# ---- mem_access_unit ----
### config.mk
export PLATFORM = sky130hd
export DESIGN_NAME = mem_access_unit
export DESIGN_NICKNAME = d
export VERILOG_FILES = /design/src/rtl/mem_access_unit.sv
export SDC_FILE = /design/constraint.sdc
export NUM_CORES = 1
export LEC_CHECK = 0
export CORE_MARGIN = 5
export CORE_UTILIZATION = 40
export CTS_CLUSTER_DIAMETER = 80
export DETAILED_ROUTE_END_ITERATION = 6
export HOLD_SLACK_MARGIN = 0.15
export PLACE_DENSITY = 0.79
export SLEW_MARGIN = 5
export SYNTH_ARGS = -nofsm -noshare
export SYNTH_HDL_FRONTEND = slang
export SYNTH_SLANG_ARGS = --single-unit
### constraint.sdc
create_clock -name clk -period 3.66 [get_ports clk]
set_clock_uncertainty 0.2 [all_clocks]
set_input_delay 0.732 -clock clk [delete_from_list [all_inputs] [get_ports clk]]
set_output_delay 0.732 -clock clk [all_outputs]
set_load 0.1 [all_outputs]
### src/rtl/mem_access_unit.sv
// mem_access_unit
//   M-stage load/store unit. Decodes the access region, steers byte lanes,
//   extends load data, checks alignment and runs a multi-cycle handshake to
//   the device bridge. Data memory is zero-wait; the device window stalls
//   the pipeline until dev_ack arrives or the timeout expires.
// Ports
//   clk, reset            : clock, synchronous active-high reset
//   req_valid, mem_op,
//   addr, wdata, flush    : M-stage instruction (mem_op 0..7 = LB LBU LH LHU LW SB SH SW)
//   dm_we, dm_be,
//   dm_wdata, dm_rdata    : data memory port (async read)
//   dev_req, dev_we,
//   dev_addr, dev_be,
//   dev_wdata, dev_rdata,
//   dev_ack               : device bridge handshake (request side registered)
//   stall                 : pipeline freeze
//   rdata, rdata_valid    : extended load result to W stage
//   exc_adel, exc_ades,
//   exc_bus               : load/store alignment error, unmapped or timeout
module mem_access_unit #(
  parameter logic [31:0] DM_BASE   = 32'h0000_0000,
  parameter logic [31:0] DM_LIMIT  = 32'h0000_2FFF,
  parameter logic [31:0] DEV_BASE  = 32'h0000_7F00,
  parameter logic [31:0] DEV_LIMIT = 32'h0000_7FFF,
  parameter int unsigned TIMEOUT   = 16
) (
  input  logic        clk,
  input  logic        reset,
  input  logic        req_valid,
  input  logic [2:0]  mem_op,
  input  logic [31:0] addr,
  input  logic [31:0] wdata,
  input  logic        flush,
  output logic        dm_we,
  output logic [3:0]  dm_be,
  output logic [31:0] dm_wdata,
  input  logic [31:0] dm_rdata,
  output logic        dev_req,
  output logic        dev_we,
  output logic [31:0] dev_addr,
  output logic [3:0]  dev_be,
  output logic [31:0] dev_wdata,
  input  logic [31:0] dev_rdata,
  input  logic        dev_ack,
  output logic        stall,
  output logic [31:0] rdata,
  output logic        rdata_valid,
  output logic        exc_adel,
  output logic        exc_ades,
  output logic        exc_bus
);

  localparam int unsigned CW = $clog2(TIMEOUT);

  typedef enum logic [1:0] {S_IDLE, S_REQ, S_DONE, S_ERR} state_t;

  state_t        state;
  logic [CW-1:0] cnt;
  logic [2:0]    op_q;
  logic [31:0]   cap_data;

  logic        is_store;
  logic        misaligned;
  logic        in_dm;
  logic        in_dev;
  logic [3:0]  lane_be;
  logic [31:0] lane_data;
  logic        issue;
  logic        go_dev;

  // Sign/zero extension of the addressed byte or half of a read word.
  function automatic logic [31:0] load_ext(input logic [2:0] op, input logic [1:0] a,
                                           input logic [31:0] w);
    logic [7:0]  b;
    logic [15:0] h;
    b = w[{a, 3'b000} +: 8];
    h = a[1] ? w[31:16] : w[15:0];
    case (op)
      3'd0:    load_ext = {{24{b[7]}}, b};
      3'd1:    load_ext = {24'd0, b};
      3'd2:    load_ext = {{16{h[15]}}, h};
      3'd3:    load_ext = {16'd0, h};
      default: load_ext = w;
    endcase
  endfunction

  // Offset-based range test avoids a constant-true compare when a base is 0.
  assign in_dm  = (addr - DM_BASE)  <= (DM_LIMIT - DM_BASE);
  assign in_dev = (addr - DEV_BASE) <= (DEV_LIMIT - DEV_BASE);
  assign is_store = (mem_op >= 3'd5);

  always_comb begin
    misaligned = 1'b0;
    lane_be    = 4'b1111;
    lane_data  = wdata;
    case (mem_op)
      3'd0, 3'd1, 3'd5: begin
        lane_be   = 4'b0001 << addr[1:0];
        lane_data = {4{wdata[7:0]}};
      end
      3'd2, 3'd3, 3'd6: begin
        misaligned = addr[0];
        lane_be    = addr[1] ? 4'b1100 : 4'b0011;
        lane_data  = {2{wdata[15:0]}};
      end
      default: misaligned = (addr[1:0] != 2'b00);
    endcase
  end

  assign issue  = (state == S_IDLE) && req_valid && !flush;
  assign go_dev = issue && !misaligned && in_dev;

  always_comb begin
    dm_we       = 1'b0;
    dm_be       = '0;
    dm_wdata    = '0;
    stall       = 1'b0;
    rdata       = '0;
    rdata_valid = 1'b0;
    exc_adel    = 1'b0;
    exc_ades    = 1'b0;
    exc_bus     = 1'b0;
    case (state)
      S_IDLE: begin
        if (issue) begin
          // Alignment is checked first so it takes precedence over unmapped.
          if (misaligned) begin
            exc_adel = !is_store;
            exc_ades = is_store;
          end else if (in_dm) begin
            if (is_store) begin
              dm_we    = 1'b1;
              dm_be    = lane_be;
              dm_wdata = lane_data;
            end else begin
              rdata       = load_ext(mem_op, addr[1:0], dm_rdata);
              rdata_valid = 1'b1;
            end
          end else if (in_dev) begin
            stall = 1'b1;
          end else begin
            exc_bus = 1'b1;
          end
        end
      end
      S_REQ:  stall = 1'b1;
      S_DONE: begin
        if (op_q < 3'd5) begin
          rdata       = load_ext(op_q, dev_addr[1:0], cap_data);
          rdata_valid = 1'b1;
        end
      end
      default: exc_bus = 1'b1;
    endcase
  end

  always_ff @(posedge clk) begin
    if (reset) begin
      state     <= S_IDLE;
      cnt       <= '0;
      op_q      <= '0;
      cap_data  <= '0;
      dev_req   <= 1'b0;
      dev_we    <= 1'b0;
      dev_addr  <= '0;
      dev_be    <= '0;
      dev_wdata <= '0;
    end else begin
      case (state)
        S_IDLE: begin
          if (go_dev) begin
            state     <= S_REQ;
            cnt       <= '0;
            op_q      <= mem_op;
            dev_req   <= 1'b1;
            dev_we    <= is_store;
            dev_addr  <= addr;
            dev_be    <= lane_be;
            dev_wdata <= is_store ? lane_data : '0;
          end
        end
        S_REQ: begin
          // flush is not looked at here: an issued device access must finish.
          if (dev_ack) begin
            cap_data <= dev_rdata;
            dev_req  <= 1'b0;
            dev_we   <= 1'b0;
            state    <= S_DONE;
          end else if (cnt == CW'(TIMEOUT - 1)) begin
            dev_req <= 1'b0;
            dev_we  <= 1'b0;
            state   <= S_ERR;
          end else begin
            cnt <= cnt + CW'(1);
          end
        end
        default: state <= S_IDLE;
      endcase
    end
  end

endmodule
# ---- d_kes_pe_elu_multi_flat ----
[src/rtl/d_kes_pe_elu_multi_if.sv]
// -----------------------------------------------------------------------------
// d_kes_pe_elu_multi_if
// Bundles the command, coefficient and status signals of the multi-lane
// error-locator-update PE. Clock and reset stay outside as plain ports.
//
// Ports (signals), lane j of a coefficient bus sits at [j*GF_ORDER +: GF_ORDER]:
//   i_INIT_PE_ELU     load v = 1, k = 1
//   i_EXECUTE_PE_ELU  start one update
//   i_v_2i_Xm1        v(X)*X^-1 coefficients
//   i_k_2i_Xm1        k(X)*X^-1 coefficients
//   i_k_2i_Xm2        k(X)*X^-2 coefficients
//   i_d_2i            discrepancy, shared by all lanes
//   i_delta_2im2      previous discrepancy, shared by all lanes
//   i_condition_2i    k-update select
//   o_v_2i_X          registered v coefficients
//   o_k_2i_X          registered k coefficients
//   o_v_deg_chk_bits  per-lane nonzero flags of o_v_2i_X
//   o_v_nonzero       any v lane nonzero
//   o_v_top_lane      highest nonzero v lane (0 if none)
//   o_busy            update in flight (pipelined build only)
//   o_done            one-cycle pulse after outputs update
// Modports: master drives commands/coefficients, slave is the PE.
// -----------------------------------------------------------------------------
interface d_kes_pe_elu_multi_if #(
   parameter int GF_ORDER  = 12,
   parameter int NUM_LANES = 4,
   parameter int DEG_W     = (NUM_LANES > 1) ? $clog2(NUM_LANES) : 1
);
   logic                            i_INIT_PE_ELU;
   logic                            i_EXECUTE_PE_ELU;
   logic [NUM_LANES*GF_ORDER-1:0]   i_v_2i_Xm1;
   logic [NUM_LANES*GF_ORDER-1:0]   i_k_2i_Xm1;
   logic [NUM_LANES*GF_ORDER-1:0]   i_k_2i_Xm2;
   logic [GF_ORDER-1:0]             i_d_2i;
   logic [GF_ORDER-1:0]             i_delta_2im2;
   logic                            i_condition_2i;
   logic [NUM_LANES*GF_ORDER-1:0]   o_v_2i_X;
   logic [NUM_LANES*GF_ORDER-1:0]   o_k_2i_X;
   logic [NUM_LANES-1:0]            o_v_deg_chk_bits;
   logic                            o_v_nonzero;
   logic [DEG_W-1:0]                o_v_top_lane;
   logic                            o_busy;
   logic                            o_done;

   modport master (
      output i_INIT_PE_ELU, i_EXECUTE_PE_ELU, i_v_2i_Xm1, i_k_2i_Xm1, i_k_2i_Xm2,
             i_d_2i, i_delta_2im2, i_condition_2i,
      input  o_v_2i_X, o_k_2i_X, o_v_deg_chk_bits, o_v_nonzero, o_v_top_lane,
             o_busy, o_done
   );

   modport slave (
      input  i_INIT_PE_ELU, i_EXECUTE_PE_ELU, i_v_2i_Xm1, i_k_2i_Xm1, i_k_2i_Xm2,
             i_d_2i, i_delta_2im2, i_condition_2i,
      output o_v_2i_X, o_k_2i_X, o_v_deg_chk_bits, o_v_nonzero, o_v_top_lane,
             o_busy, o_done
   );
endinterface

[src/rtl/d_kes_pe_elu_multi.sv]
// -----------------------------------------------------------------------------
// d_kes_pe_elu_multi
// Multi-lane error-locator-update PE for the inversion-less Berlekamp-Massey
// KES datapath. Each execute updates NUM_LANES consecutive coefficients:
//   v_new[j] = delta_2im2*v[j] + d_2i*k_Xm1[j]      (GF(2^m))
//   k_new[j] = condition ? v_Xm1[j] : k_Xm2[j]
// PIPE_STAGE=1 registers the products first and commits one edge later.
//
// Ports:
//   i_clk        clock
//   i_RESET_KES  synchronous active-high reset
//   i_stop_dec   synchronous abort, same effect as reset
//   pe           d_kes_pe_elu_multi_if.slave (commands, coefficients, status)
//
// FSM states:
//   state  | meaning
//   S_IDLE | accepts init / execute
//   S_MULT | products registered, commit on next edge (PIPE_STAGE=1 only)
//   S_OUT  | outputs just updated, o_done high, commands ignored
// -----------------------------------------------------------------------------
module d_kes_pe_elu_multi #(
   parameter int                GF_ORDER   = 12,
   parameter logic [GF_ORDER:0] GF_POLY    = 13'h1053,
   parameter int                NUM_LANES  = 4,
   parameter int                PIPE_STAGE = 0,
   parameter int                DEG_W      = (NUM_LANES > 1) ? $clog2(NUM_LANES) : 1
) (
   input  logic                  i_clk,
   input  logic                  i_RESET_KES,
   input  logic                  i_stop_dec,
   d_kes_pe_elu_multi_if.slave   pe
);
   typedef logic [GF_ORDER-1:0] coef_t;
   typedef enum logic [1:0] {S_IDLE = 2'd0, S_MULT = 2'd1, S_OUT = 2'd2} state_t;

   // shift-and-add multiply, reducing by the field polynomial every step
   function automatic coef_t gf_mul(input coef_t a, input coef_t b);
      coef_t acc;
      coef_t sh;
      acc = '0;
      sh  = a;
      for (int i = 0; i < GF_ORDER; i++) begin
         if (b[i]) acc = acc ^ sh;
         if (sh[GF_ORDER-1]) sh = {sh[GF_ORDER-2:0], 1'b0} ^ GF_POLY[GF_ORDER-1:0];
         else                sh = {sh[GF_ORDER-2:0], 1'b0};
      end
      return acc;
   endfunction

   state_t state_q, state_d;
   logic   clr;
   logic   load_init, load_mult, load_exec;

   coef_t [NUM_LANES-1:0] v_q, k_q, v_d, k_d;
   coef_t [NUM_LANES-1:0] prod_a, prod_b, k_new;
   coef_t [NUM_LANES-1:0] prod_a_q, prod_b_q, k_mult_q;
   logic  [NUM_LANES-1:0] chk_q, chk_d;
   logic  [DEG_W-1:0]     top_q, top_d;

   assign clr = i_RESET_KES | i_stop_dec;

   always_comb begin
      prod_a = '0;
      prod_b = '0;
      k_new  = '0;
      for (int j = 0; j < NUM_LANES; j++) begin
         prod_a[j] = gf_mul(pe.i_delta_2im2, v_q[j]);
         prod_b[j] = gf_mul(pe.i_d_2i, pe.i_k_2i_Xm1[j*GF_ORDER +: GF_ORDER]);
         k_new[j]  = pe.i_condition_2i ? pe.i_v_2i_Xm1[j*GF_ORDER +: GF_ORDER]
                                       : pe.i_k_2i_Xm2[j*GF_ORDER +: GF_ORDER];
      end
   end

   always_comb begin
      state_d   = state_q;
      load_init = 1'b0;
      load_mult = 1'b0;
      load_exec = 1'b0;
      case (state_q)
         S_IDLE: begin
            // init has priority; a simultaneous execute is dropped
            if (pe.i_INIT_PE_ELU) begin
               load_init = 1'b1;
            end else if (pe.i_EXECUTE_PE_ELU) begin
               if (PIPE_STAGE != 0) begin
                  load_mult = 1'b1;
                  state_d   = S_MULT;
               end else begin
                  load_exec = 1'b1;
                  state_d   = S_OUT;
               end
            end
         end
         S_MULT: begin
            load_exec = 1'b1;
            state_d   = S_OUT;
         end
         S_OUT:   state_d = S_IDLE;
         default: state_d = S_IDLE;
      endcase
   end

   always_comb begin
      v_d = v_q;
      k_d = k_q;
      if (load_init) begin
         v_d    = '0;
         k_d    = '0;
         v_d[0] = coef_t'(1);
         k_d[0] = coef_t'(1);
      end else if (load_exec) begin
         for (int j = 0; j < NUM_LANES; j++) begin
            if (state_q == S_MULT) begin
               v_d[j] = prod_a_q[j] ^ prod_b_q[j];
               k_d[j] = k_mult_q[j];
            end else begin
               v_d[j] = prod_a[j] ^ prod_b[j];
               k_d[j] = k_new[j];
            end
         end
      end
   end

   // status is derived from the next v value so it registers alongside o_v
   always_comb begin
      chk_d = '0;
      top_d = '0;
      for (int j = 0; j < NUM_LANES; j++) begin
         chk_d[j] = |v_d[j];
         if (chk_d[j]) top_d = DEG_W'(j);
      end
   end

   always_ff @(posedge i_clk) begin
      if (clr) begin
         state_q  <= S_IDLE;
         v_q      <= '0;
         k_q      <= '0;
         chk_q    <= '0;
         top_q    <= '0;
         prod_a_q <= '0;
         prod_b_q <= '0;
         k_mult_q <= '0;
      end else begin
         state_q <= state_d;
         v_q     <= v_d;
         k_q     <= k_d;
         chk_q   <= chk_d;
         top_q   <= top_d;
         if (load_mult) begin
            prod_a_q <= prod_a;
            prod_b_q <= prod_b;
            k_mult_q <= k_new;
         end
      end
   end

   assign pe.o_v_2i_X         = v_q;
   assign pe.o_k_2i_X         = k_q;
   assign pe.o_v_deg_chk_bits = chk_q;
   assign pe.o_v_nonzero      = |chk_q;
   assign pe.o_v_top_lane     = top_q;
   assign pe.o_busy           = (state_q == S_MULT);
   assign pe.o_done           = (state_q == S_OUT);
endmodule

[src/flat_wrapper.sv]
// flat-port wrapper written by rule: the top's interface ports become plain ports
module d_kes_pe_elu_multi_flat 
#(
   parameter int                GF_ORDER   = 12,
   parameter logic [GF_ORDER:0] GF_POLY    = 13'h1053,
   parameter int                NUM_LANES  = 4,
   parameter int                PIPE_STAGE = 0,
   parameter int                DEG_W      = (NUM_LANES > 1) ? $clog2(NUM_LANES) : 1
)
  (i_clk, i_RESET_KES, i_stop_dec, pe_i_INIT_PE_ELU, pe_i_EXECUTE_PE_ELU, pe_i_v_2i_Xm1, pe_i_k_2i_Xm1, pe_i_k_2i_Xm2, pe_i_d_2i, pe_i_delta_2im2, pe_i_condition_2i, pe_o_v_2i_X, pe_o_k_2i_X, pe_o_v_deg_chk_bits, pe_o_v_nonzero, pe_o_v_top_lane, pe_o_busy, pe_o_done);
  d_kes_pe_elu_multi_if #(.GF_ORDER(GF_ORDER), .NUM_LANES(NUM_LANES), .DEG_W(DEG_W)) pe_i ();
  input  logic i_clk;
  input  logic i_RESET_KES;
  input  logic i_stop_dec;
  input wire logic [$bits(pe_i.i_INIT_PE_ELU)-1:0] pe_i_INIT_PE_ELU;
  input wire logic [$bits(pe_i.i_EXECUTE_PE_ELU)-1:0] pe_i_EXECUTE_PE_ELU;
  input wire logic [$bits(pe_i.i_v_2i_Xm1)-1:0] pe_i_v_2i_Xm1;
  input wire logic [$bits(pe_i.i_k_2i_Xm1)-1:0] pe_i_k_2i_Xm1;
  input wire logic [$bits(pe_i.i_k_2i_Xm2)-1:0] pe_i_k_2i_Xm2;
  input wire logic [$bits(pe_i.i_d_2i)-1:0] pe_i_d_2i;
  input wire logic [$bits(pe_i.i_delta_2im2)-1:0] pe_i_delta_2im2;
  input wire logic [$bits(pe_i.i_condition_2i)-1:0] pe_i_condition_2i;
  output wire logic [$bits(pe_i.o_v_2i_X)-1:0] pe_o_v_2i_X;
  output wire logic [$bits(pe_i.o_k_2i_X)-1:0] pe_o_k_2i_X;
  output wire logic [$bits(pe_i.o_v_deg_chk_bits)-1:0] pe_o_v_deg_chk_bits;
  output wire logic [$bits(pe_i.o_v_nonzero)-1:0] pe_o_v_nonzero;
  output wire logic [$bits(pe_i.o_v_top_lane)-1:0] pe_o_v_top_lane;
  output wire logic [$bits(pe_i.o_busy)-1:0] pe_o_busy;
  output wire logic [$bits(pe_i.o_done)-1:0] pe_o_done;
  assign pe_i.i_INIT_PE_ELU = pe_i_INIT_PE_ELU;
  assign pe_i.i_EXECUTE_PE_ELU = pe_i_EXECUTE_PE_ELU;
  assign pe_i.i_v_2i_Xm1 = pe_i_v_2i_Xm1;
  assign pe_i.i_k_2i_Xm1 = pe_i_k_2i_Xm1;
  assign pe_i.i_k_2i_Xm2 = pe_i_k_2i_Xm2;
  assign pe_i.i_d_2i = pe_i_d_2i;
  assign pe_i.i_delta_2im2 = pe_i_delta_2im2;
  assign pe_i.i_condition_2i = pe_i_condition_2i;
  assign pe_o_v_2i_X = pe_i.o_v_2i_X;
  assign pe_o_k_2i_X = pe_i.o_k_2i_X;
  assign pe_o_v_deg_chk_bits = pe_i.o_v_deg_chk_bits;
  assign pe_o_v_nonzero = pe_i.o_v_nonzero;
  assign pe_o_v_top_lane = pe_i.o_v_top_lane;
  assign pe_o_busy = pe_i.o_busy;
  assign pe_o_done = pe_i.o_done;
  d_kes_pe_elu_multi #(.GF_ORDER(GF_ORDER), .GF_POLY(GF_POLY), .NUM_LANES(NUM_LANES), .PIPE_STAGE(PIPE_STAGE), .DEG_W(DEG_W)) u_core (.i_clk(i_clk), .i_RESET_KES(i_RESET_KES), .i_stop_dec(i_stop_dec), .pe(pe_i));
endmodule
[config.mk]
export PLATFORM = sky130hd
export DESIGN_NAME = d_kes_pe_elu_multi_flat
export DESIGN_NICKNAME = d
export VERILOG_FILES = /design/src/rtl/d_kes_pe_elu_multi_if.sv /design/src/rtl/d_kes_pe_elu_multi.sv /design/src/flat_wrapper.sv
export SDC_FILE = /design/constraint.sdc
export NUM_CORES = 1
export LEC_CHECK = 0
export CORE_MARGIN = 5
export CORE_UTILIZATION = 36
export DETAILED_ROUTE_END_ITERATION = 8
export GPL_ROUTABILITY_DRIVEN = 1
export PLACE_DENSITY = 0.65
export RECOVER_POWER = 25
export SYNTH_ARGS = -nofsm -noshare
export SYNTH_HDL_FRONTEND = slang
export SYNTH_SLANG_ARGS = --single-unit
[constraint.sdc]
create_clock -name i_clk -period 3.7 [get_ports i_clk]
set_input_delay 0.74 -clock i_clk [delete_from_list [all_inputs] [get_ports i_clk]]
set_output_delay 0.74 -clock i_clk [all_outputs]
set_load 0.02 [all_outputs]

## Gallery

Placed standard cells.
panel A
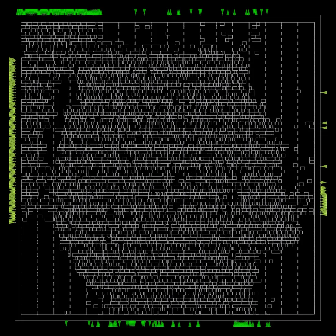
panel B
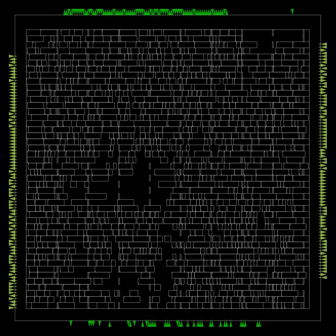
For d_kes_pe_elu_multi_flat, see panel A.
For mem_access_unit, see panel B.

==> mem_access_unit/layer_met2.png <==
Scale: 3 px per um.
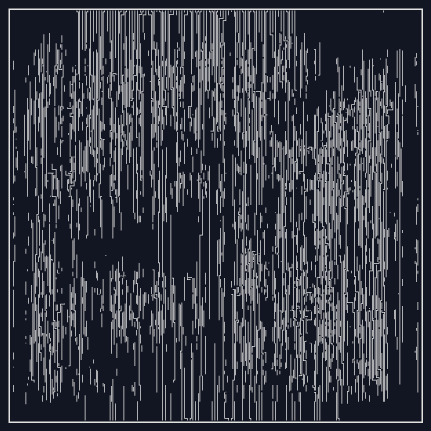
nets with wire on the layer = 1127
longest straight run = 80.6 um

==> run summary, mem_access_unit <==
Most frequent cells in the layout -> nand2_1 (179), clkdlybuf4s50_1 (151), dfxtp_1 (109), a21oi_1 (97), buf_4 (90)
Met3 routed wirelength -> 2.76 mm
Sequence of cells on the critical path -> clkdlybuf4s50_1 -> nor4_2 -> and3_4 -> nand4b_4 -> buf_6 -> or2_4 -> inv_8 -> and2_4 -> buf_12
Final Instance Area -> 11400 um2
Max-area cell share -> 0.344
Final Power -> 3.22 mW
Setup CP Type -> input port to output port
Top area cell types -> dfxtp_1 (34%), nand2_1 (11%), a21oi_1 (7.7%)
Crit path from -> addr[15]
Sequential share of cell area -> 0.195
Mapped Nets -> 1005
Sw frac -> 0.340
TritonCTS clock tree -> yes
Row Count -> 46
Final ANT Viol Nets -> 0
MI comb area -> 4580 um2
Failing checks -> negative setup slack
Fraction of layout cells with a size suffix above 1 -> 0.276
TritonRoute pass-1 iters -> 5
# IOs -> 280
Avg Cell Area, Syn -> 7.48 um2
Post-synthesis sequential area ratio -> 0.344
Chip area -> 18800 um2
Clock buf count -> 9
Outcome -> finished, violations left
Placed Area -> 10900 um2
PostCTS Resize Cnt -> 35
Max-cap violations -> 0
Reg-to-reg slack, setup -> 0.97 ns
GRT Total Usage -> 0.285
Worst hold slack -> 0.252 ns
First-pass GRT wire length -> 41.5 mm
Total sequential power -> 1.28 mW
Gate Count Post-Synth -> 865
Logic share of the area -> 0.402
Final Instance Count excl. Fillers -> 1357
Nonclk buf count -> 338
Combinational power share -> 0.284
Tool Warnings -> 31
Final setup fails -> 10
RePlAce Congestion -> 0.881
Final Hold Vio Count -> 0
Met3 GRT Util -> 0.0816
Setup slack after layout -> -0.0429 ns
==> d_kes_pe_elu_multi_flat/layer_met2.png <==
Scale: 2 px per um.
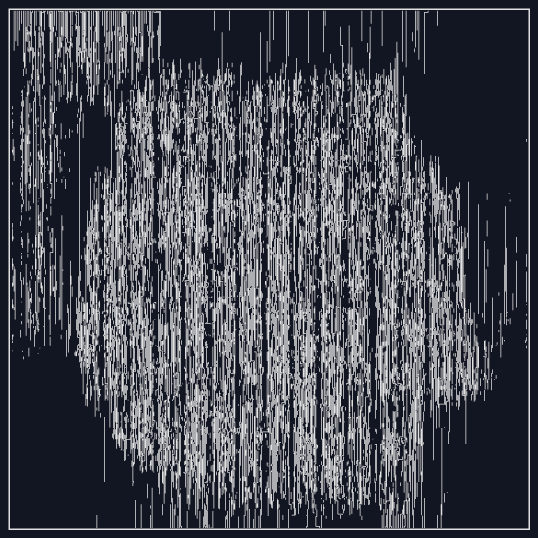
share of all routed wire = 43%
main direction = vertical
longest straight run = 89.8 um
wire length on this layer = 46.9 mm

==> run summary, d_kes_pe_elu_multi_flat <==
Post-CTS setup buffer count -> 36
Sequential share of cell area -> 0.0651
Clk pwr share -> 0.074
Port-buffer cells -> 277
Final setup fails -> 2
Cycle use final -> 1.02
Crit path required time -> 3.98 ns
Mapped Nets -> 3381
Outcome -> finished, violations left
Met2 Use GR -> 0.466
Die width -> 259 um
Clock group power -> 1.04 mW
Starting DRT DRC Count -> 3630
Pwr/cell area -> 442 nW/um2
First-pass GRT wire length -> 155 mm
CP peak stage delay -> 0.37 ns
Clock buf count -> 9
Logic share of the area -> 0.616
Setup slack after layout -> -0.0691 ns
Failing checks -> negative setup slack
Synth area leader -> xnor2_1
N_diodes -> 0
Top Metal Used -> met4
Mapped cell area -> 22400 um2
Tool Warnings -> 27

# ---- minterm_sweep_driver ----
==> minterm_sweep_driver/wires.png <==
Scale: 4 px per um. Only two layers are drawn.
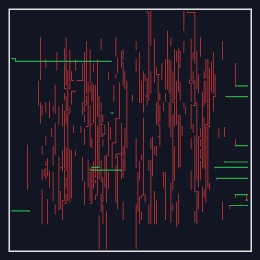

**config.mk**
```make
export PLATFORM = sky130hd
export DESIGN_NAME = minterm_sweep_driver
export DESIGN_NICKNAME = d
export VERILOG_FILES = /design/src/rtl/minterm_sweep_driver.sv
export SDC_FILE = /design/constraint.sdc
export NUM_CORES = 1
export LEC_CHECK = 0
export CAP_MARGIN = 0
export CELL_PAD_IN_SITES_DETAIL_PLACEMENT = 1
export CELL_PAD_IN_SITES_GLOBAL_PLACEMENT = 1
export CORE_MARGIN = 3
export CORE_UTILIZATION = 41
export CTS_BUF_LIST = sky130_fd_sc_hd__clkbuf_2 sky130_fd_sc_hd__clkbuf_4 sky130_fd_sc_hd__clkbuf_8
export DETAILED_ROUTE_END_ITERATION = 8
export PLACE_DENSITY_LB_ADDON = 0.08
export SLEW_MARGIN = 20
export SYNTH_ARGS = -nofsm -noshare
export SYNTH_HDL_FRONTEND = slang
export SYNTH_SLANG_ARGS = --single-unit
```
**constraint.sdc**
```tcl
create_clock -name clk -period 2.9 [get_ports clk]
set_clock_uncertainty 0.15 [all_clocks]
set_input_delay 0.435 -clock clk [delete_from_list [all_inputs] [get_ports clk]]
set_output_delay 0.435 -clock clk [all_outputs]
set_load 0.02 [all_outputs]
```
**src/rtl/minterm_sweep_driver.sv**
```systemverilog
// Clocked 3-input minterm sweep: drives {x,y,z} through 0..7, samples f_in per minterm, reports truth table.
// Optional TT_COMPARE_EN: registers mismatch = (captured table != exp_tbl) alongside done.
module minterm_sweep_driver #(
  parameter int HOLD_CYCLES = 50,
  parameter int CNT_W       = 8
) (
  input  logic       clk,
  input  logic       rst,
  input  logic       start,
  input  logic       f_in,
  input  logic [7:0] exp_tbl,
  output logic       x,
  output logic       y,
  output logic       z,
  output logic       busy,
  output logic       done,
  output logic [7:0] truth_tbl,
  output logic       mismatch
);

  typedef enum logic [1:0] {IDLE, DRIVE, DONE} state_t;

  localparam logic [CNT_W-1:0] RELOAD = CNT_W'(HOLD_CYCLES - 1);
  localparam logic [CNT_W-1:0] ONE    = CNT_W'(1);

  state_t           state, state_n;
  logic [2:0]       idx, idx_n;
  logic [2:0]       xyz, xyz_n;
  logic [CNT_W-1:0] cnt, cnt_n;
  logic             busy_n, done_n;
  logic [7:0]       tbl_n;

  always_comb begin
    state_n = state;
    idx_n   = idx;
    xyz_n   = xyz;
    cnt_n   = cnt;
    busy_n  = busy;
    done_n  = 1'b0;
    tbl_n   = truth_tbl;
    case (state)
      IDLE: begin
        if (start) begin
          state_n = DRIVE;
          busy_n  = 1'b1;
          idx_n   = 3'd0;
          xyz_n   = 3'd0;
          cnt_n   = RELOAD;
          tbl_n   = 8'h00;
        end
      end
      DRIVE: begin
        if (cnt != '0) begin
          cnt_n = cnt - ONE;
        end else begin
          // Capture on the last hold cycle, then advance or finish.
          tbl_n[idx] = f_in;
          if (idx != 3'd7) begin
            idx_n = idx + 3'd1;
            xyz_n = idx + 3'd1;
            cnt_n = RELOAD;
          end else begin
            state_n = DONE;
            busy_n  = 1'b0;
            done_n  = 1'b1;
          end
        end
      end
      DONE:    state_n = IDLE;
      default: state_n = IDLE;
    endcase
  end

  always_ff @(posedge clk) begin
    if (rst) begin
      state     <= IDLE;
      idx       <= 3'd0;
      xyz       <= 3'd0;
      cnt       <= '0;
      busy      <= 1'b0;
      done      <= 1'b0;
      truth_tbl <= 8'h00;
    end else begin
      state     <= state_n;
      idx       <= idx_n;
      xyz       <= xyz_n;
      cnt       <= cnt_n;
      busy      <= busy_n;
      done      <= done_n;
      truth_tbl <= tbl_n;
    end
  end

  assign {x, y, z} = xyz;

`ifdef TT_COMPARE_EN
  // Cleared on an accepted start, set with done, otherwise held.
  always_ff @(posedge clk) begin
    if (rst)
      mismatch <= 1'b0;
    else if (state == IDLE && start)
      mismatch <= 1'b0;
    else if (done_n)
      mismatch <= (tbl_n != exp_tbl);
  end
`else
  logic unused_exp_tbl;
  assign unused_exp_tbl = ^exp_tbl;
  assign mismatch       = 1'b0;
`endif

endmodule
```
# ---- i2c_oled_init_seq ----
## src/rtl/i2c_oled_init_seq.sv

```systemverilog
// rtl/i2c_oled_init_seq.sv - SSD1306 I2C init command sequencer; define OLED_CLEAR_EN to append a display RAM clear
module i2c_oled_init_seq #(
  parameter int PWRUP_CYCLES = 100000,
  parameter int RETRY_MAX    = 3
) (
  input  logic       CLK,
  input  logic       RST,
  input  logic       start,
  output logic [6:0] slave_addr,
  output logic       read_write,
  output logic       tx_valid,
  output logic [7:0] tx_byte,
  output logic       tx_last,
  input  logic       tx_ready,
  input  logic       tx_done,
  input  logic       tx_nack,
  output logic       busy,
  output logic       done,
  output logic       err,
  output logic [3:0] cmd_idx
);

  localparam int PW_W = (PWRUP_CYCLES > 0) ? $clog2(PWRUP_CYCLES + 1) : 1;
  localparam int RT_W = $clog2(RETRY_MAX + 1);
  localparam logic [PW_W-1:0] PW_LAST = PW_W'((PWRUP_CYCLES > 0) ? PWRUP_CYCLES - 1 : 0);
  localparam logic [RT_W-1:0] RT_MAX  = RT_W'(RETRY_MAX);

  localparam logic [2:0] S_IDLE  = 3'd0;
  localparam logic [2:0] S_PWRUP = 3'd1;
  localparam logic [2:0] S_CTRL  = 3'd2;
  localparam logic [2:0] S_CMD   = 3'd3;
  localparam logic [2:0] S_WAIT  = 3'd4;
  localparam logic [2:0] S_DONE  = 3'd5;
  localparam logic [2:0] S_ERROR = 3'd6;
`ifdef OLED_CLEAR_EN
  localparam logic [2:0] S_CLR   = 3'd7;
`endif

  logic [2:0]      state;
  logic [PW_W-1:0] pw_cnt;
  logic [RT_W-1:0] retry;
  logic [RT_W-1:0] retry_nxt;
  logic [1:0]      ptr;
  logic            addr_en;
  logic [25:0]     entry;
  logic [1:0]      cmd_len;
  logic [7:0]      cur_byte;
`ifdef OLED_CLEAR_EN
  logic            in_clr;
  logic            clr_hdr;
  logic [10:0]     clr_cnt;
`endif

  // Init table entry: {length, byte0, byte1, byte2}; unused bytes are zero
  function automatic logic [25:0] cmd_entry(input logic [3:0] idx);
    case (idx)
      4'd0:    cmd_entry = {2'd1, 8'hAE, 8'h00, 8'h00};
      4'd1:    cmd_entry = {2'd2, 8'hD5, 8'h80, 8'h00};
      4'd2:    cmd_entry = {2'd2, 8'hA8, 8'h3F, 8'h00};
      4'd3:    cmd_entry = {2'd2, 8'hD3, 8'h00, 8'h00};
      4'd4:    cmd_entry = {2'd1, 8'h40, 8'h00, 8'h00};
      4'd5:    cmd_entry = {2'd2, 8'h8D, 8'h14, 8'h00};
      4'd6:    cmd_entry = {2'd2, 8'h20, 8'h00, 8'h00};
      4'd7:    cmd_entry = {2'd1, 8'hA1, 8'h00, 8'h00};
      4'd8:    cmd_entry = {2'd1, 8'hC8, 8'h00, 8'h00};
      4'd9:    cmd_entry = {2'd2, 8'hDA, 8'h12, 8'h00};
      4'd10:   cmd_entry = {2'd2, 8'h81, 8'hCF, 8'h00};
      4'd11:   cmd_entry = {2'd2, 8'hD9, 8'hF1, 8'h00};
      4'd12:   cmd_entry = {2'd2, 8'hDB, 8'h40, 8'h00};
      4'd13:   cmd_entry = {2'd1, 8'hA4, 8'h00, 8'h00};
      4'd14:   cmd_entry = {2'd1, 8'hA6, 8'h00, 8'h00};
      default: cmd_entry = {2'd1, 8'hAF, 8'h00, 8'h00};
    endcase
  endfunction

  assign retry_nxt  = retry + RT_W'(1);
  assign slave_addr = addr_en ? 7'h3C : 7'h00;
  assign read_write = 1'b0;

  // Byte stream outputs decode from state so an asynchronous reset drops tx_valid at once
  always_comb begin
    entry    = cmd_entry(cmd_idx);
    cmd_len  = entry[25:24];
    cur_byte = (ptr == 2'd0) ? entry[23:16] : (ptr == 2'd1) ? entry[15:8] : entry[7:0];
    tx_valid = 1'b0;
    tx_byte  = 8'h00;
    tx_last  = 1'b0;
    case (state)
      S_CTRL: tx_valid = 1'b1;
      S_CMD: begin
        tx_valid = 1'b1;
        tx_byte  = cur_byte;
        tx_last  = (ptr == cmd_len - 2'd1);
      end
`ifdef OLED_CLEAR_EN
      S_CLR: begin
        tx_valid = 1'b1;
        tx_byte  = clr_hdr ? 8'h40 : 8'h00;
        tx_last  = !clr_hdr && (clr_cnt == 11'd1023);
      end
`endif
      default: ;
    endcase
  end

  // Sequencer: power-up wait, per-command transactions, NACK retry, terminal status
  always_ff @(posedge CLK or posedge RST) begin
    if (RST) begin
      state   <= S_IDLE;
      pw_cnt  <= '0;
      retry   <= '0;
      ptr     <= 2'd0;
      addr_en <= 1'b0;
      busy    <= 1'b0;
      done    <= 1'b0;
      err     <= 1'b0;
      cmd_idx <= 4'd0;
`ifdef OLED_CLEAR_EN
      in_clr  <= 1'b0;
      clr_hdr <= 1'b0;
      clr_cnt <= 11'd0;
`endif
    end else begin
      addr_en <= 1'b1;
      case (state)
        S_IDLE, S_DONE, S_ERROR: begin
          if (start) begin
            busy    <= 1'b1;
            done    <= 1'b0;
            err     <= 1'b0;
            cmd_idx <= 4'd0;
            retry   <= '0;
            pw_cnt  <= '0;
`ifdef OLED_CLEAR_EN
            in_clr  <= 1'b0;
`endif
            state   <= (PWRUP_CYCLES == 0) ? S_CTRL : S_PWRUP;
          end
        end
        S_PWRUP: begin
          if (pw_cnt == PW_LAST) state <= S_CTRL;
          else pw_cnt <= pw_cnt + PW_W'(1);
        end
        S_CTRL: begin
          if (tx_ready) begin
            ptr   <= 2'd0;
            state <= S_CMD;
          end
        end
        S_CMD: begin
          if (tx_ready) begin
            if (tx_last) state <= S_WAIT;
            else ptr <= ptr + 2'd1;
          end
        end
`ifdef OLED_CLEAR_EN
        S_CLR: begin
          if (tx_ready) begin
            if (clr_hdr) clr_hdr <= 1'b0;
            else if (tx_last) state <= S_WAIT;
            else clr_cnt <= clr_cnt + 11'd1;
          end
        end
`endif
        S_WAIT: begin
          if (tx_done) begin
            if (!tx_nack) begin
              retry <= '0;
`ifdef OLED_CLEAR_EN
              if (in_clr) begin
                busy  <= 1'b0;
                done  <= 1'b1;
                state <= S_DONE;
              end else if (cmd_idx == 4'd15) begin
                in_clr  <= 1'b1;
                clr_hdr <= 1'b1;
                clr_cnt <= 11'd0;
                state   <= S_CLR;
              end else begin
`else
              if (cmd_idx == 4'd15) begin
                busy  <= 1'b0;
                done  <= 1'b1;
                state <= S_DONE;
              end else begin
`endif
                cmd_idx <= cmd_idx + 4'd1;
                state   <= S_CTRL;
              end
            end else if (retry_nxt < RT_MAX) begin
              retry <= retry_nxt;
`ifdef OLED_CLEAR_EN
              if (in_clr) begin
                clr_hdr <= 1'b1;
                clr_cnt <= 11'd0;
                state   <= S_CLR;
              end else begin
                state <= S_CTRL;
              end
`else
              state <= S_CTRL;
`endif
            end else begin
              retry <= retry_nxt;
              busy  <= 1'b0;
              err   <= 1'b1;
              state <= S_ERROR;
            end
          end
        end
        default: state <= S_IDLE;
      endcase
    end
  end

endmodule

```

## config.mk

```make
export PLATFORM = sky130hd
export DESIGN_NAME = i2c_oled_init_seq
export DESIGN_NICKNAME = d
export VERILOG_FILES = /design/src/rtl/i2c_oled_init_seq.sv
export SDC_FILE = /design/constraint.sdc
export NUM_CORES = 1
export LEC_CHECK = 0
export CORE_MARGIN = 5
export CORE_UTILIZATION = 51
export DETAILED_ROUTE_END_ITERATION = 7
export PLACE_DENSITY = 0.82
export SLEW_MARGIN = 20
export SYNTH_ARGS = -nofsm -noshare
export SYNTH_HDL_FRONTEND = slang
export SYNTH_SLANG_ARGS = --single-unit
export TNS_END_PERCENT = 20
```

## constraint.sdc

```tcl
create_clock -name CLK -period 2.2 [get_ports CLK]
set_clock_uncertainty 0.15 [all_clocks]
set_input_delay 0.22 -clock CLK [delete_from_list [all_inputs] [get_ports CLK]]
set_output_delay 0.22 -clock CLK [all_outputs]
set_load 0.1 [all_outputs]
```

# ---- traceback_unit_flat ----
<file path="config.mk">
export PLATFORM = sky130hd
export DESIGN_NAME = traceback_unit_flat
export DESIGN_NICKNAME = d
export VERILOG_FILES = /design/src/rtl/traceback_unit_if.sv /design/src/rtl/traceback_unit.sv /design/src/flat_wrapper.sv
export SDC_FILE = /design/constraint.sdc
export NUM_CORES = 1
export LEC_CHECK = 0
export CAP_MARGIN = 30
export CORE_UTILIZATION = 40
export DETAILED_ROUTE_END_ITERATION = 10
export PLACE_DENSITY_LB_ADDON = 0.12
export SKIP_CTS_REPAIR_TIMING = 1
export SLEW_MARGIN = 0
export SYNTH_ARGS = -nofsm -noshare
export SYNTH_HDL_FRONTEND = slang
export SYNTH_SLANG_ARGS = --single-unit
export TNS_END_PERCENT = 5
</file>
<file path="constraint.sdc">
create_clock -name clk -period 1.7 [get_ports clk]
set_input_delay 0.34 -clock clk [delete_from_list [all_inputs] [get_ports clk]]
set_output_delay 0.34 -clock clk [all_outputs]
set_load 0.01 [all_outputs]
</file>
<file path="src/rtl/traceback_unit_if.sv">
// Traceback unit bus: start request, completion status, direction-memory
// read port and the emitted-direction stream.
interface traceback_unit_if #(
  parameter int IDX_W = 7
);
  logic             start;
  logic [IDX_W-1:0] start_row;
  logic [IDX_W-1:0] start_col;
  logic             busy;
  logic             done;
  logic             err;
  logic [IDX_W:0]   path_len;
  logic             dir_rd_en;
  logic [IDX_W-1:0] dir_rd_row;
  logic [IDX_W-1:0] dir_rd_col;
  logic [1:0]       dir_rd_data;
  logic             out_valid;
  logic             out_ready;
  logic [1:0]       out_dir;

  // Requester / memory / sink side
  modport master (
    output start, start_row, start_col, dir_rd_data, out_ready,
    input  busy, done, err, path_len, dir_rd_en, dir_rd_row, dir_rd_col,
           out_valid, out_dir
  );

  // Traceback engine side
  modport slave (
    input  start, start_row, start_col, dir_rd_data, out_ready,
    output busy, done, err, path_len, dir_rd_en, dir_rd_row, dir_rd_col,
           out_valid, out_dir
  );
endinterface

</file>
<file path="src/rtl/traceback_unit.sv">
// Traceback walker: starting from (row, col), repeatedly reads the direction
// matrix, emits each non-Nil direction downstream and steps toward the
// origin until a zero row/column or a Nil cell ends the walk.
module traceback_unit #(
  parameter int MAX_LEN = 64,
  parameter int IDX_W   = $clog2(MAX_LEN + 1)
) (
  input  logic              clk,
  input  logic              rst_n,
  traceback_unit_if.slave   bus
);

  typedef enum logic [2:0] {IDLE, READ, WAIT, EMIT, DONE} state_t;

  localparam logic [1:0] DIR_NIL   = 2'b00;
  localparam logic [1:0] DIR_ABOVE = 2'b01;
  localparam logic [1:0] DIR_LEFT  = 2'b10;
  localparam logic [1:0] DIR_DIAG  = 2'b11;
  localparam logic [IDX_W-1:0] MAX_IDX = IDX_W'(MAX_LEN);

  logic [1:0]       rst_sync_q;
  logic             rst_int_n;

  state_t           state_q, state_d;
  logic [IDX_W-1:0] r_q, r_d, c_q, c_d;
  logic [IDX_W:0]   len_q, len_d;
  logic [1:0]       dir_q, dir_d;
  logic             err_q, err_d;
  logic             busy_q, busy_d;
  logic             done_q, done_d;
  logic             rd_en_q, rd_en_d;
  logic             out_valid_q, out_valid_d;
  logic [IDX_W-1:0] rd_row_q, rd_col_q;
  logic [1:0]       out_dir_q;

  // Reset asserts immediately but releases only after two clock edges
  always_ff @(posedge clk or negedge rst_n) begin
    if (!rst_n) rst_sync_q <= 2'b00;
    else        rst_sync_q <= {rst_sync_q[0], 1'b1};
  end

  assign rst_int_n = rst_sync_q[1];

  // Next-state and datapath: walk control and coordinate bookkeeping
  always_comb begin
    state_d = state_q;
    r_d     = r_q;
    c_d     = c_q;
    len_d   = len_q;
    dir_d   = dir_q;
    err_d   = err_q;
    case (state_q)
      IDLE: begin
        if (bus.start) begin
          r_d   = bus.start_row;
          c_d   = bus.start_col;
          len_d = '0;
          if (bus.start_row > MAX_IDX || bus.start_col > MAX_IDX) begin
            err_d   = 1'b1;
            state_d = DONE;
          end else begin
            err_d   = 1'b0;
            state_d = (bus.start_row == '0 || bus.start_col == '0) ? DONE : READ;
          end
        end
      end
      READ: state_d = WAIT;
      WAIT: begin
        dir_d   = bus.dir_rd_data;
        state_d = (bus.dir_rd_data == DIR_NIL) ? DONE : EMIT;
      end
      EMIT: begin
        if (bus.out_ready) begin
          len_d = len_q + 1'b1;
          case (dir_q)
            DIR_DIAG: begin
              r_d = r_q - 1'b1;
              c_d = c_q - 1'b1;
            end
            DIR_ABOVE: r_d = r_q - 1'b1;
            DIR_LEFT:  c_d = c_q - 1'b1;
            default: ;
          endcase
          // Stopping at a zero index is what keeps the decrements from wrapping
          state_d = (r_d == '0 || c_d == '0) ? DONE : READ;
        end
      end
      DONE:    state_d = IDLE;
      default: state_d = IDLE;
    endcase
  end

  // Output decode from the next state so every output comes straight off a flop
  always_comb begin
    busy_d      = (state_d != IDLE);
    done_d      = (state_d == DONE);
    rd_en_d     = (state_d == READ);
    out_valid_d = (state_d == EMIT);
  end

  // State, datapath and registered outputs
  always_ff @(posedge clk or negedge rst_int_n) begin
    if (!rst_int_n) begin
      state_q     <= IDLE;
      r_q         <= '0;
      c_q         <= '0;
      len_q       <= '0;
      dir_q       <= DIR_NIL;
      err_q       <= 1'b0;
      busy_q      <= 1'b0;
      done_q      <= 1'b0;
      rd_en_q     <= 1'b0;
      rd_row_q    <= '0;
      rd_col_q    <= '0;
      out_valid_q <= 1'b0;
      out_dir_q   <= DIR_NIL;
    end else begin
      state_q     <= state_d;
      r_q         <= r_d;
      c_q         <= c_d;
      len_q       <= len_d;
      dir_q       <= dir_d;
      err_q       <= err_d;
      busy_q      <= busy_d;
      done_q      <= done_d;
      rd_en_q     <= rd_en_d;
      rd_row_q    <= r_d;
      rd_col_q    <= c_d;
      out_valid_q <= out_valid_d;
      out_dir_q   <= dir_d;
    end
  end

  assign bus.busy       = busy_q;
  assign bus.done       = done_q;
  assign bus.err        = err_q;
  assign bus.path_len   = len_q;
  assign bus.dir_rd_en  = rd_en_q;
  assign bus.dir_rd_row = rd_row_q;
  assign bus.dir_rd_col = rd_col_q;
  assign bus.out_valid  = out_valid_q;
  assign bus.out_dir    = out_dir_q;

endmodule

</file>
<file path="src/flat_wrapper.sv">
// flat-port wrapper written by rule: the top's interface ports become plain ports
module traceback_unit_flat 
#(
  parameter int MAX_LEN = 64,
  parameter int IDX_W   = $clog2(MAX_LEN + 1)
)
  (clk, rst_n, bus_start, bus_start_row, bus_start_col, bus_dir_rd_data, bus_out_ready, bus_busy, bus_done, bus_err, bus_path_len, bus_dir_rd_en, bus_dir_rd_row, bus_dir_rd_col, bus_out_valid, bus_out_dir);
  traceback_unit_if #(.IDX_W(IDX_W)) bus_i ();
  input  logic clk;
  input  logic rst_n;
  input wire logic [$bits(bus_i.start)-1:0] bus_start;
  input wire logic [$bits(bus_i.start_row)-1:0] bus_start_row;
  input wire logic [$bits(bus_i.start_col)-1:0] bus_start_col;
  input wire logic [$bits(bus_i.dir_rd_data)-1:0] bus_dir_rd_data;
  input wire logic [$bits(bus_i.out_ready)-1:0] bus_out_ready;
  output wire logic [$bits(bus_i.busy)-1:0] bus_busy;
  output wire logic [$bits(bus_i.done)-1:0] bus_done;
  output wire logic [$bits(bus_i.err)-1:0] bus_err;
  output wire logic [$bits(bus_i.path_len)-1:0] bus_path_len;
  output wire logic [$bits(bus_i.dir_rd_en)-1:0] bus_dir_rd_en;
  output wire logic [$bits(bus_i.dir_rd_row)-1:0] bus_dir_rd_row;
  output wire logic [$bits(bus_i.dir_rd_col)-1:0] bus_dir_rd_col;
  output wire logic [$bits(bus_i.out_valid)-1:0] bus_out_valid;
  output wire logic [$bits(bus_i.out_dir)-1:0] bus_out_dir;
  assign bus_i.start = bus_start;
  assign bus_i.start_row = bus_start_row;
  assign bus_i.start_col = bus_start_col;
  assign bus_i.dir_rd_data = bus_dir_rd_data;
  assign bus_i.out_ready = bus_out_ready;
  assign bus_busy = bus_i.busy;
  assign bus_done = bus_i.done;
  assign bus_err = bus_i.err;
  assign bus_path_len = bus_i.path_len;
  assign bus_dir_rd_en = bus_i.dir_rd_en;
  assign bus_dir_rd_row = bus_i.dir_rd_row;
  assign bus_dir_rd_col = bus_i.dir_rd_col;
  assign bus_out_valid = bus_i.out_valid;
  assign bus_out_dir = bus_i.out_dir;
  traceback_unit #(.MAX_LEN(MAX_LEN), .IDX_W(IDX_W)) u_core (.clk(clk), .rst_n(rst_n), .bus(bus_i));
endmodule
</file>
==> minterm_sweep_driver/io_fan.png <==
Scale: 4 px per um.
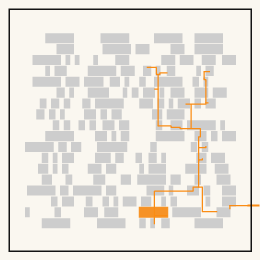
`y` -> orange  # bits 1, direction output, edge right, end cells 1, buffers 1, wire 112 um

About minterm_sweep_driver/wires.png:
metal 2 -> red  # wire length 1550 um
metal 3 -> green  # wire length 80.0 um

==> run summary, minterm_sweep_driver <==
Outcome -> completed
RR Startpoint -> cnt[0]
WP buf/inv -> 1
Tapcell Cnt -> 30
Worst hold slack -> 0.360 ns
Clk pwr share -> 0.246
Worst R2R End -> truth_tbl[3]
Met1 Wirelength -> 1.32 mm
Initial antenna violation count -> 0
P_comb -> 0.134 mW
Max frequency -> 433 MHz
Critical Path Sink -> truth_tbl[3]
Placed Area -> 1370 um2
Pwr/cell area -> 463 nW/um2
Met2 routed WL -> 1.55 mm
Crit path from -> cnt[0]
RSZ-0062 raised after global routing -> no
Top Metal Used -> met4
Flop pwr share -> 0.547
Total sequential power -> 0.355 mW
Top flop regs -> cnt x8, truth_tbl x8, xyz x3
N_diodes -> 0
Inverters -> 6
Number of remaining DRC errors -> 0
Synth area leader -> dfxtp_1
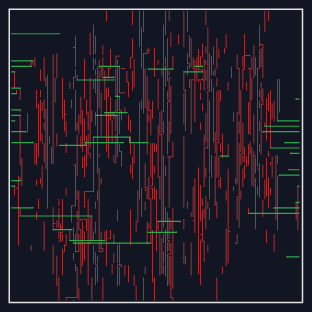
(traceback_unit_flat/wires.png)
Scale: 4 px per um. Only two layers are drawn.
metal 2 -> red  # wire length 2620 um
metal 3 -> green  # wire length 252 um

==> run summary, traceback_unit_flat <==
Outcome -> finished, violations left
Failing checks -> negative setup slack
Number of remaining DRC errors -> 0
Combinational gates -> 174
Avg Cell Area, Syn -> 8.86 um2
RSZ-0062 raised after global routing -> yes
Final Power -> 4.73 mW
Gr busiest metal -> met2
Critical Path Sink -> u_core.bus.done
Initial antenna violation count -> 0
Worst Hold Class -> flop to asynchronous set/reset pin
First-pass GRT wire length -> 8.63 mm
Final setup fails -> 4
Yosys Chip Area -> 2010 um2
Setup slack after layout -> -0.109 ns
Fraction of layout cells with a size suffix above 1 -> 0.272
Cell-internal power -> 2.92 mW
Post-synthesis sequential area ratio -> 0.423
Number of global-route vias before repair -> 1802
Row Count -> 25
Crit path DAT -> 2.05 ns
Placed Area -> 2860 um2
Cycle use final -> 1.06
Met3 GRT Util -> 0.0428
LEAKAGE -> 1.39 nW
Final Instance Count excl. Fillers -> 380
Sequence of cells on the critical path -> inv_2 -> ha_4 -> and4bb_2 -> nand4bb_1 -> a21o_1 -> a2111oi_4 -> a211o_1
Clock buf count -> 5
Place WS -> -0.563 ns
==> i2c_oled_init_seq/placement.png <==
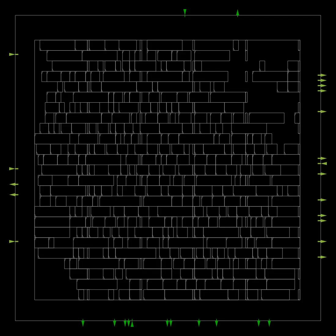
Final Util: 0.768
sequential cells: 32
fillers: 315
sequential share of cell area: 0.225
Tapcell Cnt: 67

==> i2c_oled_init_seq/layer_met2.png <==
Scale: 6 px per um.
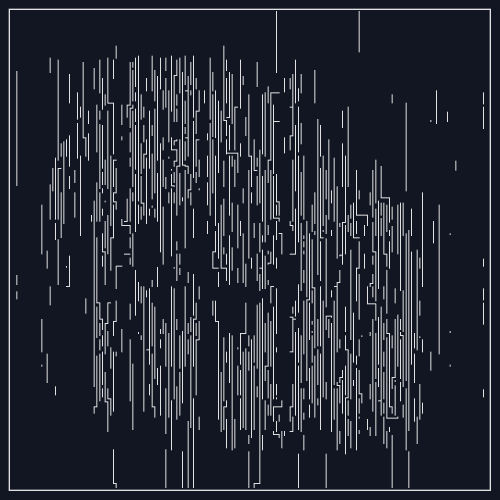
main direction = vertical
longest straight run = 33.3 um
nets with wire on the layer = 337
wire length on this layer = 3460 um
share of all routed wire = 48%
met2 Use GR: 0.367
final wirelength: 7.20 mm
Via Count: 2609

==> run summary, i2c_oled_init_seq <==
Place WS -> -0.134 ns
TritonCTS clock tree -> yes
Clk root buf -> clkbuf_8
Mapped cell area -> 2490 um2
Met3 routed wirelength -> 416 um
Distinct lib cells used -> 62
TNS Setup -> -2.31 ns
Hold-fix buffers, CTS -> 0
Leading power group -> combinational cells
Final Power -> 4.54 mW
Starting DRT DRC Count -> 237
Final Hold Vio Count -> 0
Final setup fails -> 28
P_comb -> 3.28 mW
Avg Cell Area, Syn -> 8.26 um2
Met3 GRT Util -> 0.0305
Most frequent cells in the layout -> buf_4 (64), nand2_1 (31), dfrtp_1 (28), nor2_1 (24), o21ai_0 (14)
Worst Hold Class -> input port to asynchronous set/reset pin
Dominant flop cell -> dfrtp_1
Crit path required time -> 1.83 ns
Setup slack after layout -> -0.188 ns
Area-dominant class -> combinational gates
Row Count -> 25
Starting Density -> 0.528
Tool Warnings -> 36
Initial antenna violation count -> 0
Total sequential power -> 0.817 mW
Chip area -> 6390 um2
CP peak stage delay -> 0.50 ns
Critical Path Sink -> tx_byte[7]
MI comb area -> 1770 um2
Max-cap violations -> 0
Number of global-route vias before repair -> 2463
Outcome -> finished, violations left
Flop pwr share -> 0.180
Final Instance Count excl. Fillers -> 443
# clock sinks -> 32
Levels on crit path -> 8
Post-synth regs -> 32
Cell-internal power -> 2.30 mW
Failing checks -> negative setup slack
H-Tree Depth -> 2
Chip Height -> 79.9 um
CTS clk-pin slew, worst paths -> 0.06 ns

==> notes/layouts.md <==
Pictures saved along the way, in no particular order.

I/O pins on the die edge.
(a)
Scale: 8 px per um. Pins as bars across the die edge, other pins in gray.
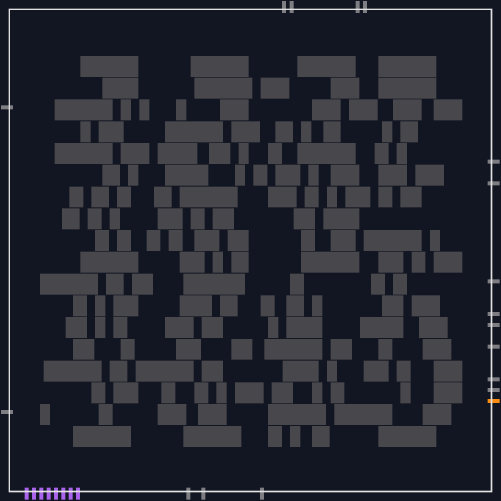
(b)
Scale: 6 px per um. Pins as bars across the die edge, other pins in gray.
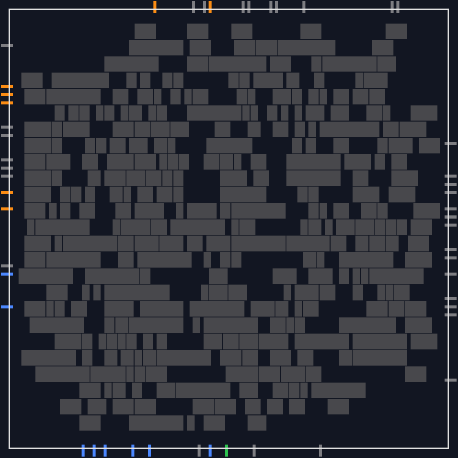
(c)
Scale: 6 px per um. Pins as bars across the die edge, other pins in gray.
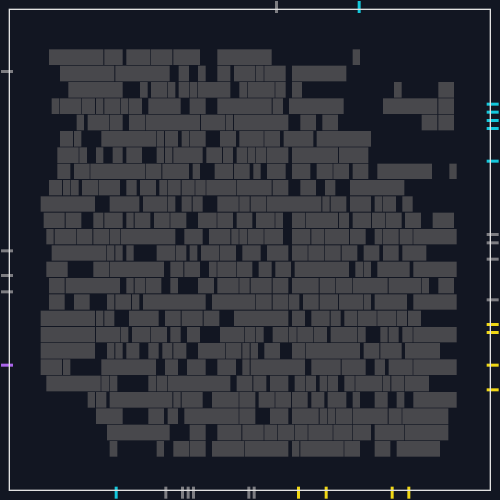
(c) comes from i2c_oled_init_seq.
(a) comes from minterm_sweep_driver.
(b) comes from traceback_unit_flat.
Of these, largest die: (c)
Of these, smallest die: (a)


# ---- lsu_ctrl ----
==> lsu_ctrl/layer_met2.png <==
Scale: 4 px per um.
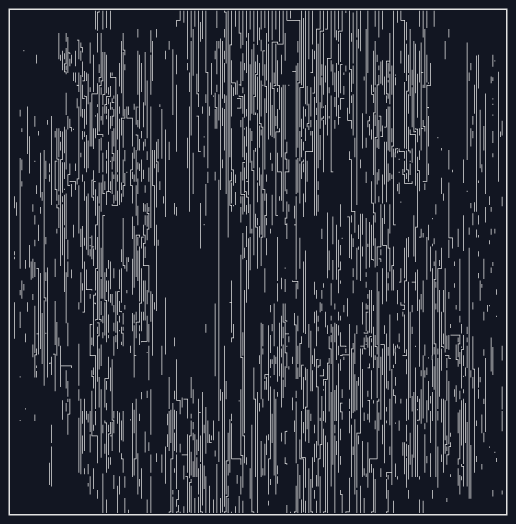

File: src/rtl/lsu_ctrl.sv
// lsu_ctrl: load/store unit between the execute stage and the data-memory port.
// Computes the effective address, lane-aligns store data and byte enables, runs
// a req/gnt/rvalid handshake, and returns sign/zero-extended load data.
// Optional response watchdog: define LSU_TIMEOUT_EN (limit set by TIMEOUT_CYC).
module lsu_ctrl #(
  parameter int XLEN        = 32,
  parameter int ADDR_W      = 32,
  parameter int TIMEOUT_CYC = 255
) (
  input  logic                clk,
  input  logic                rst_n,
  input  logic                in_valid,
  output logic                in_ready,
  input  logic [6:0]          opcode,
  input  logic [2:0]          funct3,
  input  logic [11:0]         imm,
  input  logic [XLEN-1:0]     op0,
  input  logic [XLEN-1:0]     op1,
  output logic                mem_req,
  output logic                mem_we,
  output logic [ADDR_W-1:0]   mem_addr,
  output logic [XLEN-1:0]     mem_wdata,
  output logic [XLEN/8-1:0]   mem_be,
  input  logic                mem_gnt,
  input  logic                mem_rvalid,
  input  logic [XLEN-1:0]     mem_rdata,
  output logic                res_valid,
  output logic [XLEN-1:0]     res_data,
  output logic                misalign,
  output logic                fault
);

  localparam int BEW   = XLEN / 8;
  localparam int OFF_W = $clog2(BEW);
  localparam logic [6:0] OP_LOAD  = 7'b0000011;
  localparam logic [6:0] OP_STORE = 7'b0100011;

  typedef enum logic [1:0] {IDLE, REQ, WAIT, DONE} state_t;

  state_t              state_q, state_d;
  logic                misalign_q, misalign_d;
  logic                fault_q, fault_d;

  logic [ADDR_W-1:0]   addr_q;
  logic [XLEN-1:0]     wdata_q;
  logic [BEW-1:0]      be_q;
  logic                we_q;
  logic [OFF_W-1:0]    off_q;
  logic [1:0]          size_q;
  logic                uns_q;
  logic [XLEN-1:0]     data_q;

  logic                accept, is_ld, is_st, misal_a;
  logic signed [XLEN-1:0] ea;
  logic [OFF_W-1:0]    off_a;
  logic [BEW-1:0]      be_m, be_a;
  logic [XLEN-1:0]     data_m, wdata_a;
  int                  szb;

`ifdef LSU_TIMEOUT_EN
  localparam int CNT_W = $clog2(TIMEOUT_CYC + 1);
  logic [CNT_W-1:0]    cnt_q, cnt_d;
  logic                tmo;
  assign tmo = (cnt_q == CNT_W'(TIMEOUT_CYC - 1));
`endif

  // Select size bytes at the lane offset, then zero- or sign-extend to XLEN.
  function automatic logic [XLEN-1:0] ext_load(input logic [XLEN-1:0] s,
                                               input logic [1:0] sz,
                                               input logic uns);
    logic [XLEN-1:0] r;
    int              nb;
    logic            sb;
    nb = 8 << sz;
    if (nb > XLEN) nb = XLEN;
    sb = s[nb-1];
    for (int i = 0; i < XLEN; i++)
      r[i] = (i < nb) ? s[i] : (~uns & sb);
    return r;
  endfunction

  assign accept = in_valid & (state_q == IDLE);
  assign is_ld  = (opcode == OP_LOAD);
  assign is_st  = (opcode == OP_STORE);
  assign ea     = $signed(op0) + XLEN'($signed(imm));
  assign off_a  = ea[OFF_W-1:0];

  // Accept-side decode: misalignment, lane-shifted byte enables and store data.
  always_comb begin
    szb     = 1 << funct3[1:0];
    misal_a = (szb > BEW) || ((int'(ea[3:0]) & (szb - 1)) != 0);
    be_m    = '0;
    data_m  = '0;
    for (int i = 0; i < BEW; i++) begin
      be_m[i]         = (i < szb);
      data_m[i*8 +: 8] = (i < szb) ? op1[i*8 +: 8] : 8'h00;
    end
    be_a    = be_m << off_a;
    wdata_a = data_m << {off_a, 3'b000};
  end

  // Control state register with synchronous active-low reset.
  always_ff @(posedge clk) begin
    if (!rst_n) begin
      state_q    <= IDLE;
      misalign_q <= 1'b0;
      fault_q    <= 1'b0;
`ifdef LSU_TIMEOUT_EN
      cnt_q      <= '0;
`endif
    end else begin
      state_q    <= state_d;
      misalign_q <= misalign_d;
      fault_q    <= fault_d;
`ifdef LSU_TIMEOUT_EN
      cnt_q      <= cnt_d;
`endif
    end
  end

  // Next-state logic for the IDLE/REQ/WAIT/DONE handshake.
  always_comb begin
    state_d    = state_q;
    misalign_d = misalign_q;
    fault_d    = fault_q;
`ifdef LSU_TIMEOUT_EN
    cnt_d      = cnt_q;
`endif
    case (state_q)
      IDLE: begin
        if (accept && (is_ld || is_st)) begin
          misalign_d = misal_a;
          fault_d    = 1'b0;
          state_d    = misal_a ? DONE : REQ;
`ifdef LSU_TIMEOUT_EN
          cnt_d      = '0;
`endif
        end
      end
      REQ: begin
        if (mem_gnt) state_d = we_q ? DONE : WAIT;
`ifdef LSU_TIMEOUT_EN
        else if (tmo) begin
          state_d = DONE;
          fault_d = 1'b1;
        end
        cnt_d = cnt_q + 1'b1;
`endif
      end
      WAIT: begin
        if (mem_rvalid) state_d = DONE;
`ifdef LSU_TIMEOUT_EN
        else if (tmo) begin
          state_d = DONE;
          fault_d = 1'b1;
        end
        cnt_d = cnt_q + 1'b1;
`endif
      end
      DONE:    state_d = IDLE;
      default: state_d = IDLE;
    endcase
  end

  // Request fields latched at accept; load data captured on the response.
  always_ff @(posedge clk) begin
    if (accept) begin
      addr_q  <= ADDR_W'(ea);
      wdata_q <= wdata_a;
      be_q    <= be_a;
      we_q    <= is_st;
      off_q   <= off_a;
      size_q  <= funct3[1:0];
      uns_q   <= funct3[2];
      data_q  <= '0;
    end else if (state_q == WAIT && mem_rvalid) begin
      data_q  <= ext_load(mem_rdata >> {off_q, 3'b000}, size_q, uns_q);
    end
  end

  assign in_ready  = (state_q == IDLE);
  assign mem_req   = (state_q == REQ);
  assign mem_we    = mem_req & we_q;
  assign mem_addr  = mem_req ? addr_q  : '0;
  assign mem_wdata = mem_req ? wdata_q : '0;
  assign mem_be    = mem_req ? be_q    : '0;
  assign res_valid = (state_q == DONE);
  assign res_data  = res_valid ? data_q : '0;
  assign misalign  = res_valid & misalign_q;
`ifdef LSU_TIMEOUT_EN
  assign fault     = res_valid & fault_q;
`else
  assign fault     = 1'b0;
`endif

endmodule

File: config.mk
export PLATFORM = sky130hd
export DESIGN_NAME = lsu_ctrl
export DESIGN_NICKNAME = d
export VERILOG_FILES = /design/src/rtl/lsu_ctrl.sv
export SDC_FILE = /design/constraint.sdc
export NUM_CORES = 1
export LEC_CHECK = 0
export CAP_MARGIN = 5
export CORE_AREA = 2 2 122 124
export CTS_BUF_LIST = sky130_fd_sc_hd__clkbuf_8 sky130_fd_sc_hd__clkbuf_16
export DETAILED_ROUTE_END_ITERATION = 12
export DIE_AREA = 0 0 124 126
export PLACE_DENSITY_LB_ADDON = 0.25
export SLEW_MARGIN = 30
export SYNTH_ARGS = -nofsm -noshare
export SYNTH_HDL_FRONTEND = slang
export SYNTH_SLANG_ARGS = --single-unit
File: constraint.sdc
create_clock -name clk -period 7.8 [get_ports clk]
set_input_delay 1.56 -clock clk [delete_from_list [all_inputs] [get_ports clk]]
set_output_delay 1.56 -clock clk [all_outputs]
set_load 0.02 [all_outputs]
# ---- uart_tx_arbiter ----
**config.mk**
```make
export PLATFORM = sky130hd
export DESIGN_NAME = uart_tx_arbiter
export DESIGN_NICKNAME = d
export VERILOG_FILES = /design/src/rtl/uart_tx_arbiter.sv
export SDC_FILE = /design/constraint.sdc
export NUM_CORES = 1
export LEC_CHECK = 0
export CORE_AREA = 8 8 52 96
export DETAILED_ROUTE_END_ITERATION = 10
export DIE_AREA = 0 0 60 104
export HOLD_SLACK_MARGIN = 0.06
export PLACE_DENSITY = 0.92
export SYNTH_ARGS = -nofsm -noshare
export SYNTH_HDL_FRONTEND = slang
export SYNTH_SLANG_ARGS = --single-unit
```
**constraint.sdc**
```tcl
create_clock -name clk -period 8.18 [get_ports clk]
set_clock_uncertainty 0.05 [all_clocks]
set_input_delay 2.454 -clock clk [delete_from_list [all_inputs] [get_ports clk]]
set_output_delay 2.454 -clock clk [all_outputs]
set_load 0.03 [all_outputs]
```
**src/rtl/uart_tx_arbiter.sv**
```systemverilog
// Round-robin owner of the shared UART byte transmitter. A granted source keeps
// the link for a whole message; a per-message watchdog reclaims it from a stalled source.
module uart_tx_arbiter #(
  parameter int NUM_REQ     = 3,
  parameter int DATA_W      = 8,
  parameter int TIMEOUT_CYC = 50000
) (
  input  logic                        clk,
  input  logic                        rst_n,
  input  logic [NUM_REQ-1:0]          req,
  input  logic [NUM_REQ*DATA_W-1:0]   src_data,
  input  logic [NUM_REQ-1:0]          src_valid,
  input  logic [NUM_REQ-1:0]          src_last,
  output logic [NUM_REQ-1:0]          src_ready,
  output logic [NUM_REQ-1:0]          grant,
  output logic                        busy,
  output logic [DATA_W-1:0]           tx_data,
  output logic                        tx_valid,
  input  logic                        tx_ready,
  output logic                        timeout_err
);

  localparam int IW  = (NUM_REQ > 1) ? $clog2(NUM_REQ) : 1;
  localparam int IW1 = IW + 1;
  localparam int CW  = $clog2(TIMEOUT_CYC);

  localparam logic [CW-1:0] WD_MAX   = CW'(TIMEOUT_CYC - 1);
  localparam logic [IW-1:0] LAST_IDX = IW'(NUM_REQ - 1);
  localparam logic [IW:0]   NREQ_W   = IW1'(NUM_REQ);

  localparam logic [1:0] ST_IDLE    = 2'd0;
  localparam logic [1:0] ST_XFER    = 2'd1;
  localparam logic [1:0] ST_RELEASE = 2'd2;

  logic [1:0]         state;
  logic [IW-1:0]      ptr;
  logic [IW-1:0]      owner;
  logic [CW-1:0]      wd_cnt;

  logic [IW:0]        rot_sh;
  logic [IW:0]        sum;
  logic [NUM_REQ-1:0] rot;
  logic [IW-1:0]      off;
  logic [IW-1:0]      winner;
  logic [NUM_REQ-1:0] winner_oh;
  logic               xfer;
  logic               last_sel;
  logic               beat;

  // Rotate req so that bit 0 is the requester at ptr; the lowest set bit wins.
  always_comb begin
    rot_sh = NREQ_W - {1'b0, ptr};
    rot    = (req >> ptr) | (req << rot_sh);
    off    = '0;
    for (int k = NUM_REQ - 1; k >= 0; k--) begin
      if (rot[k]) off = IW'(k);
    end
    sum = {1'b0, ptr} + {1'b0, off};
    if (sum >= NREQ_W) sum = sum - NREQ_W;
    winner = sum[IW-1:0];
    winner_oh = '0;
    for (int i = 0; i < NUM_REQ; i++) begin
      winner_oh[i] = (winner == IW'(i));
    end
  end

  // Byte path: grant is one-hot in XFER and zero elsewhere, so it selects directly.
  always_comb begin
    xfer    = (state == ST_XFER);
    tx_data = '0;
    for (int i = 0; i < NUM_REQ; i++) begin
      if (xfer && grant[i]) tx_data = src_data[i*DATA_W +: DATA_W];
    end
    tx_valid  = xfer & (|(src_valid & grant));
    last_sel  = |(src_last & grant);
    src_ready = (xfer && tx_ready) ? grant : '0;
    beat      = tx_valid & tx_ready;
    busy      = (state != ST_IDLE);
  end

  always_ff @(posedge clk or negedge rst_n) begin
    if (!rst_n) begin
      state       <= ST_IDLE;
      grant       <= '0;
      owner       <= '0;
      ptr         <= '0;
      wd_cnt      <= '0;
      timeout_err <= 1'b0;
    end else begin
      timeout_err <= 1'b0;
      case (state)
        ST_IDLE: begin
          if (|req) begin
            state  <= ST_XFER;
            grant  <= winner_oh;
            owner  <= winner;
            wd_cnt <= '0;
          end
        end
        ST_XFER: begin
          // A beat in the expiry cycle takes priority over the abort.
          if (beat) begin
            wd_cnt <= '0;
            if (last_sel) begin
              state <= ST_RELEASE;
              grant <= '0;
            end
          end else if (wd_cnt == WD_MAX) begin
            timeout_err <= 1'b1;
            state       <= ST_RELEASE;
            grant       <= '0;
            wd_cnt      <= '0;
          end else begin
            wd_cnt <= wd_cnt + 1'b1;
          end
        end
        ST_RELEASE: begin
          state <= ST_IDLE;
          ptr   <= (owner == LAST_IDX) ? '0 : owner + 1'b1;
        end
        default: state <= ST_IDLE;
      endcase
    end
  end

endmodule

```
# ---- btn_conditioner ----
===== src/rtl/btn_conditioner.sv =====
// Push-button front end: per-channel synchroniser, debouncer, press/release
// pulse generator and optional hold-to-auto-repeat on the press pulse.
module btn_conditioner #(
  parameter int NUM_BTN         = 3,
  parameter int DEBOUNCE_CYCLES = 1_000_000,
  parameter int REPEAT_DELAY    = 25_000_000,
  parameter int REPEAT_RATE     = 5_000_000,
  parameter int BTN_ACTIVE_LOW  = 1
) (
  input  logic               clk_50,
  input  logic               rst,
  input  logic [NUM_BTN-1:0] btn_raw,
  input  logic [NUM_BTN-1:0] repeat_en,
  output logic [NUM_BTN-1:0] btn_level,
  output logic [NUM_BTN-1:0] btn_press,
  output logic [NUM_BTN-1:0] btn_release
);

  localparam int DB_W   = (DEBOUNCE_CYCLES > 2) ? $clog2(DEBOUNCE_CYCLES) : 1;
  localparam int RP_MAX = (REPEAT_DELAY > REPEAT_RATE) ? REPEAT_DELAY : REPEAT_RATE;
  localparam int RP_W   = (RP_MAX > 2) ? $clog2(RP_MAX) : 1;

  typedef enum logic [1:0] {
    IDLE  = 2'd0,
    DELAY = 2'd1,
    RATE  = 2'd2
  } rep_state_t;

  logic [NUM_BTN-1:0] pin;
  logic [NUM_BTN-1:0] sync1;
  logic [NUM_BTN-1:0] sync2;
  logic [NUM_BTN-1:0] level_d;
  logic [NUM_BTN-1:0] rise;
  logic [NUM_BTN-1:0] fall;
  logic [NUM_BTN-1:0] rep_fire;

  assign pin  = (BTN_ACTIVE_LOW != 0) ? ~btn_raw : btn_raw;
  assign rise = btn_level & ~level_d;
  assign fall = ~btn_level & level_d;

  // Pulses are registered so consumers see them one cycle after the level edge.
  always_ff @(posedge clk_50 or posedge rst) begin
    if (rst) begin
      sync1       <= '0;
      sync2       <= '0;
      level_d     <= '0;
      btn_press   <= '0;
      btn_release <= '0;
    end else begin
      sync1       <= pin;
      sync2       <= sync1;
      level_d     <= btn_level;
      btn_press   <= rise | rep_fire;
      btn_release <= fall;
    end
  end

  for (genvar g = 0; g < NUM_BTN; g++) begin : g_chan
    logic            level_q;
    logic [DB_W-1:0] db_cnt;
    rep_state_t      state_q;
    rep_state_t      state_n;
    logic [RP_W-1:0] rcnt_q;
    logic [RP_W-1:0] rcnt_n;
    logic            fire;

    assign btn_level[g] = level_q;
    assign rep_fire[g]  = fire;

    always_ff @(posedge clk_50 or posedge rst) begin
      if (rst) begin
        level_q <= 1'b0;
        db_cnt  <= '0;
      end else if (sync2[g] == level_q) begin
        db_cnt <= '0;
      end else if (db_cnt == DB_W'(DEBOUNCE_CYCLES - 1)) begin
        level_q <= ~level_q;
        db_cnt  <= '0;
      end else begin
        db_cnt <= db_cnt + DB_W'(1);
      end
    end

    always_ff @(posedge clk_50 or posedge rst) begin
      if (rst) begin
        state_q <= IDLE;
        rcnt_q  <= '0;
      end else begin
        state_q <= state_n;
        rcnt_q  <= rcnt_n;
      end
    end

    // Leaving IDLE on the same edge that registers the press pulse makes the
    // first repeat land exactly REPEAT_DELAY cycles after that pulse.
    always_comb begin
      state_n = state_q;
      rcnt_n  = rcnt_q;
      fire    = 1'b0;
      if (!level_q) begin
        state_n = IDLE;
        rcnt_n  = '0;
      end else begin
        case (state_q)
          IDLE: begin
            if (rise[g]) begin
              state_n = DELAY;
              rcnt_n  = '0;
            end
          end
          DELAY: begin
            if (!repeat_en[g]) begin
              rcnt_n = '0;
            end else if (rcnt_q == RP_W'(REPEAT_DELAY - 1)) begin
              fire    = 1'b1;
              rcnt_n  = '0;
              state_n = RATE;
            end else begin
              rcnt_n = rcnt_q + RP_W'(1);
            end
          end
          RATE: begin
            if (!repeat_en[g]) begin
              rcnt_n = '0;
            end else if (rcnt_q == RP_W'(REPEAT_RATE - 1)) begin
              fire   = 1'b1;
              rcnt_n = '0;
            end else begin
              rcnt_n = rcnt_q + RP_W'(1);
            end
          end
          default: begin
            state_n = IDLE;
            rcnt_n  = '0;
          end
        endcase
      end
    end
  end

endmodule


===== config.mk =====
export PLATFORM = sky130hd
export DESIGN_NAME = btn_conditioner
export DESIGN_NICKNAME = d
export VERILOG_FILES = /design/src/rtl/btn_conditioner.sv
export SDC_FILE = /design/constraint.sdc
export NUM_CORES = 1
export LEC_CHECK = 0
export CAP_MARGIN = 20
export CORE_MARGIN = 2
export CORE_UTILIZATION = 60
export CTS_CLUSTER_DIAMETER = 80
export DETAILED_ROUTE_END_ITERATION = 10
export PLACE_DENSITY_LB_ADDON = 0.3
export SKIP_CTS_REPAIR_TIMING = 1
export SYNTH_ARGS = -nofsm -noshare
export SYNTH_HDL_FRONTEND = slang
export SYNTH_SLANG_ARGS = --single-unit

===== constraint.sdc =====
create_clock -name clk_50 -period 16.1 [get_ports clk_50]
set_input_delay 2.415 -clock clk_50 [delete_from_list [all_inputs] [get_ports clk_50]]
set_output_delay 2.415 -clock clk_50 [all_outputs]
set_load 0.01 [all_outputs]

# ---- csel_subtractor_pipe ----
$ cat src/rtl/csel_subtractor_pipe.sv
// Two-stage pipelined 16-bit carry-select subtractor: diff = a + ~b + 1.
// Groups [1:0] [3:2] [6:4] [10:7] [15:11]. The upper groups keep a
// carry-in-0 ripple sum and a BEC-incremented carry-in-1 copy. Stage 2
// picks between them along the group carry chain.
module csel_subtractor_pipe #(
    parameter int WIDTH    = 16,
    parameter bit FLAGS_EN = 1'b1
) (
    input  logic             clk,
    input  logic             rst_n,
    input  logic             in_valid,
    output logic             in_ready,
    input  logic [WIDTH-1:0] a,
    input  logic [WIDTH-1:0] b,
    output logic             out_valid,
    input  logic             out_ready,
    output logic [WIDTH-1:0] diff,
    output logic             borrow,
    output logic             zero,
    output logic             ovf,
    output logic             lt_s
);

    // The group partition is hard-wired to 16 bits.
    if (WIDTH != 16) begin : g_badWidth
        $error("csel_subtractor_pipe: WIDTH must be 16");
    end

    logic        w_adv1, w_adv2, w_inFire;
    logic [15:0] w_nb;

    logic [1:0]  w_sumG0;
    logic        w_c0;
    logic [1:0]  w_sum0G1, w_sum1G1;
    logic [2:0]  w_sum0G2, w_sum1G2;
    logic [3:0]  w_sum0G3, w_sum1G3;
    logic [4:0]  w_sum0G4, w_sum1G4;
    logic        w_cout0G1, w_cout0G2, w_cout0G3, w_cout0G4;
    logic        w_cout1G1, w_cout1G2, w_cout1G3, w_cout1G4;

    logic        r_s1Valid;
    logic [1:0]  r_sumG0;
    logic        r_c0;
    logic [1:0]  r_sum0G1, r_sum1G1;
    logic [2:0]  r_sum0G2, r_sum1G2;
    logic [3:0]  r_sum0G3, r_sum1G3;
    logic [4:0]  r_sum0G4, r_sum1G4;
    logic        r_cout0G1, r_cout0G2, r_cout0G3, r_cout0G4;
    logic        r_cout1G1, r_cout1G2, r_cout1G3, r_cout1G4;
    logic        r_aSign, r_bSign;

    logic        w_c1, w_c2, w_c3, w_c4;
    logic [1:0]  w_dG1;
    logic [2:0]  w_dG2;
    logic [3:0]  w_dG3;
    logic [4:0]  w_dG4;
    logic [15:0] w_diff;

    logic        r_outValid;
    logic [15:0] r_diff;
    logic        r_borrow;

    // Handshake: a stage advances when the stage after it is empty or draining.
    assign w_adv2   = ~r_outValid | out_ready;
    assign w_adv1   = ~r_s1Valid | w_adv2;
    assign in_ready = w_adv1 & rst_n;
    assign w_inFire = in_valid & in_ready;

    // Stage 1 group sums: group 0 absorbs the +1, the rest get sum0 and BEC sum1.
    assign w_nb = ~b[15:0];
    assign {w_c0, w_sumG0}       = {1'b0, a[1:0]}   + {1'b0, w_nb[1:0]} + 3'd1;
    assign {w_cout0G1, w_sum0G1} = {1'b0, a[3:2]}   + {1'b0, w_nb[3:2]};
    assign {w_cout0G2, w_sum0G2} = {1'b0, a[6:4]}   + {1'b0, w_nb[6:4]};
    assign {w_cout0G3, w_sum0G3} = {1'b0, a[10:7]}  + {1'b0, w_nb[10:7]};
    assign {w_cout0G4, w_sum0G4} = {1'b0, a[15:11]} + {1'b0, w_nb[15:11]};

    assign w_sum1G1  = w_sum0G1 + 2'd1;
    assign w_sum1G2  = w_sum0G2 + 3'd1;
    assign w_sum1G3  = w_sum0G3 + 4'd1;
    assign w_sum1G4  = w_sum0G4 + 5'd1;
    assign w_cout1G1 = w_cout0G1 ^ (&w_sum0G1);
    assign w_cout1G2 = w_cout0G2 ^ (&w_sum0G2);
    assign w_cout1G3 = w_cout0G3 ^ (&w_sum0G3);
    assign w_cout1G4 = w_cout0G4 ^ (&w_sum0G4);

    // Stage 1 registers: capture group results on input transfer, hold otherwise.
    always_ff @(posedge clk) begin
        if (!rst_n) begin
            r_s1Valid <= 1'b0;
            r_sumG0   <= '0;
            r_c0      <= 1'b0;
            r_sum0G1  <= '0;
            r_sum1G1  <= '0;
            r_sum0G2  <= '0;
            r_sum1G2  <= '0;
            r_sum0G3  <= '0;
            r_sum1G3  <= '0;
            r_sum0G4  <= '0;
            r_sum1G4  <= '0;
            r_cout0G1 <= 1'b0;
            r_cout1G1 <= 1'b0;
            r_cout0G2 <= 1'b0;
            r_cout1G2 <= 1'b0;
            r_cout0G3 <= 1'b0;
            r_cout1G3 <= 1'b0;
            r_cout0G4 <= 1'b0;
            r_cout1G4 <= 1'b0;
            r_aSign   <= 1'b0;
            r_bSign   <= 1'b0;
        end else if (w_adv1) begin
            r_s1Valid <= w_inFire;
            if (w_inFire) begin
                r_sumG0   <= w_sumG0;
                r_c0      <= w_c0;
                r_sum0G1  <= w_sum0G1;
                r_sum1G1  <= w_sum1G1;
                r_sum0G2  <= w_sum0G2;
                r_sum1G2  <= w_sum1G2;
                r_sum0G3  <= w_sum0G3;
                r_sum1G3  <= w_sum1G3;
                r_sum0G4  <= w_sum0G4;
                r_sum1G4  <= w_sum1G4;
                r_cout0G1 <= w_cout0G1;
                r_cout1G1 <= w_cout1G1;
                r_cout0G2 <= w_cout0G2;
                r_cout1G2 <= w_cout1G2;
                r_cout0G3 <= w_cout0G3;
                r_cout1G3 <= w_cout1G3;
                r_cout0G4 <= w_cout0G4;
                r_cout1G4 <= w_cout1G4;
                r_aSign   <= a[15];
                r_bSign   <= b[15];
            end
        end
    end

    // Stage 2 select chain: each group's carry picks the next group's sum and carry.
    assign w_c1   = r_c0 ? r_cout1G1 : r_cout0G1;
    assign w_c2   = w_c1 ? r_cout1G2 : r_cout0G2;
    assign w_c3   = w_c2 ? r_cout1G3 : r_cout0G3;
    assign w_c4   = w_c3 ? r_cout1G4 : r_cout0G4;
    assign w_dG1  = r_c0 ? r_sum1G1 : r_sum0G1;
    assign w_dG2  = w_c1 ? r_sum1G2 : r_sum0G2;
    assign w_dG3  = w_c2 ? r_sum1G3 : r_sum0G3;
    assign w_dG4  = w_c3 ? r_sum1G4 : r_sum0G4;
    assign w_diff = {w_dG4, w_dG3, w_dG2, w_dG1, r_sumG0};

    // Output register: loads the selected result whenever stage 2 advances.
    always_ff @(posedge clk) begin
        if (!rst_n) begin
            r_outValid <= 1'b0;
            r_diff     <= '0;
            r_borrow   <= 1'b0;
        end else if (w_adv2) begin
            r_outValid <= r_s1Valid;
            if (r_s1Valid) begin
                r_diff   <= w_diff;
                r_borrow <= ~w_c4;
            end
        end
    end

    assign out_valid = r_outValid;
    assign diff      = r_diff;
    assign borrow    = r_borrow;

    if (FLAGS_EN) begin : g_flags
        logic r_zero, r_ovf, r_ltS;
        logic w_ovf;

        assign w_ovf = (r_aSign != r_bSign) && (w_diff[15] != r_aSign);

        // Comparison flags registered alongside diff from the final result and sign bits.
        always_ff @(posedge clk) begin
            if (!rst_n) begin
                r_zero <= 1'b0;
                r_ovf  <= 1'b0;
                r_ltS  <= 1'b0;
            end else if (w_adv2 && r_s1Valid) begin
                r_zero <= (w_diff == 16'h0000);
                r_ovf  <= w_ovf;
                r_ltS  <= w_diff[15] ^ w_ovf;
            end
        end

        assign zero = r_zero;
        assign ovf  = r_ovf;
        assign lt_s = r_ltS;
    end else begin : g_noFlags
        assign zero = 1'b0;
        assign ovf  = 1'b0;
        assign lt_s = 1'b0;
    end

endmodule

$ cat config.mk
export PLATFORM = sky130hd
export DESIGN_NAME = csel_subtractor_pipe
export DESIGN_NICKNAME = d
export VERILOG_FILES = /design/src/rtl/csel_subtractor_pipe.sv
export SDC_FILE = /design/constraint.sdc
export NUM_CORES = 1
export LEC_CHECK = 0
export CAP_MARGIN = 15
export CORE_UTILIZATION = 48
export DETAILED_ROUTE_END_ITERATION = 16
export GPL_ROUTABILITY_DRIVEN = 0
export PLACE_DENSITY = 0.77
export SLEW_MARGIN = 20
export SYNTH_ARGS = -nofsm -noshare
export SYNTH_HDL_FRONTEND = slang
export SYNTH_SLANG_ARGS = --single-unit
$ cat constraint.sdc
create_clock -name clk -period 2.2 [get_ports clk]
set_input_delay 0.22 -clock clk [delete_from_list [all_inputs] [get_ports clk]]
set_output_delay 0.22 -clock clk [all_outputs]
set_load 0.1 [all_outputs]

==> notes/layouts.md <==
Pictures saved along the way, in no particular order.

Metal layers overlaid.
image #1
Scale: 2 px per um. Only two layers are drawn.
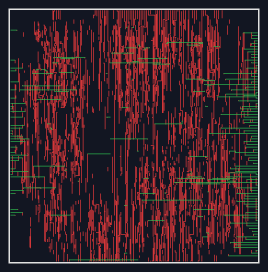
image #2
Scale: 4 px per um. Only two layers are drawn.
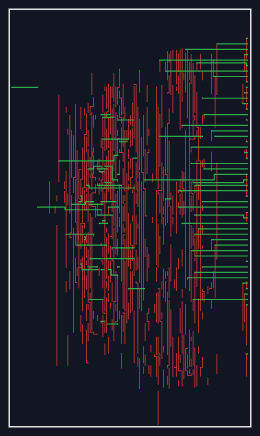
image #3
Scale: 3 px per um. Only two layers are drawn.
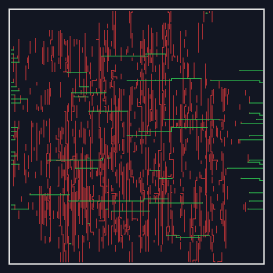
image #4
Scale: 2 px per um. Only two layers are drawn.
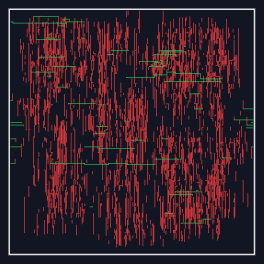
image #2 -> uart_tx_arbiter
image #4 -> btn_conditioner
image #3 -> csel_subtractor_pipe
image #1 -> lsu_ctrl
The one with the most wire is image #1.
The one with the least wire is image #2.

==> btn_conditioner/io_placement.png <==
Scale: 4 px per um. Pins as bars across the die edge, other pins in gray.
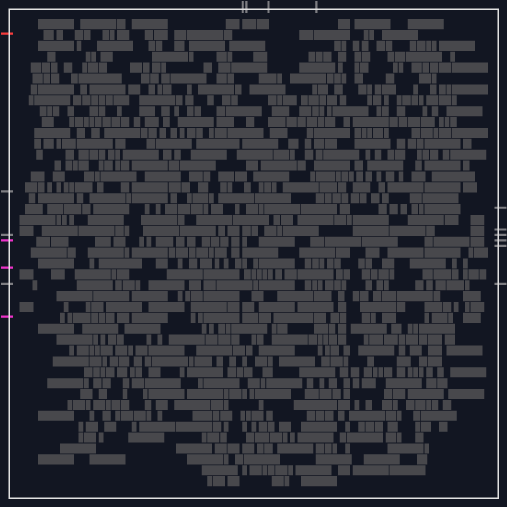
`btn_raw` -> magenta  # pins 3, direction input, edge left
`clk_50` -> red  # pins 1, direction input, edge left
all pins by edge = 7 left, 6 right, 4 top
Chip Height: 122 um
die width: 122 um
Port-buffer cells: 16

==> run summary, btn_conditioner <==
Outcome -> completed
Final ANT Viol Nets -> 0
Gate Count Post-Synth -> 896
Switching power -> 0.179 mW
Crit path from -> repeat_en[2]
Initial antenna violation count -> 0
First-pass GRT wire length -> 28.7 mm
Simple share -> 0.263
WL per Instance -> 15.1 um
Main logic family -> simple AND/OR/NAND/NOR gates
Largest net degree at the start of global routing -> 86
TritonCTS clock tree -> yes
Post-Synth AOI/OAI Area -> 0.115
Logic share of the area -> 0.440
Slowest stage cell, crit path -> nand2_2
Sw frac -> 0.206
Clock buf count -> 19
Final setup fails -> 0
Number of remaining DRC errors -> 0
Reg2reg path depth -> 7
Total CTS buffers -> 17
Number of flops mapped to enable cells by yosys -> 0
Final Instance Area -> 9280 um2
Cell-internal power -> 0.691 mW
Hold path endpoint -> sync2[1]
Final Hold Vio Count -> 0
# clock sinks -> 159
CTS clk-pin slew, worst paths -> 0.06 ns
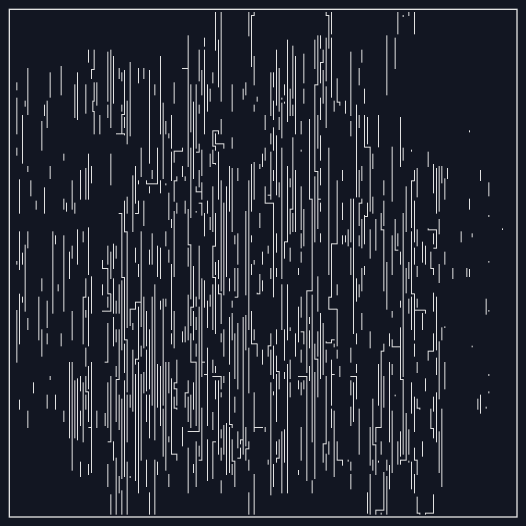
(csel_subtractor_pipe/layer_met2.png)
Scale: 6 px per um.
wire length on this layer = 3510 um
longest straight run = 27.2 um
main direction = vertical
nets with wire on the layer = 437

==> csel_subtractor_pipe/placement.png <==
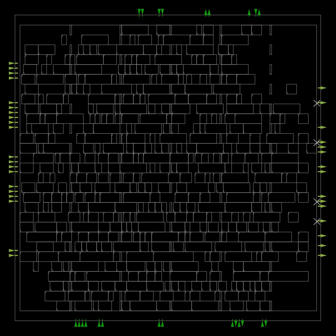
fillers: 518
Core ar.: 6460 um2

==> run summary, csel_subtractor_pipe <==
Mapped cell area -> 3260 um2
Number of remaining DRC errors -> 8
Largest net degree at the start of global routing -> 29
TritonCTS clock tree -> yes
Clock group power -> 1.08 mW
H-Tree Depth -> 3
Top Metal Used -> met4
RR Startpoint -> r_c0
Clk root buf -> clkbuf_8
Area delta synth->final -> 34.9%
GRT Total Usage -> 0.226
Mapped Nets -> 440
Fraction of layout cells with a size suffix above 1 -> 0.234
Hold-fix buffers, CTS -> 0
Vias per cell -> 5.40
Logic share of the area -> 0.427
RSZ-0062 raised after global routing -> no
Post-DP HPWL -> 5.46 mm
Outcome -> finished, violations left
Area-dominant class -> combinational gates
Maximum vdd drop -> 0.000371 V
# IOs -> 58
CTS clk-pin slew, worst paths -> 0.07 ns
Top delay family on crit path -> buffers and inverters
Tool Warnings -> 27
Max reg flops -> 16
Post-synth regs -> 63
Failing checks -> design-rule violations
Placed Area -> 4010 um2
Met3 routed wirelength -> 403 um
Reg2reg path depth -> 5
Yosys Instances -> 379
Distinct lib cells used -> 52
# clock sinks -> 63
Post-CTS setup buffer count -> 5
MI comb area -> 1880 um2
Synth area leader -> dfxtp_1
CP Capture Type -> flop
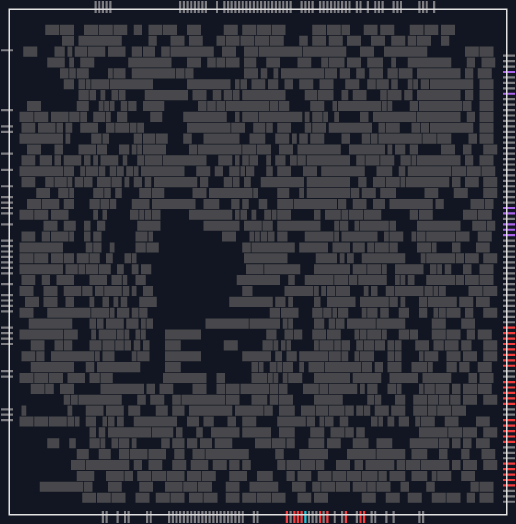
(lsu_ctrl/io_placement.png)
Scale: 4 px per um. Pins as bars across the die edge, other pins in gray.
`res_valid` -> cyan  # pins 1, direction output, edge bottom
`mem_rdata` -> red  # pins 32, direction input, edge 23 right, 9 bottom
`opcode` -> purple  # pins 7, direction input, edge right
all pins by edge = 83 right, 59 top, 54 bottom, 33 left

## Picture notes: lsu_ctrl/layer_met2.png
main direction = vertical
wire length on this layer = 9790 um
share of all routed wire = 49%
nets with wire on the layer = 942

==> run summary, lsu_ctrl <==
Met2 Use GR -> 0.425
Total CTS buffers -> 9
CTS clk-pin slew, worst paths -> 0.09 ns
Slowest stage cell, crit path -> clkdlybuf4s50_1
RSZ-0062 raised after global routing -> no
Switching power -> 0.860 mW
Post-DP HPWL -> 14.2 mm
Chip Height -> 126 um
Place WS -> 3.02 ns
Outcome -> completed
Clock group power -> 0.489 mW
Met2 routed WL -> 9.79 mm
Simple share -> 0.193
GRT Total Usage -> 0.249
Placed Cells -> 1121
Tapcell Cnt -> 184
Post-Synth AOI/OAI Area -> 0.210
Yosys Instances -> 752
Number of flops mapped to enable cells by yosys -> 72
Top delay family on crit path -> AND-OR/OR-AND gates
Reg2reg path depth -> 8
Most frequent cells in the layout -> clkdlybuf4s50_1 (227), and2_1 (123), edfxtp_1 (72), nor2_1 (56), a21oi_1 (53)
Top area cell types -> edfxtp_1 (30%), and2_1 (11%), dfxtp_1 (9.8%)
==> uart_tx_arbiter/layer_met2.png <==
Scale: 6 px per um.
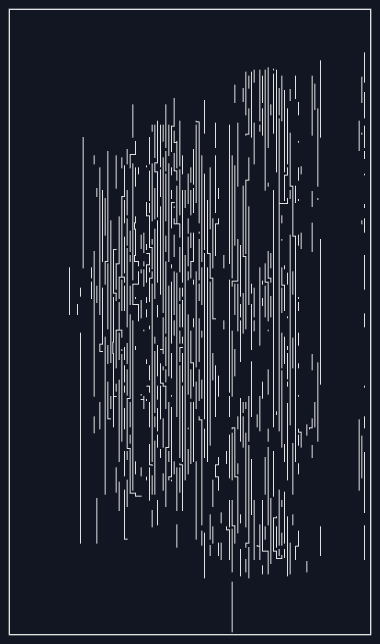
longest straight run = 52.0 um
share of all routed wire = 51%
main direction = vertical

==> uart_tx_arbiter/io_fan.png <==
Scale: 4 px per um.
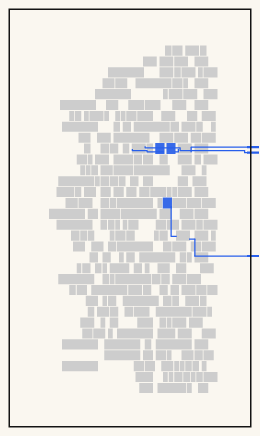
`src_ready` -> blue  # bits 3, direction output, edge right, end cells 3, buffers 3, wire 80.0 um
Port-buffer cells: 52
# IOs: 53

==> run summary, uart_tx_arbiter <==
Outcome -> completed
Post-synth regs -> 26
Combinational gates -> 163
Logic share of the area -> 0.446
Top area cell types -> dfrtp_1 (36%), nand2_1 (4.2%), o21ai_0 (3.9%)
Synth top cell by count -> dfrtp_1
Met1 Wirelength -> 2.01 mm
Post-Synth AOI/OAI Area -> 0.235
Adder share -> 0.0319
Worst hold slack -> 0.436 ns
Met3 routed wirelength -> 624 um
Number of global-route vias before repair -> 1995
P_comb -> 0.320 mW
Met3 GRT Util -> 0.0607
Flop pwr share -> 0.314
Via Count -> 1949
Number of remaining DRC errors -> 0
Worst Tran Pin Value -> 0.983 ns
Core ar. -> 3800 um2
Main logic family -> simple AND/OR/NAND/NOR gates
Place WS -> 1.48 ns
Worst R2R End -> grant[1]
Starting DRT DRC Count -> 141
Max-area cell share -> 0.360
Clk latency of the worst-skew pair -> 0.27 ns
Final setup fails -> 0
Worst Hold Class -> flop to flop
GRT Total Usage -> 0.188
Synth Warn # -> 0
Total sequential power -> 0.185 mW
Initial antenna violation count -> 0
Final Max Tran Viols -> 0
Combinational power share -> 0.544
CP Capture Type -> output port
Tapcell Cnt -> 51
Distinct lib cells used -> 51
Area fraction in mux cells -> 0.0430
Most flop-heavy register -> wd_cnt
CTS max path bufs -> 2
Crit path DAT -> 4.20 ns
Final wirelength -> 5.73 mm
Hold path depth -> 1
Clk root buf -> clkbuf_8

# ---- ddr_burst_wr_flat ----
==> ddr_burst_wr_flat/io_fan.png <==
Scale: 2 px per um.
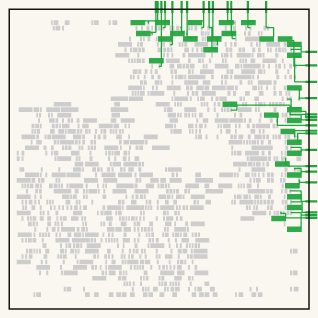

<file path="config.mk">
export PLATFORM = sky130hd
export DESIGN_NAME = ddr_burst_wr_flat
export DESIGN_NICKNAME = d
export VERILOG_FILES = /design/src/rtl/ddr_wr_pkg.sv /design/src/rtl/ddr_burst_wr_if.sv /design/src/rtl/ddr_wr_skid.sv /design/src/rtl/ddr_burst_wr.sv /design/src/flat_wrapper.sv
export SDC_FILE = /design/constraint.sdc
export NUM_CORES = 1
export LEC_CHECK = 0
export ABC_AREA = 1
export ABC_CLOCK_PERIOD_IN_PS = 6300
export CORE_MARGIN = 3
export CORE_UTILIZATION = 35
export DETAILED_ROUTE_END_ITERATION = 16
export DONT_BUFFER_PORTS = 1
export GPL_ROUTABILITY_DRIVEN = 0
export GPL_TIMING_DRIVEN = 0
export HOLD_SLACK_MARGIN = 0.1
export SKIP_CTS_REPAIR_TIMING = 1
export SYNTH_ARGS = -nofsm -noshare
export SYNTH_HDL_FRONTEND = slang
export SYNTH_HIERARCHICAL = 1
export SYNTH_SLANG_ARGS = --single-unit
</file>
<file path="constraint.sdc">
create_clock -name ddr_clk -period 6.3 [get_ports ddr_clk]
set_input_delay 1.26 -clock ddr_clk [delete_from_list [all_inputs] [get_ports ddr_clk]]
set_output_delay 1.26 -clock ddr_clk [all_outputs]
set_load 0.005 [all_outputs]
</file>
<file path="src/rtl/ddr_wr_pkg.sv">
// Shared definitions for the DDR burst writer: FSM state encoding, the
// Avalon burstcount width and the BURST_LEN legality check.
package ddr_wr_pkg;

    typedef enum logic [1:0] {
        ST_IDLE  = 2'd0,
        ST_FILL  = 2'd1,
        ST_BURST = 2'd2,
        ST_DONE  = 2'd3
    } state_t;

    localparam int BURSTCOUNT_W = 7;

    function automatic bit burst_len_legal(input int len);
        return (len >= 2) && (len <= 64) && ((len & (len - 1)) == 0);
    endfunction

endpackage

</file>
<file path="src/rtl/ddr_burst_wr_if.sv">
// Avalon-MM burst write channel between the burst writer (master) and DDR.
interface ddr_burst_wr_if #(
    parameter int DATA_W = 32,
    parameter int ADDR_W = 25
);
    import ddr_wr_pkg::*;

    logic [ADDR_W-1:0]       avm_address;
    logic                    avm_write;
    logic [DATA_W-1:0]       avm_writedata;
    logic [BURSTCOUNT_W-1:0] avm_burstcount;
    logic                    avm_waitrequest;

    modport master (
        output avm_address, avm_write, avm_writedata, avm_burstcount,
        input  avm_waitrequest
    );

    modport slave (
        input  avm_address, avm_write, avm_writedata, avm_burstcount,
        output avm_waitrequest
    );
endinterface

</file>
<file path="src/rtl/ddr_wr_skid.sv">
// Two-entry skid register decoupling FIFO read latency from DDR waitrequest.
module ddr_wr_skid #(
    parameter int DATA_W = 32
) (
    input  logic              clk,
    input  logic              rst,
    input  logic              push,
    input  logic [DATA_W-1:0] push_data,
    input  logic              pop,
    output logic [DATA_W-1:0] head,
    output logic [1:0]        occ
);

    logic [DATA_W-1:0] e0_q, e0_d, e1_q, e1_d;
    logic [1:0]        occ_q, occ_d;

    // Next-entry logic; e0 is always the oldest word.
    always_comb begin
        e0_d  = e0_q;
        e1_d  = e1_q;
        occ_d = occ_q;
        case ({push, pop})
            2'b10: begin
                if (occ_q == 2'd0) begin
                    e0_d = push_data;
                end else begin
                    e1_d = push_data;
                end
                occ_d = occ_q + 2'd1;
            end
            2'b01: begin
                e0_d  = e1_q;
                occ_d = occ_q - 2'd1;
            end
            2'b11: begin
                if (occ_q == 2'd2) begin
                    e0_d = e1_q;
                    e1_d = push_data;
                end else begin
                    e0_d = push_data;
                end
            end
            default: begin
                occ_d = occ_q;
            end
        endcase
    end

    // Entry and occupancy registers.
    always_ff @(posedge clk) begin
        if (rst) begin
            e0_q  <= '0;
            e1_q  <= '0;
            occ_q <= 2'd0;
        end else begin
            e0_q  <= e0_d;
            e1_q  <= e1_d;
            occ_q <= occ_d;
        end
    end

    assign head = e0_q;
    assign occ  = occ_q;

endmodule

</file>
<file path="src/rtl/ddr_burst_wr.sv">
// Moves fixed-length bursts from a sample FIFO into a DDR ring buffer.
// Optional macro DDR_WR_STALL_STAT_EN adds the stall_cnt statistics output.
module ddr_burst_wr
    import ddr_wr_pkg::*;
#(
    parameter int DATA_W    = 32,
    parameter int ADDR_W    = 25,
    parameter int BURST_LEN = 16,
    parameter int BUF_WORDS = 1 << 20,
    parameter int BASE_ADDR = 0
) (
    input  logic               ddr_clk,
    input  logic               reset_syn,
    input  logic               enable,
    input  logic [DATA_W-1:0]  fifo_q,
    input  logic [10:0]        fifo_rdusedw,
    output logic               fifo_rdreq,
    ddr_burst_wr_if.master     avm,
    output logic               busy,
    output logic [ADDR_W-1:0]  wr_ptr,
    output logic [15:0]        wrap_cnt
`ifdef DDR_WR_STALL_STAT_EN
    ,
    output logic [31:0]        stall_cnt
`endif
);

    localparam int                PTR_W     = ADDR_W + 1;
    localparam logic [6:0]        LEN_C     = 7'(BURST_LEN);
    localparam logic [10:0]       USEDW_THR = 11'(BURST_LEN);
    localparam logic [ADDR_W-1:0] BASE_C    = ADDR_W'(BASE_ADDR);
    localparam logic [PTR_W-1:0]  END_ADDR  = PTR_W'(BASE_ADDR + BUF_WORDS);

    if (!burst_len_legal(BURST_LEN) || ((BUF_WORDS % BURST_LEN) != 0)) begin : g_bad_cfg
        $error("ddr_burst_wr: illegal BURST_LEN / BUF_WORDS combination");
    end

    state_t            state_q, state_d;
    logic              fill_q, fill_d;
    logic [6:0]        reads_q, reads_d;
    logic [6:0]        beats_q, beats_d;
    logic              inflight_q, inflight_d;
    logic [ADDR_W-1:0] wr_ptr_q, wr_ptr_d;
    logic [15:0]       wrap_q, wrap_d;
    logic              rdreq_s, write_s, pop_s;
    logic [2:0]        occ_after_s;
    logic [PTR_W-1:0]  next_ptr_s;
    logic [DATA_W-1:0] skid_head_s;
    logic [1:0]        skid_occ_s;

    // FIFO data lands one cycle after the read strobe, so push is the delayed strobe.
    ddr_wr_skid #(.DATA_W(DATA_W)) u_skid (
        .clk       (ddr_clk),
        .rst       (reset_syn),
        .push      (inflight_q),
        .push_data (fifo_q),
        .pop       (pop_s),
        .head      (skid_head_s),
        .occ       (skid_occ_s)
    );

    // Next-state, read-issue and pointer-advance logic.
    always_comb begin
        state_d     = state_q;
        fill_d      = fill_q;
        reads_d     = reads_q;
        beats_d     = beats_q;
        wr_ptr_d    = wr_ptr_q;
        wrap_d      = wrap_q;
        rdreq_s     = 1'b0;
        write_s     = 1'b0;
        pop_s       = 1'b0;
        occ_after_s = 3'd0;
        next_ptr_s  = {1'b0, wr_ptr_q} + PTR_W'(BURST_LEN);
        case (state_q)
            ST_IDLE: begin
                if (enable && (fifo_rdusedw >= USEDW_THR)) begin
                    state_d = ST_FILL;
                    fill_d  = 1'b0;
                    reads_d = 7'd0;
                    beats_d = 7'd0;
                end else begin
                    state_d = ST_IDLE;
                end
            end
            ST_FILL: begin
                rdreq_s = 1'b1;
                reads_d = reads_q + 7'd1;
                if (fill_q) begin
                    state_d = ST_BURST;
                end else begin
                    fill_d = 1'b1;
                end
            end
            ST_BURST: begin
                write_s     = (skid_occ_s != 2'd0);
                pop_s       = write_s && !avm.avm_waitrequest;
                // Occupancy once this cycle's pop and the landing read settle.
                occ_after_s = {1'b0, skid_occ_s} + {2'b00, inflight_q} - {2'b00, pop_s};
                if ((reads_q < LEN_C) && (occ_after_s <= 3'd1)) begin
                    rdreq_s = 1'b1;
                    reads_d = reads_q + 7'd1;
                end else begin
                    rdreq_s = 1'b0;
                end
                if (pop_s) begin
                    beats_d = beats_q + 7'd1;
                    if (beats_q == (LEN_C - 7'd1)) begin
                        state_d = ST_DONE;
                    end else begin
                        state_d = ST_BURST;
                    end
                end else begin
                    beats_d = beats_q;
                end
            end
            ST_DONE: begin
                state_d = ST_IDLE;
                if (next_ptr_s == END_ADDR) begin
                    wr_ptr_d = BASE_C;
                    if (wrap_q != 16'hFFFF) begin
                        wrap_d = wrap_q + 16'd1;
                    end else begin
                        wrap_d = wrap_q;
                    end
                end else begin
                    wr_ptr_d = next_ptr_s[ADDR_W-1:0];
                end
            end
            default: begin
                state_d = ST_IDLE;
            end
        endcase
    end

    assign inflight_d = rdreq_s;

    // Control and pointer registers.
    always_ff @(posedge ddr_clk) begin
        if (reset_syn) begin
            state_q    <= ST_IDLE;
            fill_q     <= 1'b0;
            reads_q    <= 7'd0;
            beats_q    <= 7'd0;
            inflight_q <= 1'b0;
            wr_ptr_q   <= BASE_C;
            wrap_q     <= 16'd0;
        end else begin
            state_q    <= state_d;
            fill_q     <= fill_d;
            reads_q    <= reads_d;
            beats_q    <= beats_d;
            inflight_q <= inflight_d;
            wr_ptr_q   <= wr_ptr_d;
            wrap_q     <= wrap_d;
        end
    end

`ifdef DDR_WR_STALL_STAT_EN
    logic [31:0] stall_q, stall_d;

    // Saturating count of stalled write cycles.
    always_comb begin
        if (write_s && avm.avm_waitrequest && (stall_q != 32'hFFFF_FFFF)) begin
            stall_d = stall_q + 32'd1;
        end else begin
            stall_d = stall_q;
        end
    end

    // Stall counter register.
    always_ff @(posedge ddr_clk) begin
        if (reset_syn) begin
            stall_q <= 32'd0;
        end else begin
            stall_q <= stall_d;
        end
    end

    assign stall_cnt = stall_q;
`endif

    assign fifo_rdreq         = rdreq_s;
    assign avm.avm_write      = write_s;
    assign avm.avm_writedata  = skid_head_s;
    assign avm.avm_address    = wr_ptr_q;
    assign avm.avm_burstcount = BURSTCOUNT_W'(BURST_LEN);
    assign busy               = (state_q != ST_IDLE);
    assign wr_ptr             = wr_ptr_q;
    assign wrap_cnt           = wrap_q;

endmodule
</file>
<file path="src/flat_wrapper.sv">
// flat-port wrapper written by rule: the top's interface ports become plain ports
module ddr_burst_wr_flat import ddr_wr_pkg::*;
#(
    parameter int DATA_W    = 32,
    parameter int ADDR_W    = 25,
    parameter int BURST_LEN = 16,
    parameter int BUF_WORDS = 1 << 20,
    parameter int BASE_ADDR = 0
)
  (ddr_clk, reset_syn, enable, fifo_q, fifo_rdusedw, fifo_rdreq, busy, wr_ptr, wrap_cnt, avm_avm_address, avm_avm_write, avm_avm_writedata, avm_avm_burstcount, avm_avm_waitrequest);
  ddr_burst_wr_if #(.DATA_W(DATA_W), .ADDR_W(ADDR_W)) avm_i ();
  input  logic ddr_clk;
  input  logic reset_syn;
  input  logic enable;
  input  logic [DATA_W-1:0] fifo_q;
  input  logic [10:0] fifo_rdusedw;
  output logic fifo_rdreq;
  output logic busy;
  output logic [ADDR_W-1:0] wr_ptr;
  output logic [15:0] wrap_cnt;
  output wire logic [$bits(avm_i.avm_address)-1:0] avm_avm_address;
  output wire logic [$bits(avm_i.avm_write)-1:0] avm_avm_write;
  output wire logic [$bits(avm_i.avm_writedata)-1:0] avm_avm_writedata;
  output wire logic [$bits(avm_i.avm_burstcount)-1:0] avm_avm_burstcount;
  input wire logic [$bits(avm_i.avm_waitrequest)-1:0] avm_avm_waitrequest;
  assign avm_avm_address = avm_i.avm_address;
  assign avm_avm_write = avm_i.avm_write;
  assign avm_avm_writedata = avm_i.avm_writedata;
  assign avm_avm_burstcount = avm_i.avm_burstcount;
  assign avm_i.avm_waitrequest = avm_avm_waitrequest;
  ddr_burst_wr #(.DATA_W(DATA_W), .ADDR_W(ADDR_W), .BURST_LEN(BURST_LEN), .BUF_WORDS(BUF_WORDS), .BASE_ADDR(BASE_ADDR)) u_core (.ddr_clk(ddr_clk), .reset_syn(reset_syn), .enable(enable), .fifo_q(fifo_q), .fifo_rdusedw(fifo_rdusedw), .fifo_rdreq(fifo_rdreq), .avm(avm_i), .busy(busy), .wr_ptr(wr_ptr), .wrap_cnt(wrap_cnt));
endmodule
</file>
# ---- trdb_packet_scheduler_flat ----
==> src/rtl/trdb_pkg.sv <==
// Shared types and sizes for the trace-encoder packet scheduler.
package trdb_pkg;

    localparam int BRANCH_MAP_LEN   = 31;
    localparam int BRANCH_COUNT_LEN = 5;
    localparam int PTYPE_LEN        = 3;

    typedef enum logic [PTYPE_LEN-1:0] {
        F0SF0 = 3'd0,
        F1    = 3'd1,
        F2    = 3'd2,
        F3SF0 = 3'd3,
        F3SF1 = 3'd4,
        F3SF2 = 3'd5,
        F3SF3 = 3'd6
    } it_packet_type_e;

    typedef enum logic {
        PACKET_MODE = 1'b0,
        CYCLE_MODE  = 1'b1
    } resync_mode_e;

    typedef enum logic [1:0] {
        OFF        = 2'd0,
        NEED_START = 2'd1,
        RUN        = 2'd2,
        HOLD       = 2'd3
    } sched_state_e;

endpackage

==> src/rtl/trdb_packet_scheduler_if.sv <==
// Packet request channel between the scheduler (master) and the packet emitter (slave).
interface trdb_packet_scheduler_if;
    import trdb_pkg::*;

    logic                        pkt_valid;
    logic                        pkt_ready;
    it_packet_type_e             pkt_type;
    logic [BRANCH_MAP_LEN-1:0]   branch_map;
    logic [BRANCH_COUNT_LEN-1:0] branch_count;

    modport master (
        output pkt_valid,
        input  pkt_ready,
        output pkt_type,
        output branch_map,
        output branch_count
    );

    modport slave (
        input  pkt_valid,
        output pkt_ready,
        input  pkt_type,
        input  branch_map,
        input  branch_count
    );

endinterface

==> src/rtl/trdb_resync_cnt.sv <==
// Resync counter: counts accepted packets or enabled cycles, saturates, flags when the threshold is reached.
module trdb_resync_cnt
    import trdb_pkg::*;
#(
    parameter resync_mode_e MODE = PACKET_MODE,
    parameter int           W    = 16
) (
    input  logic         clk_i,
    input  logic         rst_i,
    input  logic         cycle_en,
    input  logic         pkt_accept,
    input  logic         clear,
    input  logic [W-1:0] resync_max,
    output logic         pending
);

    logic [W-1:0] cnt_q;
    logic         inc;

    assign inc = (MODE == CYCLE_MODE) ? cycle_en : pkt_accept;

    always_ff @(posedge clk_i) begin
        if (rst_i) begin
            cnt_q <= '0;
        end else if (clear) begin
            cnt_q <= '0;
        end else if (inc && (cnt_q != '1)) begin
            cnt_q <= cnt_q + 1'b1;
        end
    end

    // A zero threshold disables resync entirely.
    assign pending = (resync_max != '0) && (cnt_q >= resync_max);

endmodule

==> src/rtl/trdb_packet_scheduler.sv <==
// Per retired instruction decides which trace packet to emit, accumulates the branch map
// and holds the selected packet across valid/ready backpressure.
//
//   state      | meaning
//   -----------+-----------------------------------------------------------
//   OFF        | trace disabled, nothing tracked
//   NEED_START | next instruction must produce an F3SF0 (sync) packet
//   RUN        | tracking, packets produced on demand
//   HOLD       | packet presented, waiting for the emitter to accept
module trdb_packet_scheduler
    import trdb_pkg::*;
#(
    parameter resync_mode_e RESYNC_MODE  = PACKET_MODE,
    parameter int           RESYNC_CNT_W = 16
) (
    input  logic                    clk_i,
    input  logic                    rst_i,
    input  logic                    enable_i,
    input  logic                    inst_valid_i,
    input  logic                    req_trap_i,
    input  logic                    req_context_i,
    input  logic                    req_support_i,
    input  logic                    req_addr_i,
    input  logic                    branch_i,
    input  logic                    branch_taken_i,
    input  logic [RESYNC_CNT_W-1:0] resync_max_i,
    trdb_packet_scheduler_if.master pkt,
    output logic                    stall_o,
    output logic                    lost_o
);

    sched_state_e                state_q;
    logic [BRANCH_MAP_LEN-1:0]   map_q, map_nxt, out_map_q;
    logic [BRANCH_COUNT_LEN-1:0] count_q, count_nxt, out_count_q;
    it_packet_type_e             out_type_q, emit_type;
    logic                        out_valid_q;
    logic                        lost_q;
    logic                        drop_seen_q;
    logic                        emit;
    logic                        force_start;
    logic                        accept;
    logic                        resync_pending;

    assign accept      = (state_q == HOLD) && pkt.pkt_ready;
    assign force_start = (state_q == NEED_START) || drop_seen_q;

    trdb_resync_cnt #(
        .MODE (RESYNC_MODE),
        .W    (RESYNC_CNT_W)
    ) u_resync_cnt (
        .clk_i      (clk_i),
        .rst_i      (rst_i),
        .cycle_en   (enable_i && (state_q != OFF)),
        .pkt_accept (accept),
        .clear      (accept && (out_type_q == F3SF0)),
        .resync_max (resync_max_i),
        .pending    (resync_pending)
    );

    // The current instruction's branch is folded in before selection so it lands in its own packet.
    always_comb begin
        map_nxt   = map_q;
        count_nxt = count_q;
        if (branch_i) begin
            map_nxt[count_q] = ~branch_taken_i;
            count_nxt        = count_q + 1'b1;
        end

        emit      = 1'b1;
        emit_type = F0SF0;
        if (force_start)                                 emit_type = F3SF0;
        else if (req_trap_i)                             emit_type = F3SF1;
        else if (resync_pending)                         emit_type = F3SF0;
        else if (req_context_i)                          emit_type = F3SF2;
        else if (req_support_i)                          emit_type = F3SF3;
        else if (req_addr_i)                             emit_type = (count_nxt != '0) ? F1 : F2;
        else if (count_nxt == BRANCH_COUNT_LEN'(BRANCH_MAP_LEN)) emit_type = F1;
        else                                             emit = 1'b0;
    end

    always_ff @(posedge clk_i) begin
        if (rst_i) begin
            state_q     <= OFF;
            map_q       <= '0;
            count_q     <= '0;
            out_map_q   <= '0;
            out_count_q <= '0;
            out_type_q  <= F0SF0;
            out_valid_q <= 1'b0;
            lost_q      <= 1'b0;
            drop_seen_q <= 1'b0;
        end else begin
            case (state_q)
                OFF: begin
                    if (enable_i) state_q <= NEED_START;
                end
                NEED_START, RUN: begin
                    if (!enable_i) begin
                        state_q <= OFF;
                        map_q   <= '0;
                        count_q <= '0;
                    end else if (inst_valid_i) begin
                        if (emit) begin
                            out_valid_q <= 1'b1;
                            out_type_q  <= emit_type;
                            out_map_q   <= map_nxt;
                            out_count_q <= count_nxt;
                            map_q       <= '0;
                            count_q     <= '0;
                            state_q     <= HOLD;
                        end else begin
                            map_q   <= map_nxt;
                            count_q <= count_nxt;
                        end
                    end
                end
                HOLD: begin
                    if (pkt.pkt_ready) begin
                        out_valid_q <= 1'b0;
                        drop_seen_q <= 1'b0;
                        if (out_type_q == F3SF0) lost_q <= 1'b0;
                        if (!enable_i) begin
                            state_q <= OFF;
                            map_q   <= '0;
                            count_q <= '0;
                        end else if (inst_valid_i && emit) begin
                            out_valid_q <= 1'b1;
                            out_type_q  <= emit_type;
                            out_map_q   <= map_nxt;
                            out_count_q <= count_nxt;
                            map_q       <= '0;
                            count_q     <= '0;
                        end else begin
                            if (inst_valid_i) begin
                                map_q   <= map_nxt;
                                count_q <= count_nxt;
                            end
                            state_q <= drop_seen_q ? NEED_START : RUN;
                        end
                    end else if (inst_valid_i) begin
                        lost_q      <= 1'b1;
                        drop_seen_q <= 1'b1;
                    end
                end
                default: state_q <= OFF;
            endcase
        end
    end

    assign pkt.pkt_valid    = out_valid_q;
    assign pkt.pkt_type     = out_type_q;
    assign pkt.branch_map   = out_map_q;
    assign pkt.branch_count = out_count_q;
    assign stall_o          = (state_q == HOLD) && !pkt.pkt_ready;
    assign lost_o           = lost_q;

endmodule

==> src/flat_wrapper.sv <==
// flat-port wrapper written by rule: the top's interface ports become plain ports
module trdb_packet_scheduler_flat import trdb_pkg::*;
#(
    parameter resync_mode_e RESYNC_MODE  = PACKET_MODE,
    parameter int           RESYNC_CNT_W = 16
)
  (clk_i, rst_i, enable_i, inst_valid_i, req_trap_i, req_context_i, req_support_i, req_addr_i, branch_i, branch_taken_i, resync_max_i, stall_o, lost_o, pkt_pkt_valid, pkt_pkt_ready, pkt_pkt_type, pkt_branch_map, pkt_branch_count);
  trdb_packet_scheduler_if pkt_i ();
  input  logic clk_i;
  input  logic rst_i;
  input  logic enable_i;
  input  logic inst_valid_i;
  input  logic req_trap_i;
  input  logic req_context_i;
  input  logic req_support_i;
  input  logic req_addr_i;
  input  logic branch_i;
  input  logic branch_taken_i;
  input  logic [RESYNC_CNT_W-1:0] resync_max_i;
  output logic stall_o;
  output logic lost_o;
  output wire logic [$bits(pkt_i.pkt_valid)-1:0] pkt_pkt_valid;
  input wire logic [$bits(pkt_i.pkt_ready)-1:0] pkt_pkt_ready;
  output wire logic [$bits(pkt_i.pkt_type)-1:0] pkt_pkt_type;
  output wire logic [$bits(pkt_i.branch_map)-1:0] pkt_branch_map;
  output wire logic [$bits(pkt_i.branch_count)-1:0] pkt_branch_count;
  assign pkt_pkt_valid = pkt_i.pkt_valid;
  assign pkt_i.pkt_ready = pkt_pkt_ready;
  assign pkt_pkt_type = pkt_i.pkt_type;
  assign pkt_branch_map = pkt_i.branch_map;
  assign pkt_branch_count = pkt_i.branch_count;
  trdb_packet_scheduler #(.RESYNC_MODE(RESYNC_MODE), .RESYNC_CNT_W(RESYNC_CNT_W)) u_core (.clk_i(clk_i), .rst_i(rst_i), .enable_i(enable_i), .inst_valid_i(inst_valid_i), .req_trap_i(req_trap_i), .req_context_i(req_context_i), .req_support_i(req_support_i), .req_addr_i(req_addr_i), .branch_i(branch_i), .branch_taken_i(branch_taken_i), .resync_max_i(resync_max_i), .pkt(pkt_i), .stall_o(stall_o), .lost_o(lost_o));
endmodule
==> config.mk <==
export PLATFORM = sky130hd
export DESIGN_NAME = trdb_packet_scheduler_flat
export DESIGN_NICKNAME = d
export VERILOG_FILES = /design/src/rtl/trdb_pkg.sv /design/src/rtl/trdb_packet_scheduler_if.sv /design/src/rtl/trdb_resync_cnt.sv /design/src/rtl/trdb_packet_scheduler.sv /design/src/flat_wrapper.sv
export SDC_FILE = /design/constraint.sdc
export NUM_CORES = 1
export LEC_CHECK = 0
export CORE_MARGIN = 10
export CORE_UTILIZATION = 57
export CTS_BUF_LIST = sky130_fd_sc_hd__clkbuf_2
export CTS_CLUSTER_SIZE = 10
export DETAILED_ROUTE_END_ITERATION = 10
export HOLD_SLACK_MARGIN = 0.08
export PLACE_DENSITY = 0.82
export SETUP_SLACK_MARGIN = 0.3
export SYNTH_ARGS = -nofsm -noshare
export SYNTH_HDL_FRONTEND = slang
export SYNTH_HIERARCHICAL = 1
export SYNTH_SLANG_ARGS = --single-unit
export TNS_END_PERCENT = 30
==> constraint.sdc <==
create_clock -name clk_i -period 3.56 [get_ports clk_i]
set_input_delay 0.534 -clock clk_i [delete_from_list [all_inputs] [get_ports clk_i]]
set_output_delay 0.534 -clock clk_i [all_outputs]
set_load 0.02 [all_outputs]

==> layout pictures side by side <==
I/O pins on the die edge.
shot_01.png
Scale: 4 px per um. Pins as bars across the die edge, other pins in gray.
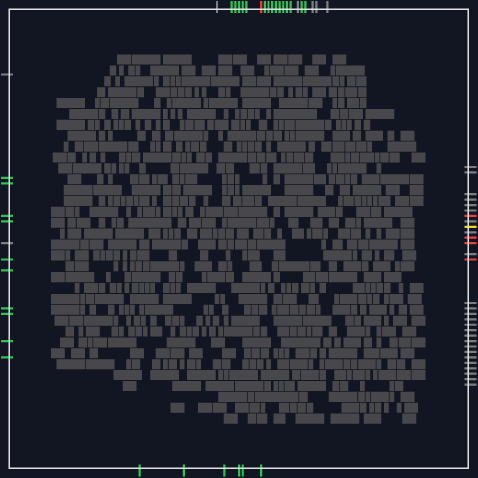
shot_02.png
Scale: 3 px per um. Pins as bars across the die edge, other pins in gray.
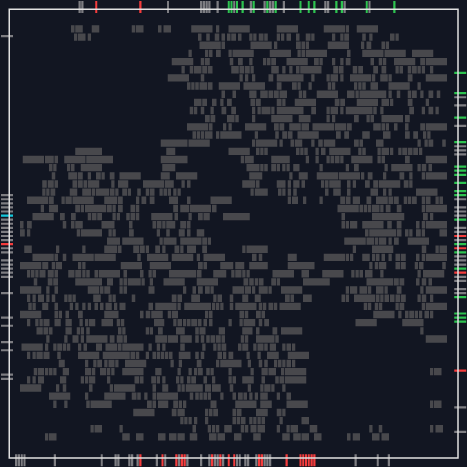
| picture | from |
|---|---|
| shot_02.png | ddr_burst_wr_flat |
| shot_01.png | trdb_packet_scheduler_flat |
- most pins: shot_02.png
- largest die: shot_02.png

==> trdb_packet_scheduler_flat/layer_met2.png <==
Scale: 4 px per um.
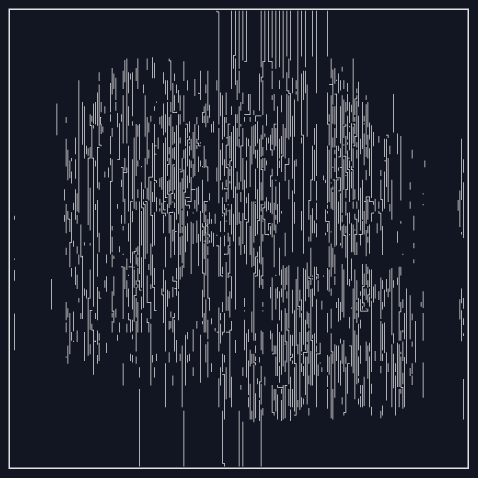
main direction = vertical
share of all routed wire = 47%
longest straight run = 37.1 um
met2 Use GR: 0.319
Via Count: 4861

==> trdb_packet_scheduler_flat/io_fan.png <==
Scale: 2 px per um.
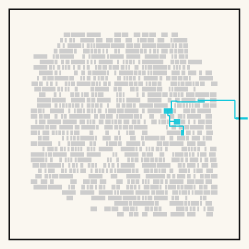
`req_support_i` -> cyan  # bits 1, direction input, edge right, end cells 3, buffers 1, wire 75.6 um
Port-buffer cells: 68
# IOs: 69

==> run summary, trdb_packet_scheduler_flat <==
Final Net Count -> 757
Largest net degree at the start of global routing -> 49
Top delay family on crit path -> AND-OR/OR-AND gates
Most frequent cells in the layout -> nand2_1 (109), dfxtp_1 (96), clkdlybuf4s50_1 (68), a21oi_1 (67), inv_1 (44)
Max frequency -> 330 MHz
Yosys Instances -> 648
Final wirelength -> 12.9 mm
Cycle use final -> 0.851
Logic share of the area -> 0.469
Number of flops mapped to enable cells by yosys -> 0
Clk latency of the worst-skew pair -> 0.58 ns
Chip Height -> 114 um
Distinct lib cells used -> 61
Mapped cell area -> 5080 um2
Hold path startpoint -> u_core/map_q[1]
Slowest stage cell, crit path -> dfxtp_1
Outcome -> completed
Hold path endpoint -> u_core/map_q[1]
Post-synthesis sequential area ratio -> 0.378
==> ddr_burst_wr_flat/placement.png <==
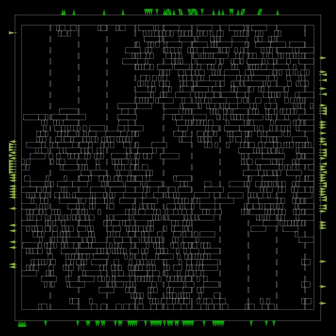
sequential share of cell area: 0.298
Tapcell Cnt: 265
Core ar.: 19800 um2

Notes on ddr_burst_wr_flat/io_fan.png above:
`avm_avm_writedata` -> green  # bits 32, direction output, edge 18 right, 14 top, end cells 32, buffers 0, wire 507 um

==> run summary, ddr_burst_wr_flat <==
Top delay family on crit path -> adder cells
Post-synth regs -> 121
Most frequent cells in the layout -> nand2_1 (254), inv_1 (145), nor2_1 (141), dfxtp_1 (121), nand3_1 (92)
Main logic family -> simple AND/OR/NAND/NOR gates
Worst clock skew -> 0.00863 ns
Crit path DAT -> 2.99 ns
Met2 routed WL -> 8.40 mm
Via Count -> 6533
Outcome -> completed
First-pass GRT wire length -> 29.8 mm
Combinational power share -> 0.199
Max_slew headroom -> 0.591
Port-buffer cells -> 0
Final ANT Viol Nets -> 0
CTS max path bufs -> 2
N_diodes -> 0
Total CTS buffers -> 17


==> gallery <==
Placed standard cells.
picture 1
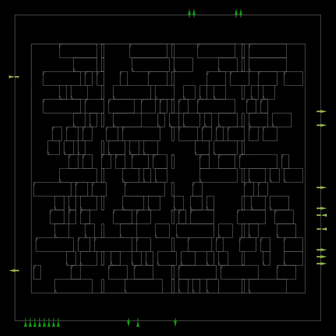
picture 2
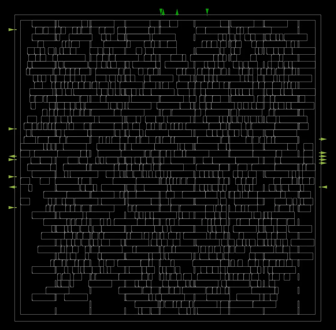
picture 3
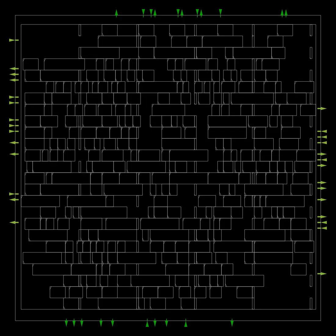
picture 4
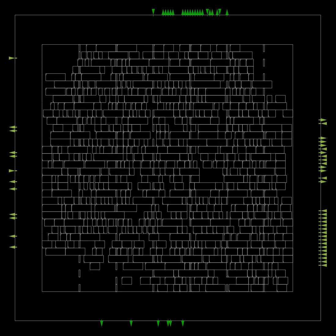
picture 5
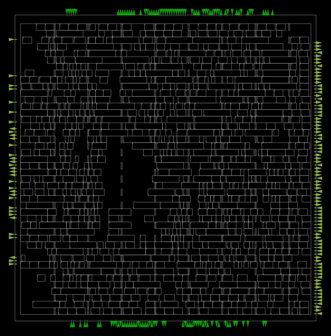
Of these, fewest cells: picture 1
Of these, most sequential cells: picture 2
Picture 1 comes from minterm_sweep_driver.
Picture 5 comes from lsu_ctrl.
Picture 2 comes from btn_conditioner.
Picture 3 comes from traceback_unit_flat.
Picture 4 comes from trdb_packet_scheduler_flat.


==> gallery <==
Nets reached from selected ports.
Plate I
Scale: 3 px per um.
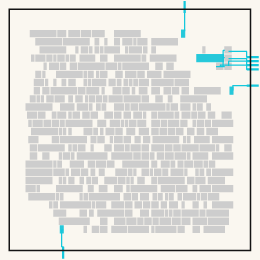
Plate II
Scale: 2 px per um.
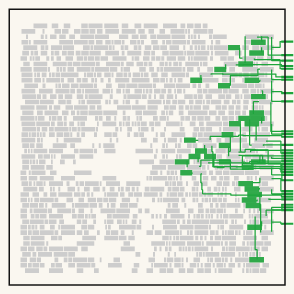
Plate III
Scale: 4 px per um.
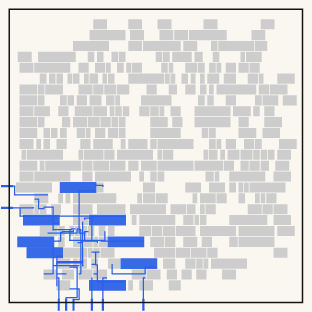
Plate IV
Scale: 2 px per um.
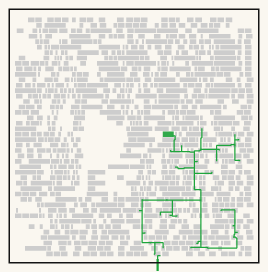
Plate V
Scale: 3 px per um.
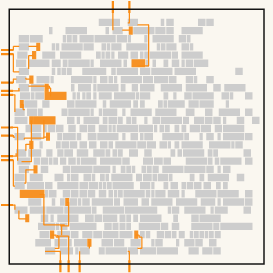
Plate VI
Scale: 1 px per um.
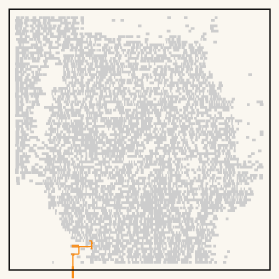
| from | picture |
|---|---|
| d_kes_pe_elu_multi_flat | Plate VI |
| csel_subtractor_pipe | Plate V |
| traceback_unit_flat | Plate III |
| i2c_oled_init_seq | Plate I |
| mem_access_unit | Plate II |
| lsu_ctrl | Plate IV |

Power figures rest on the tool's default switching activity, not on a simulated workload.
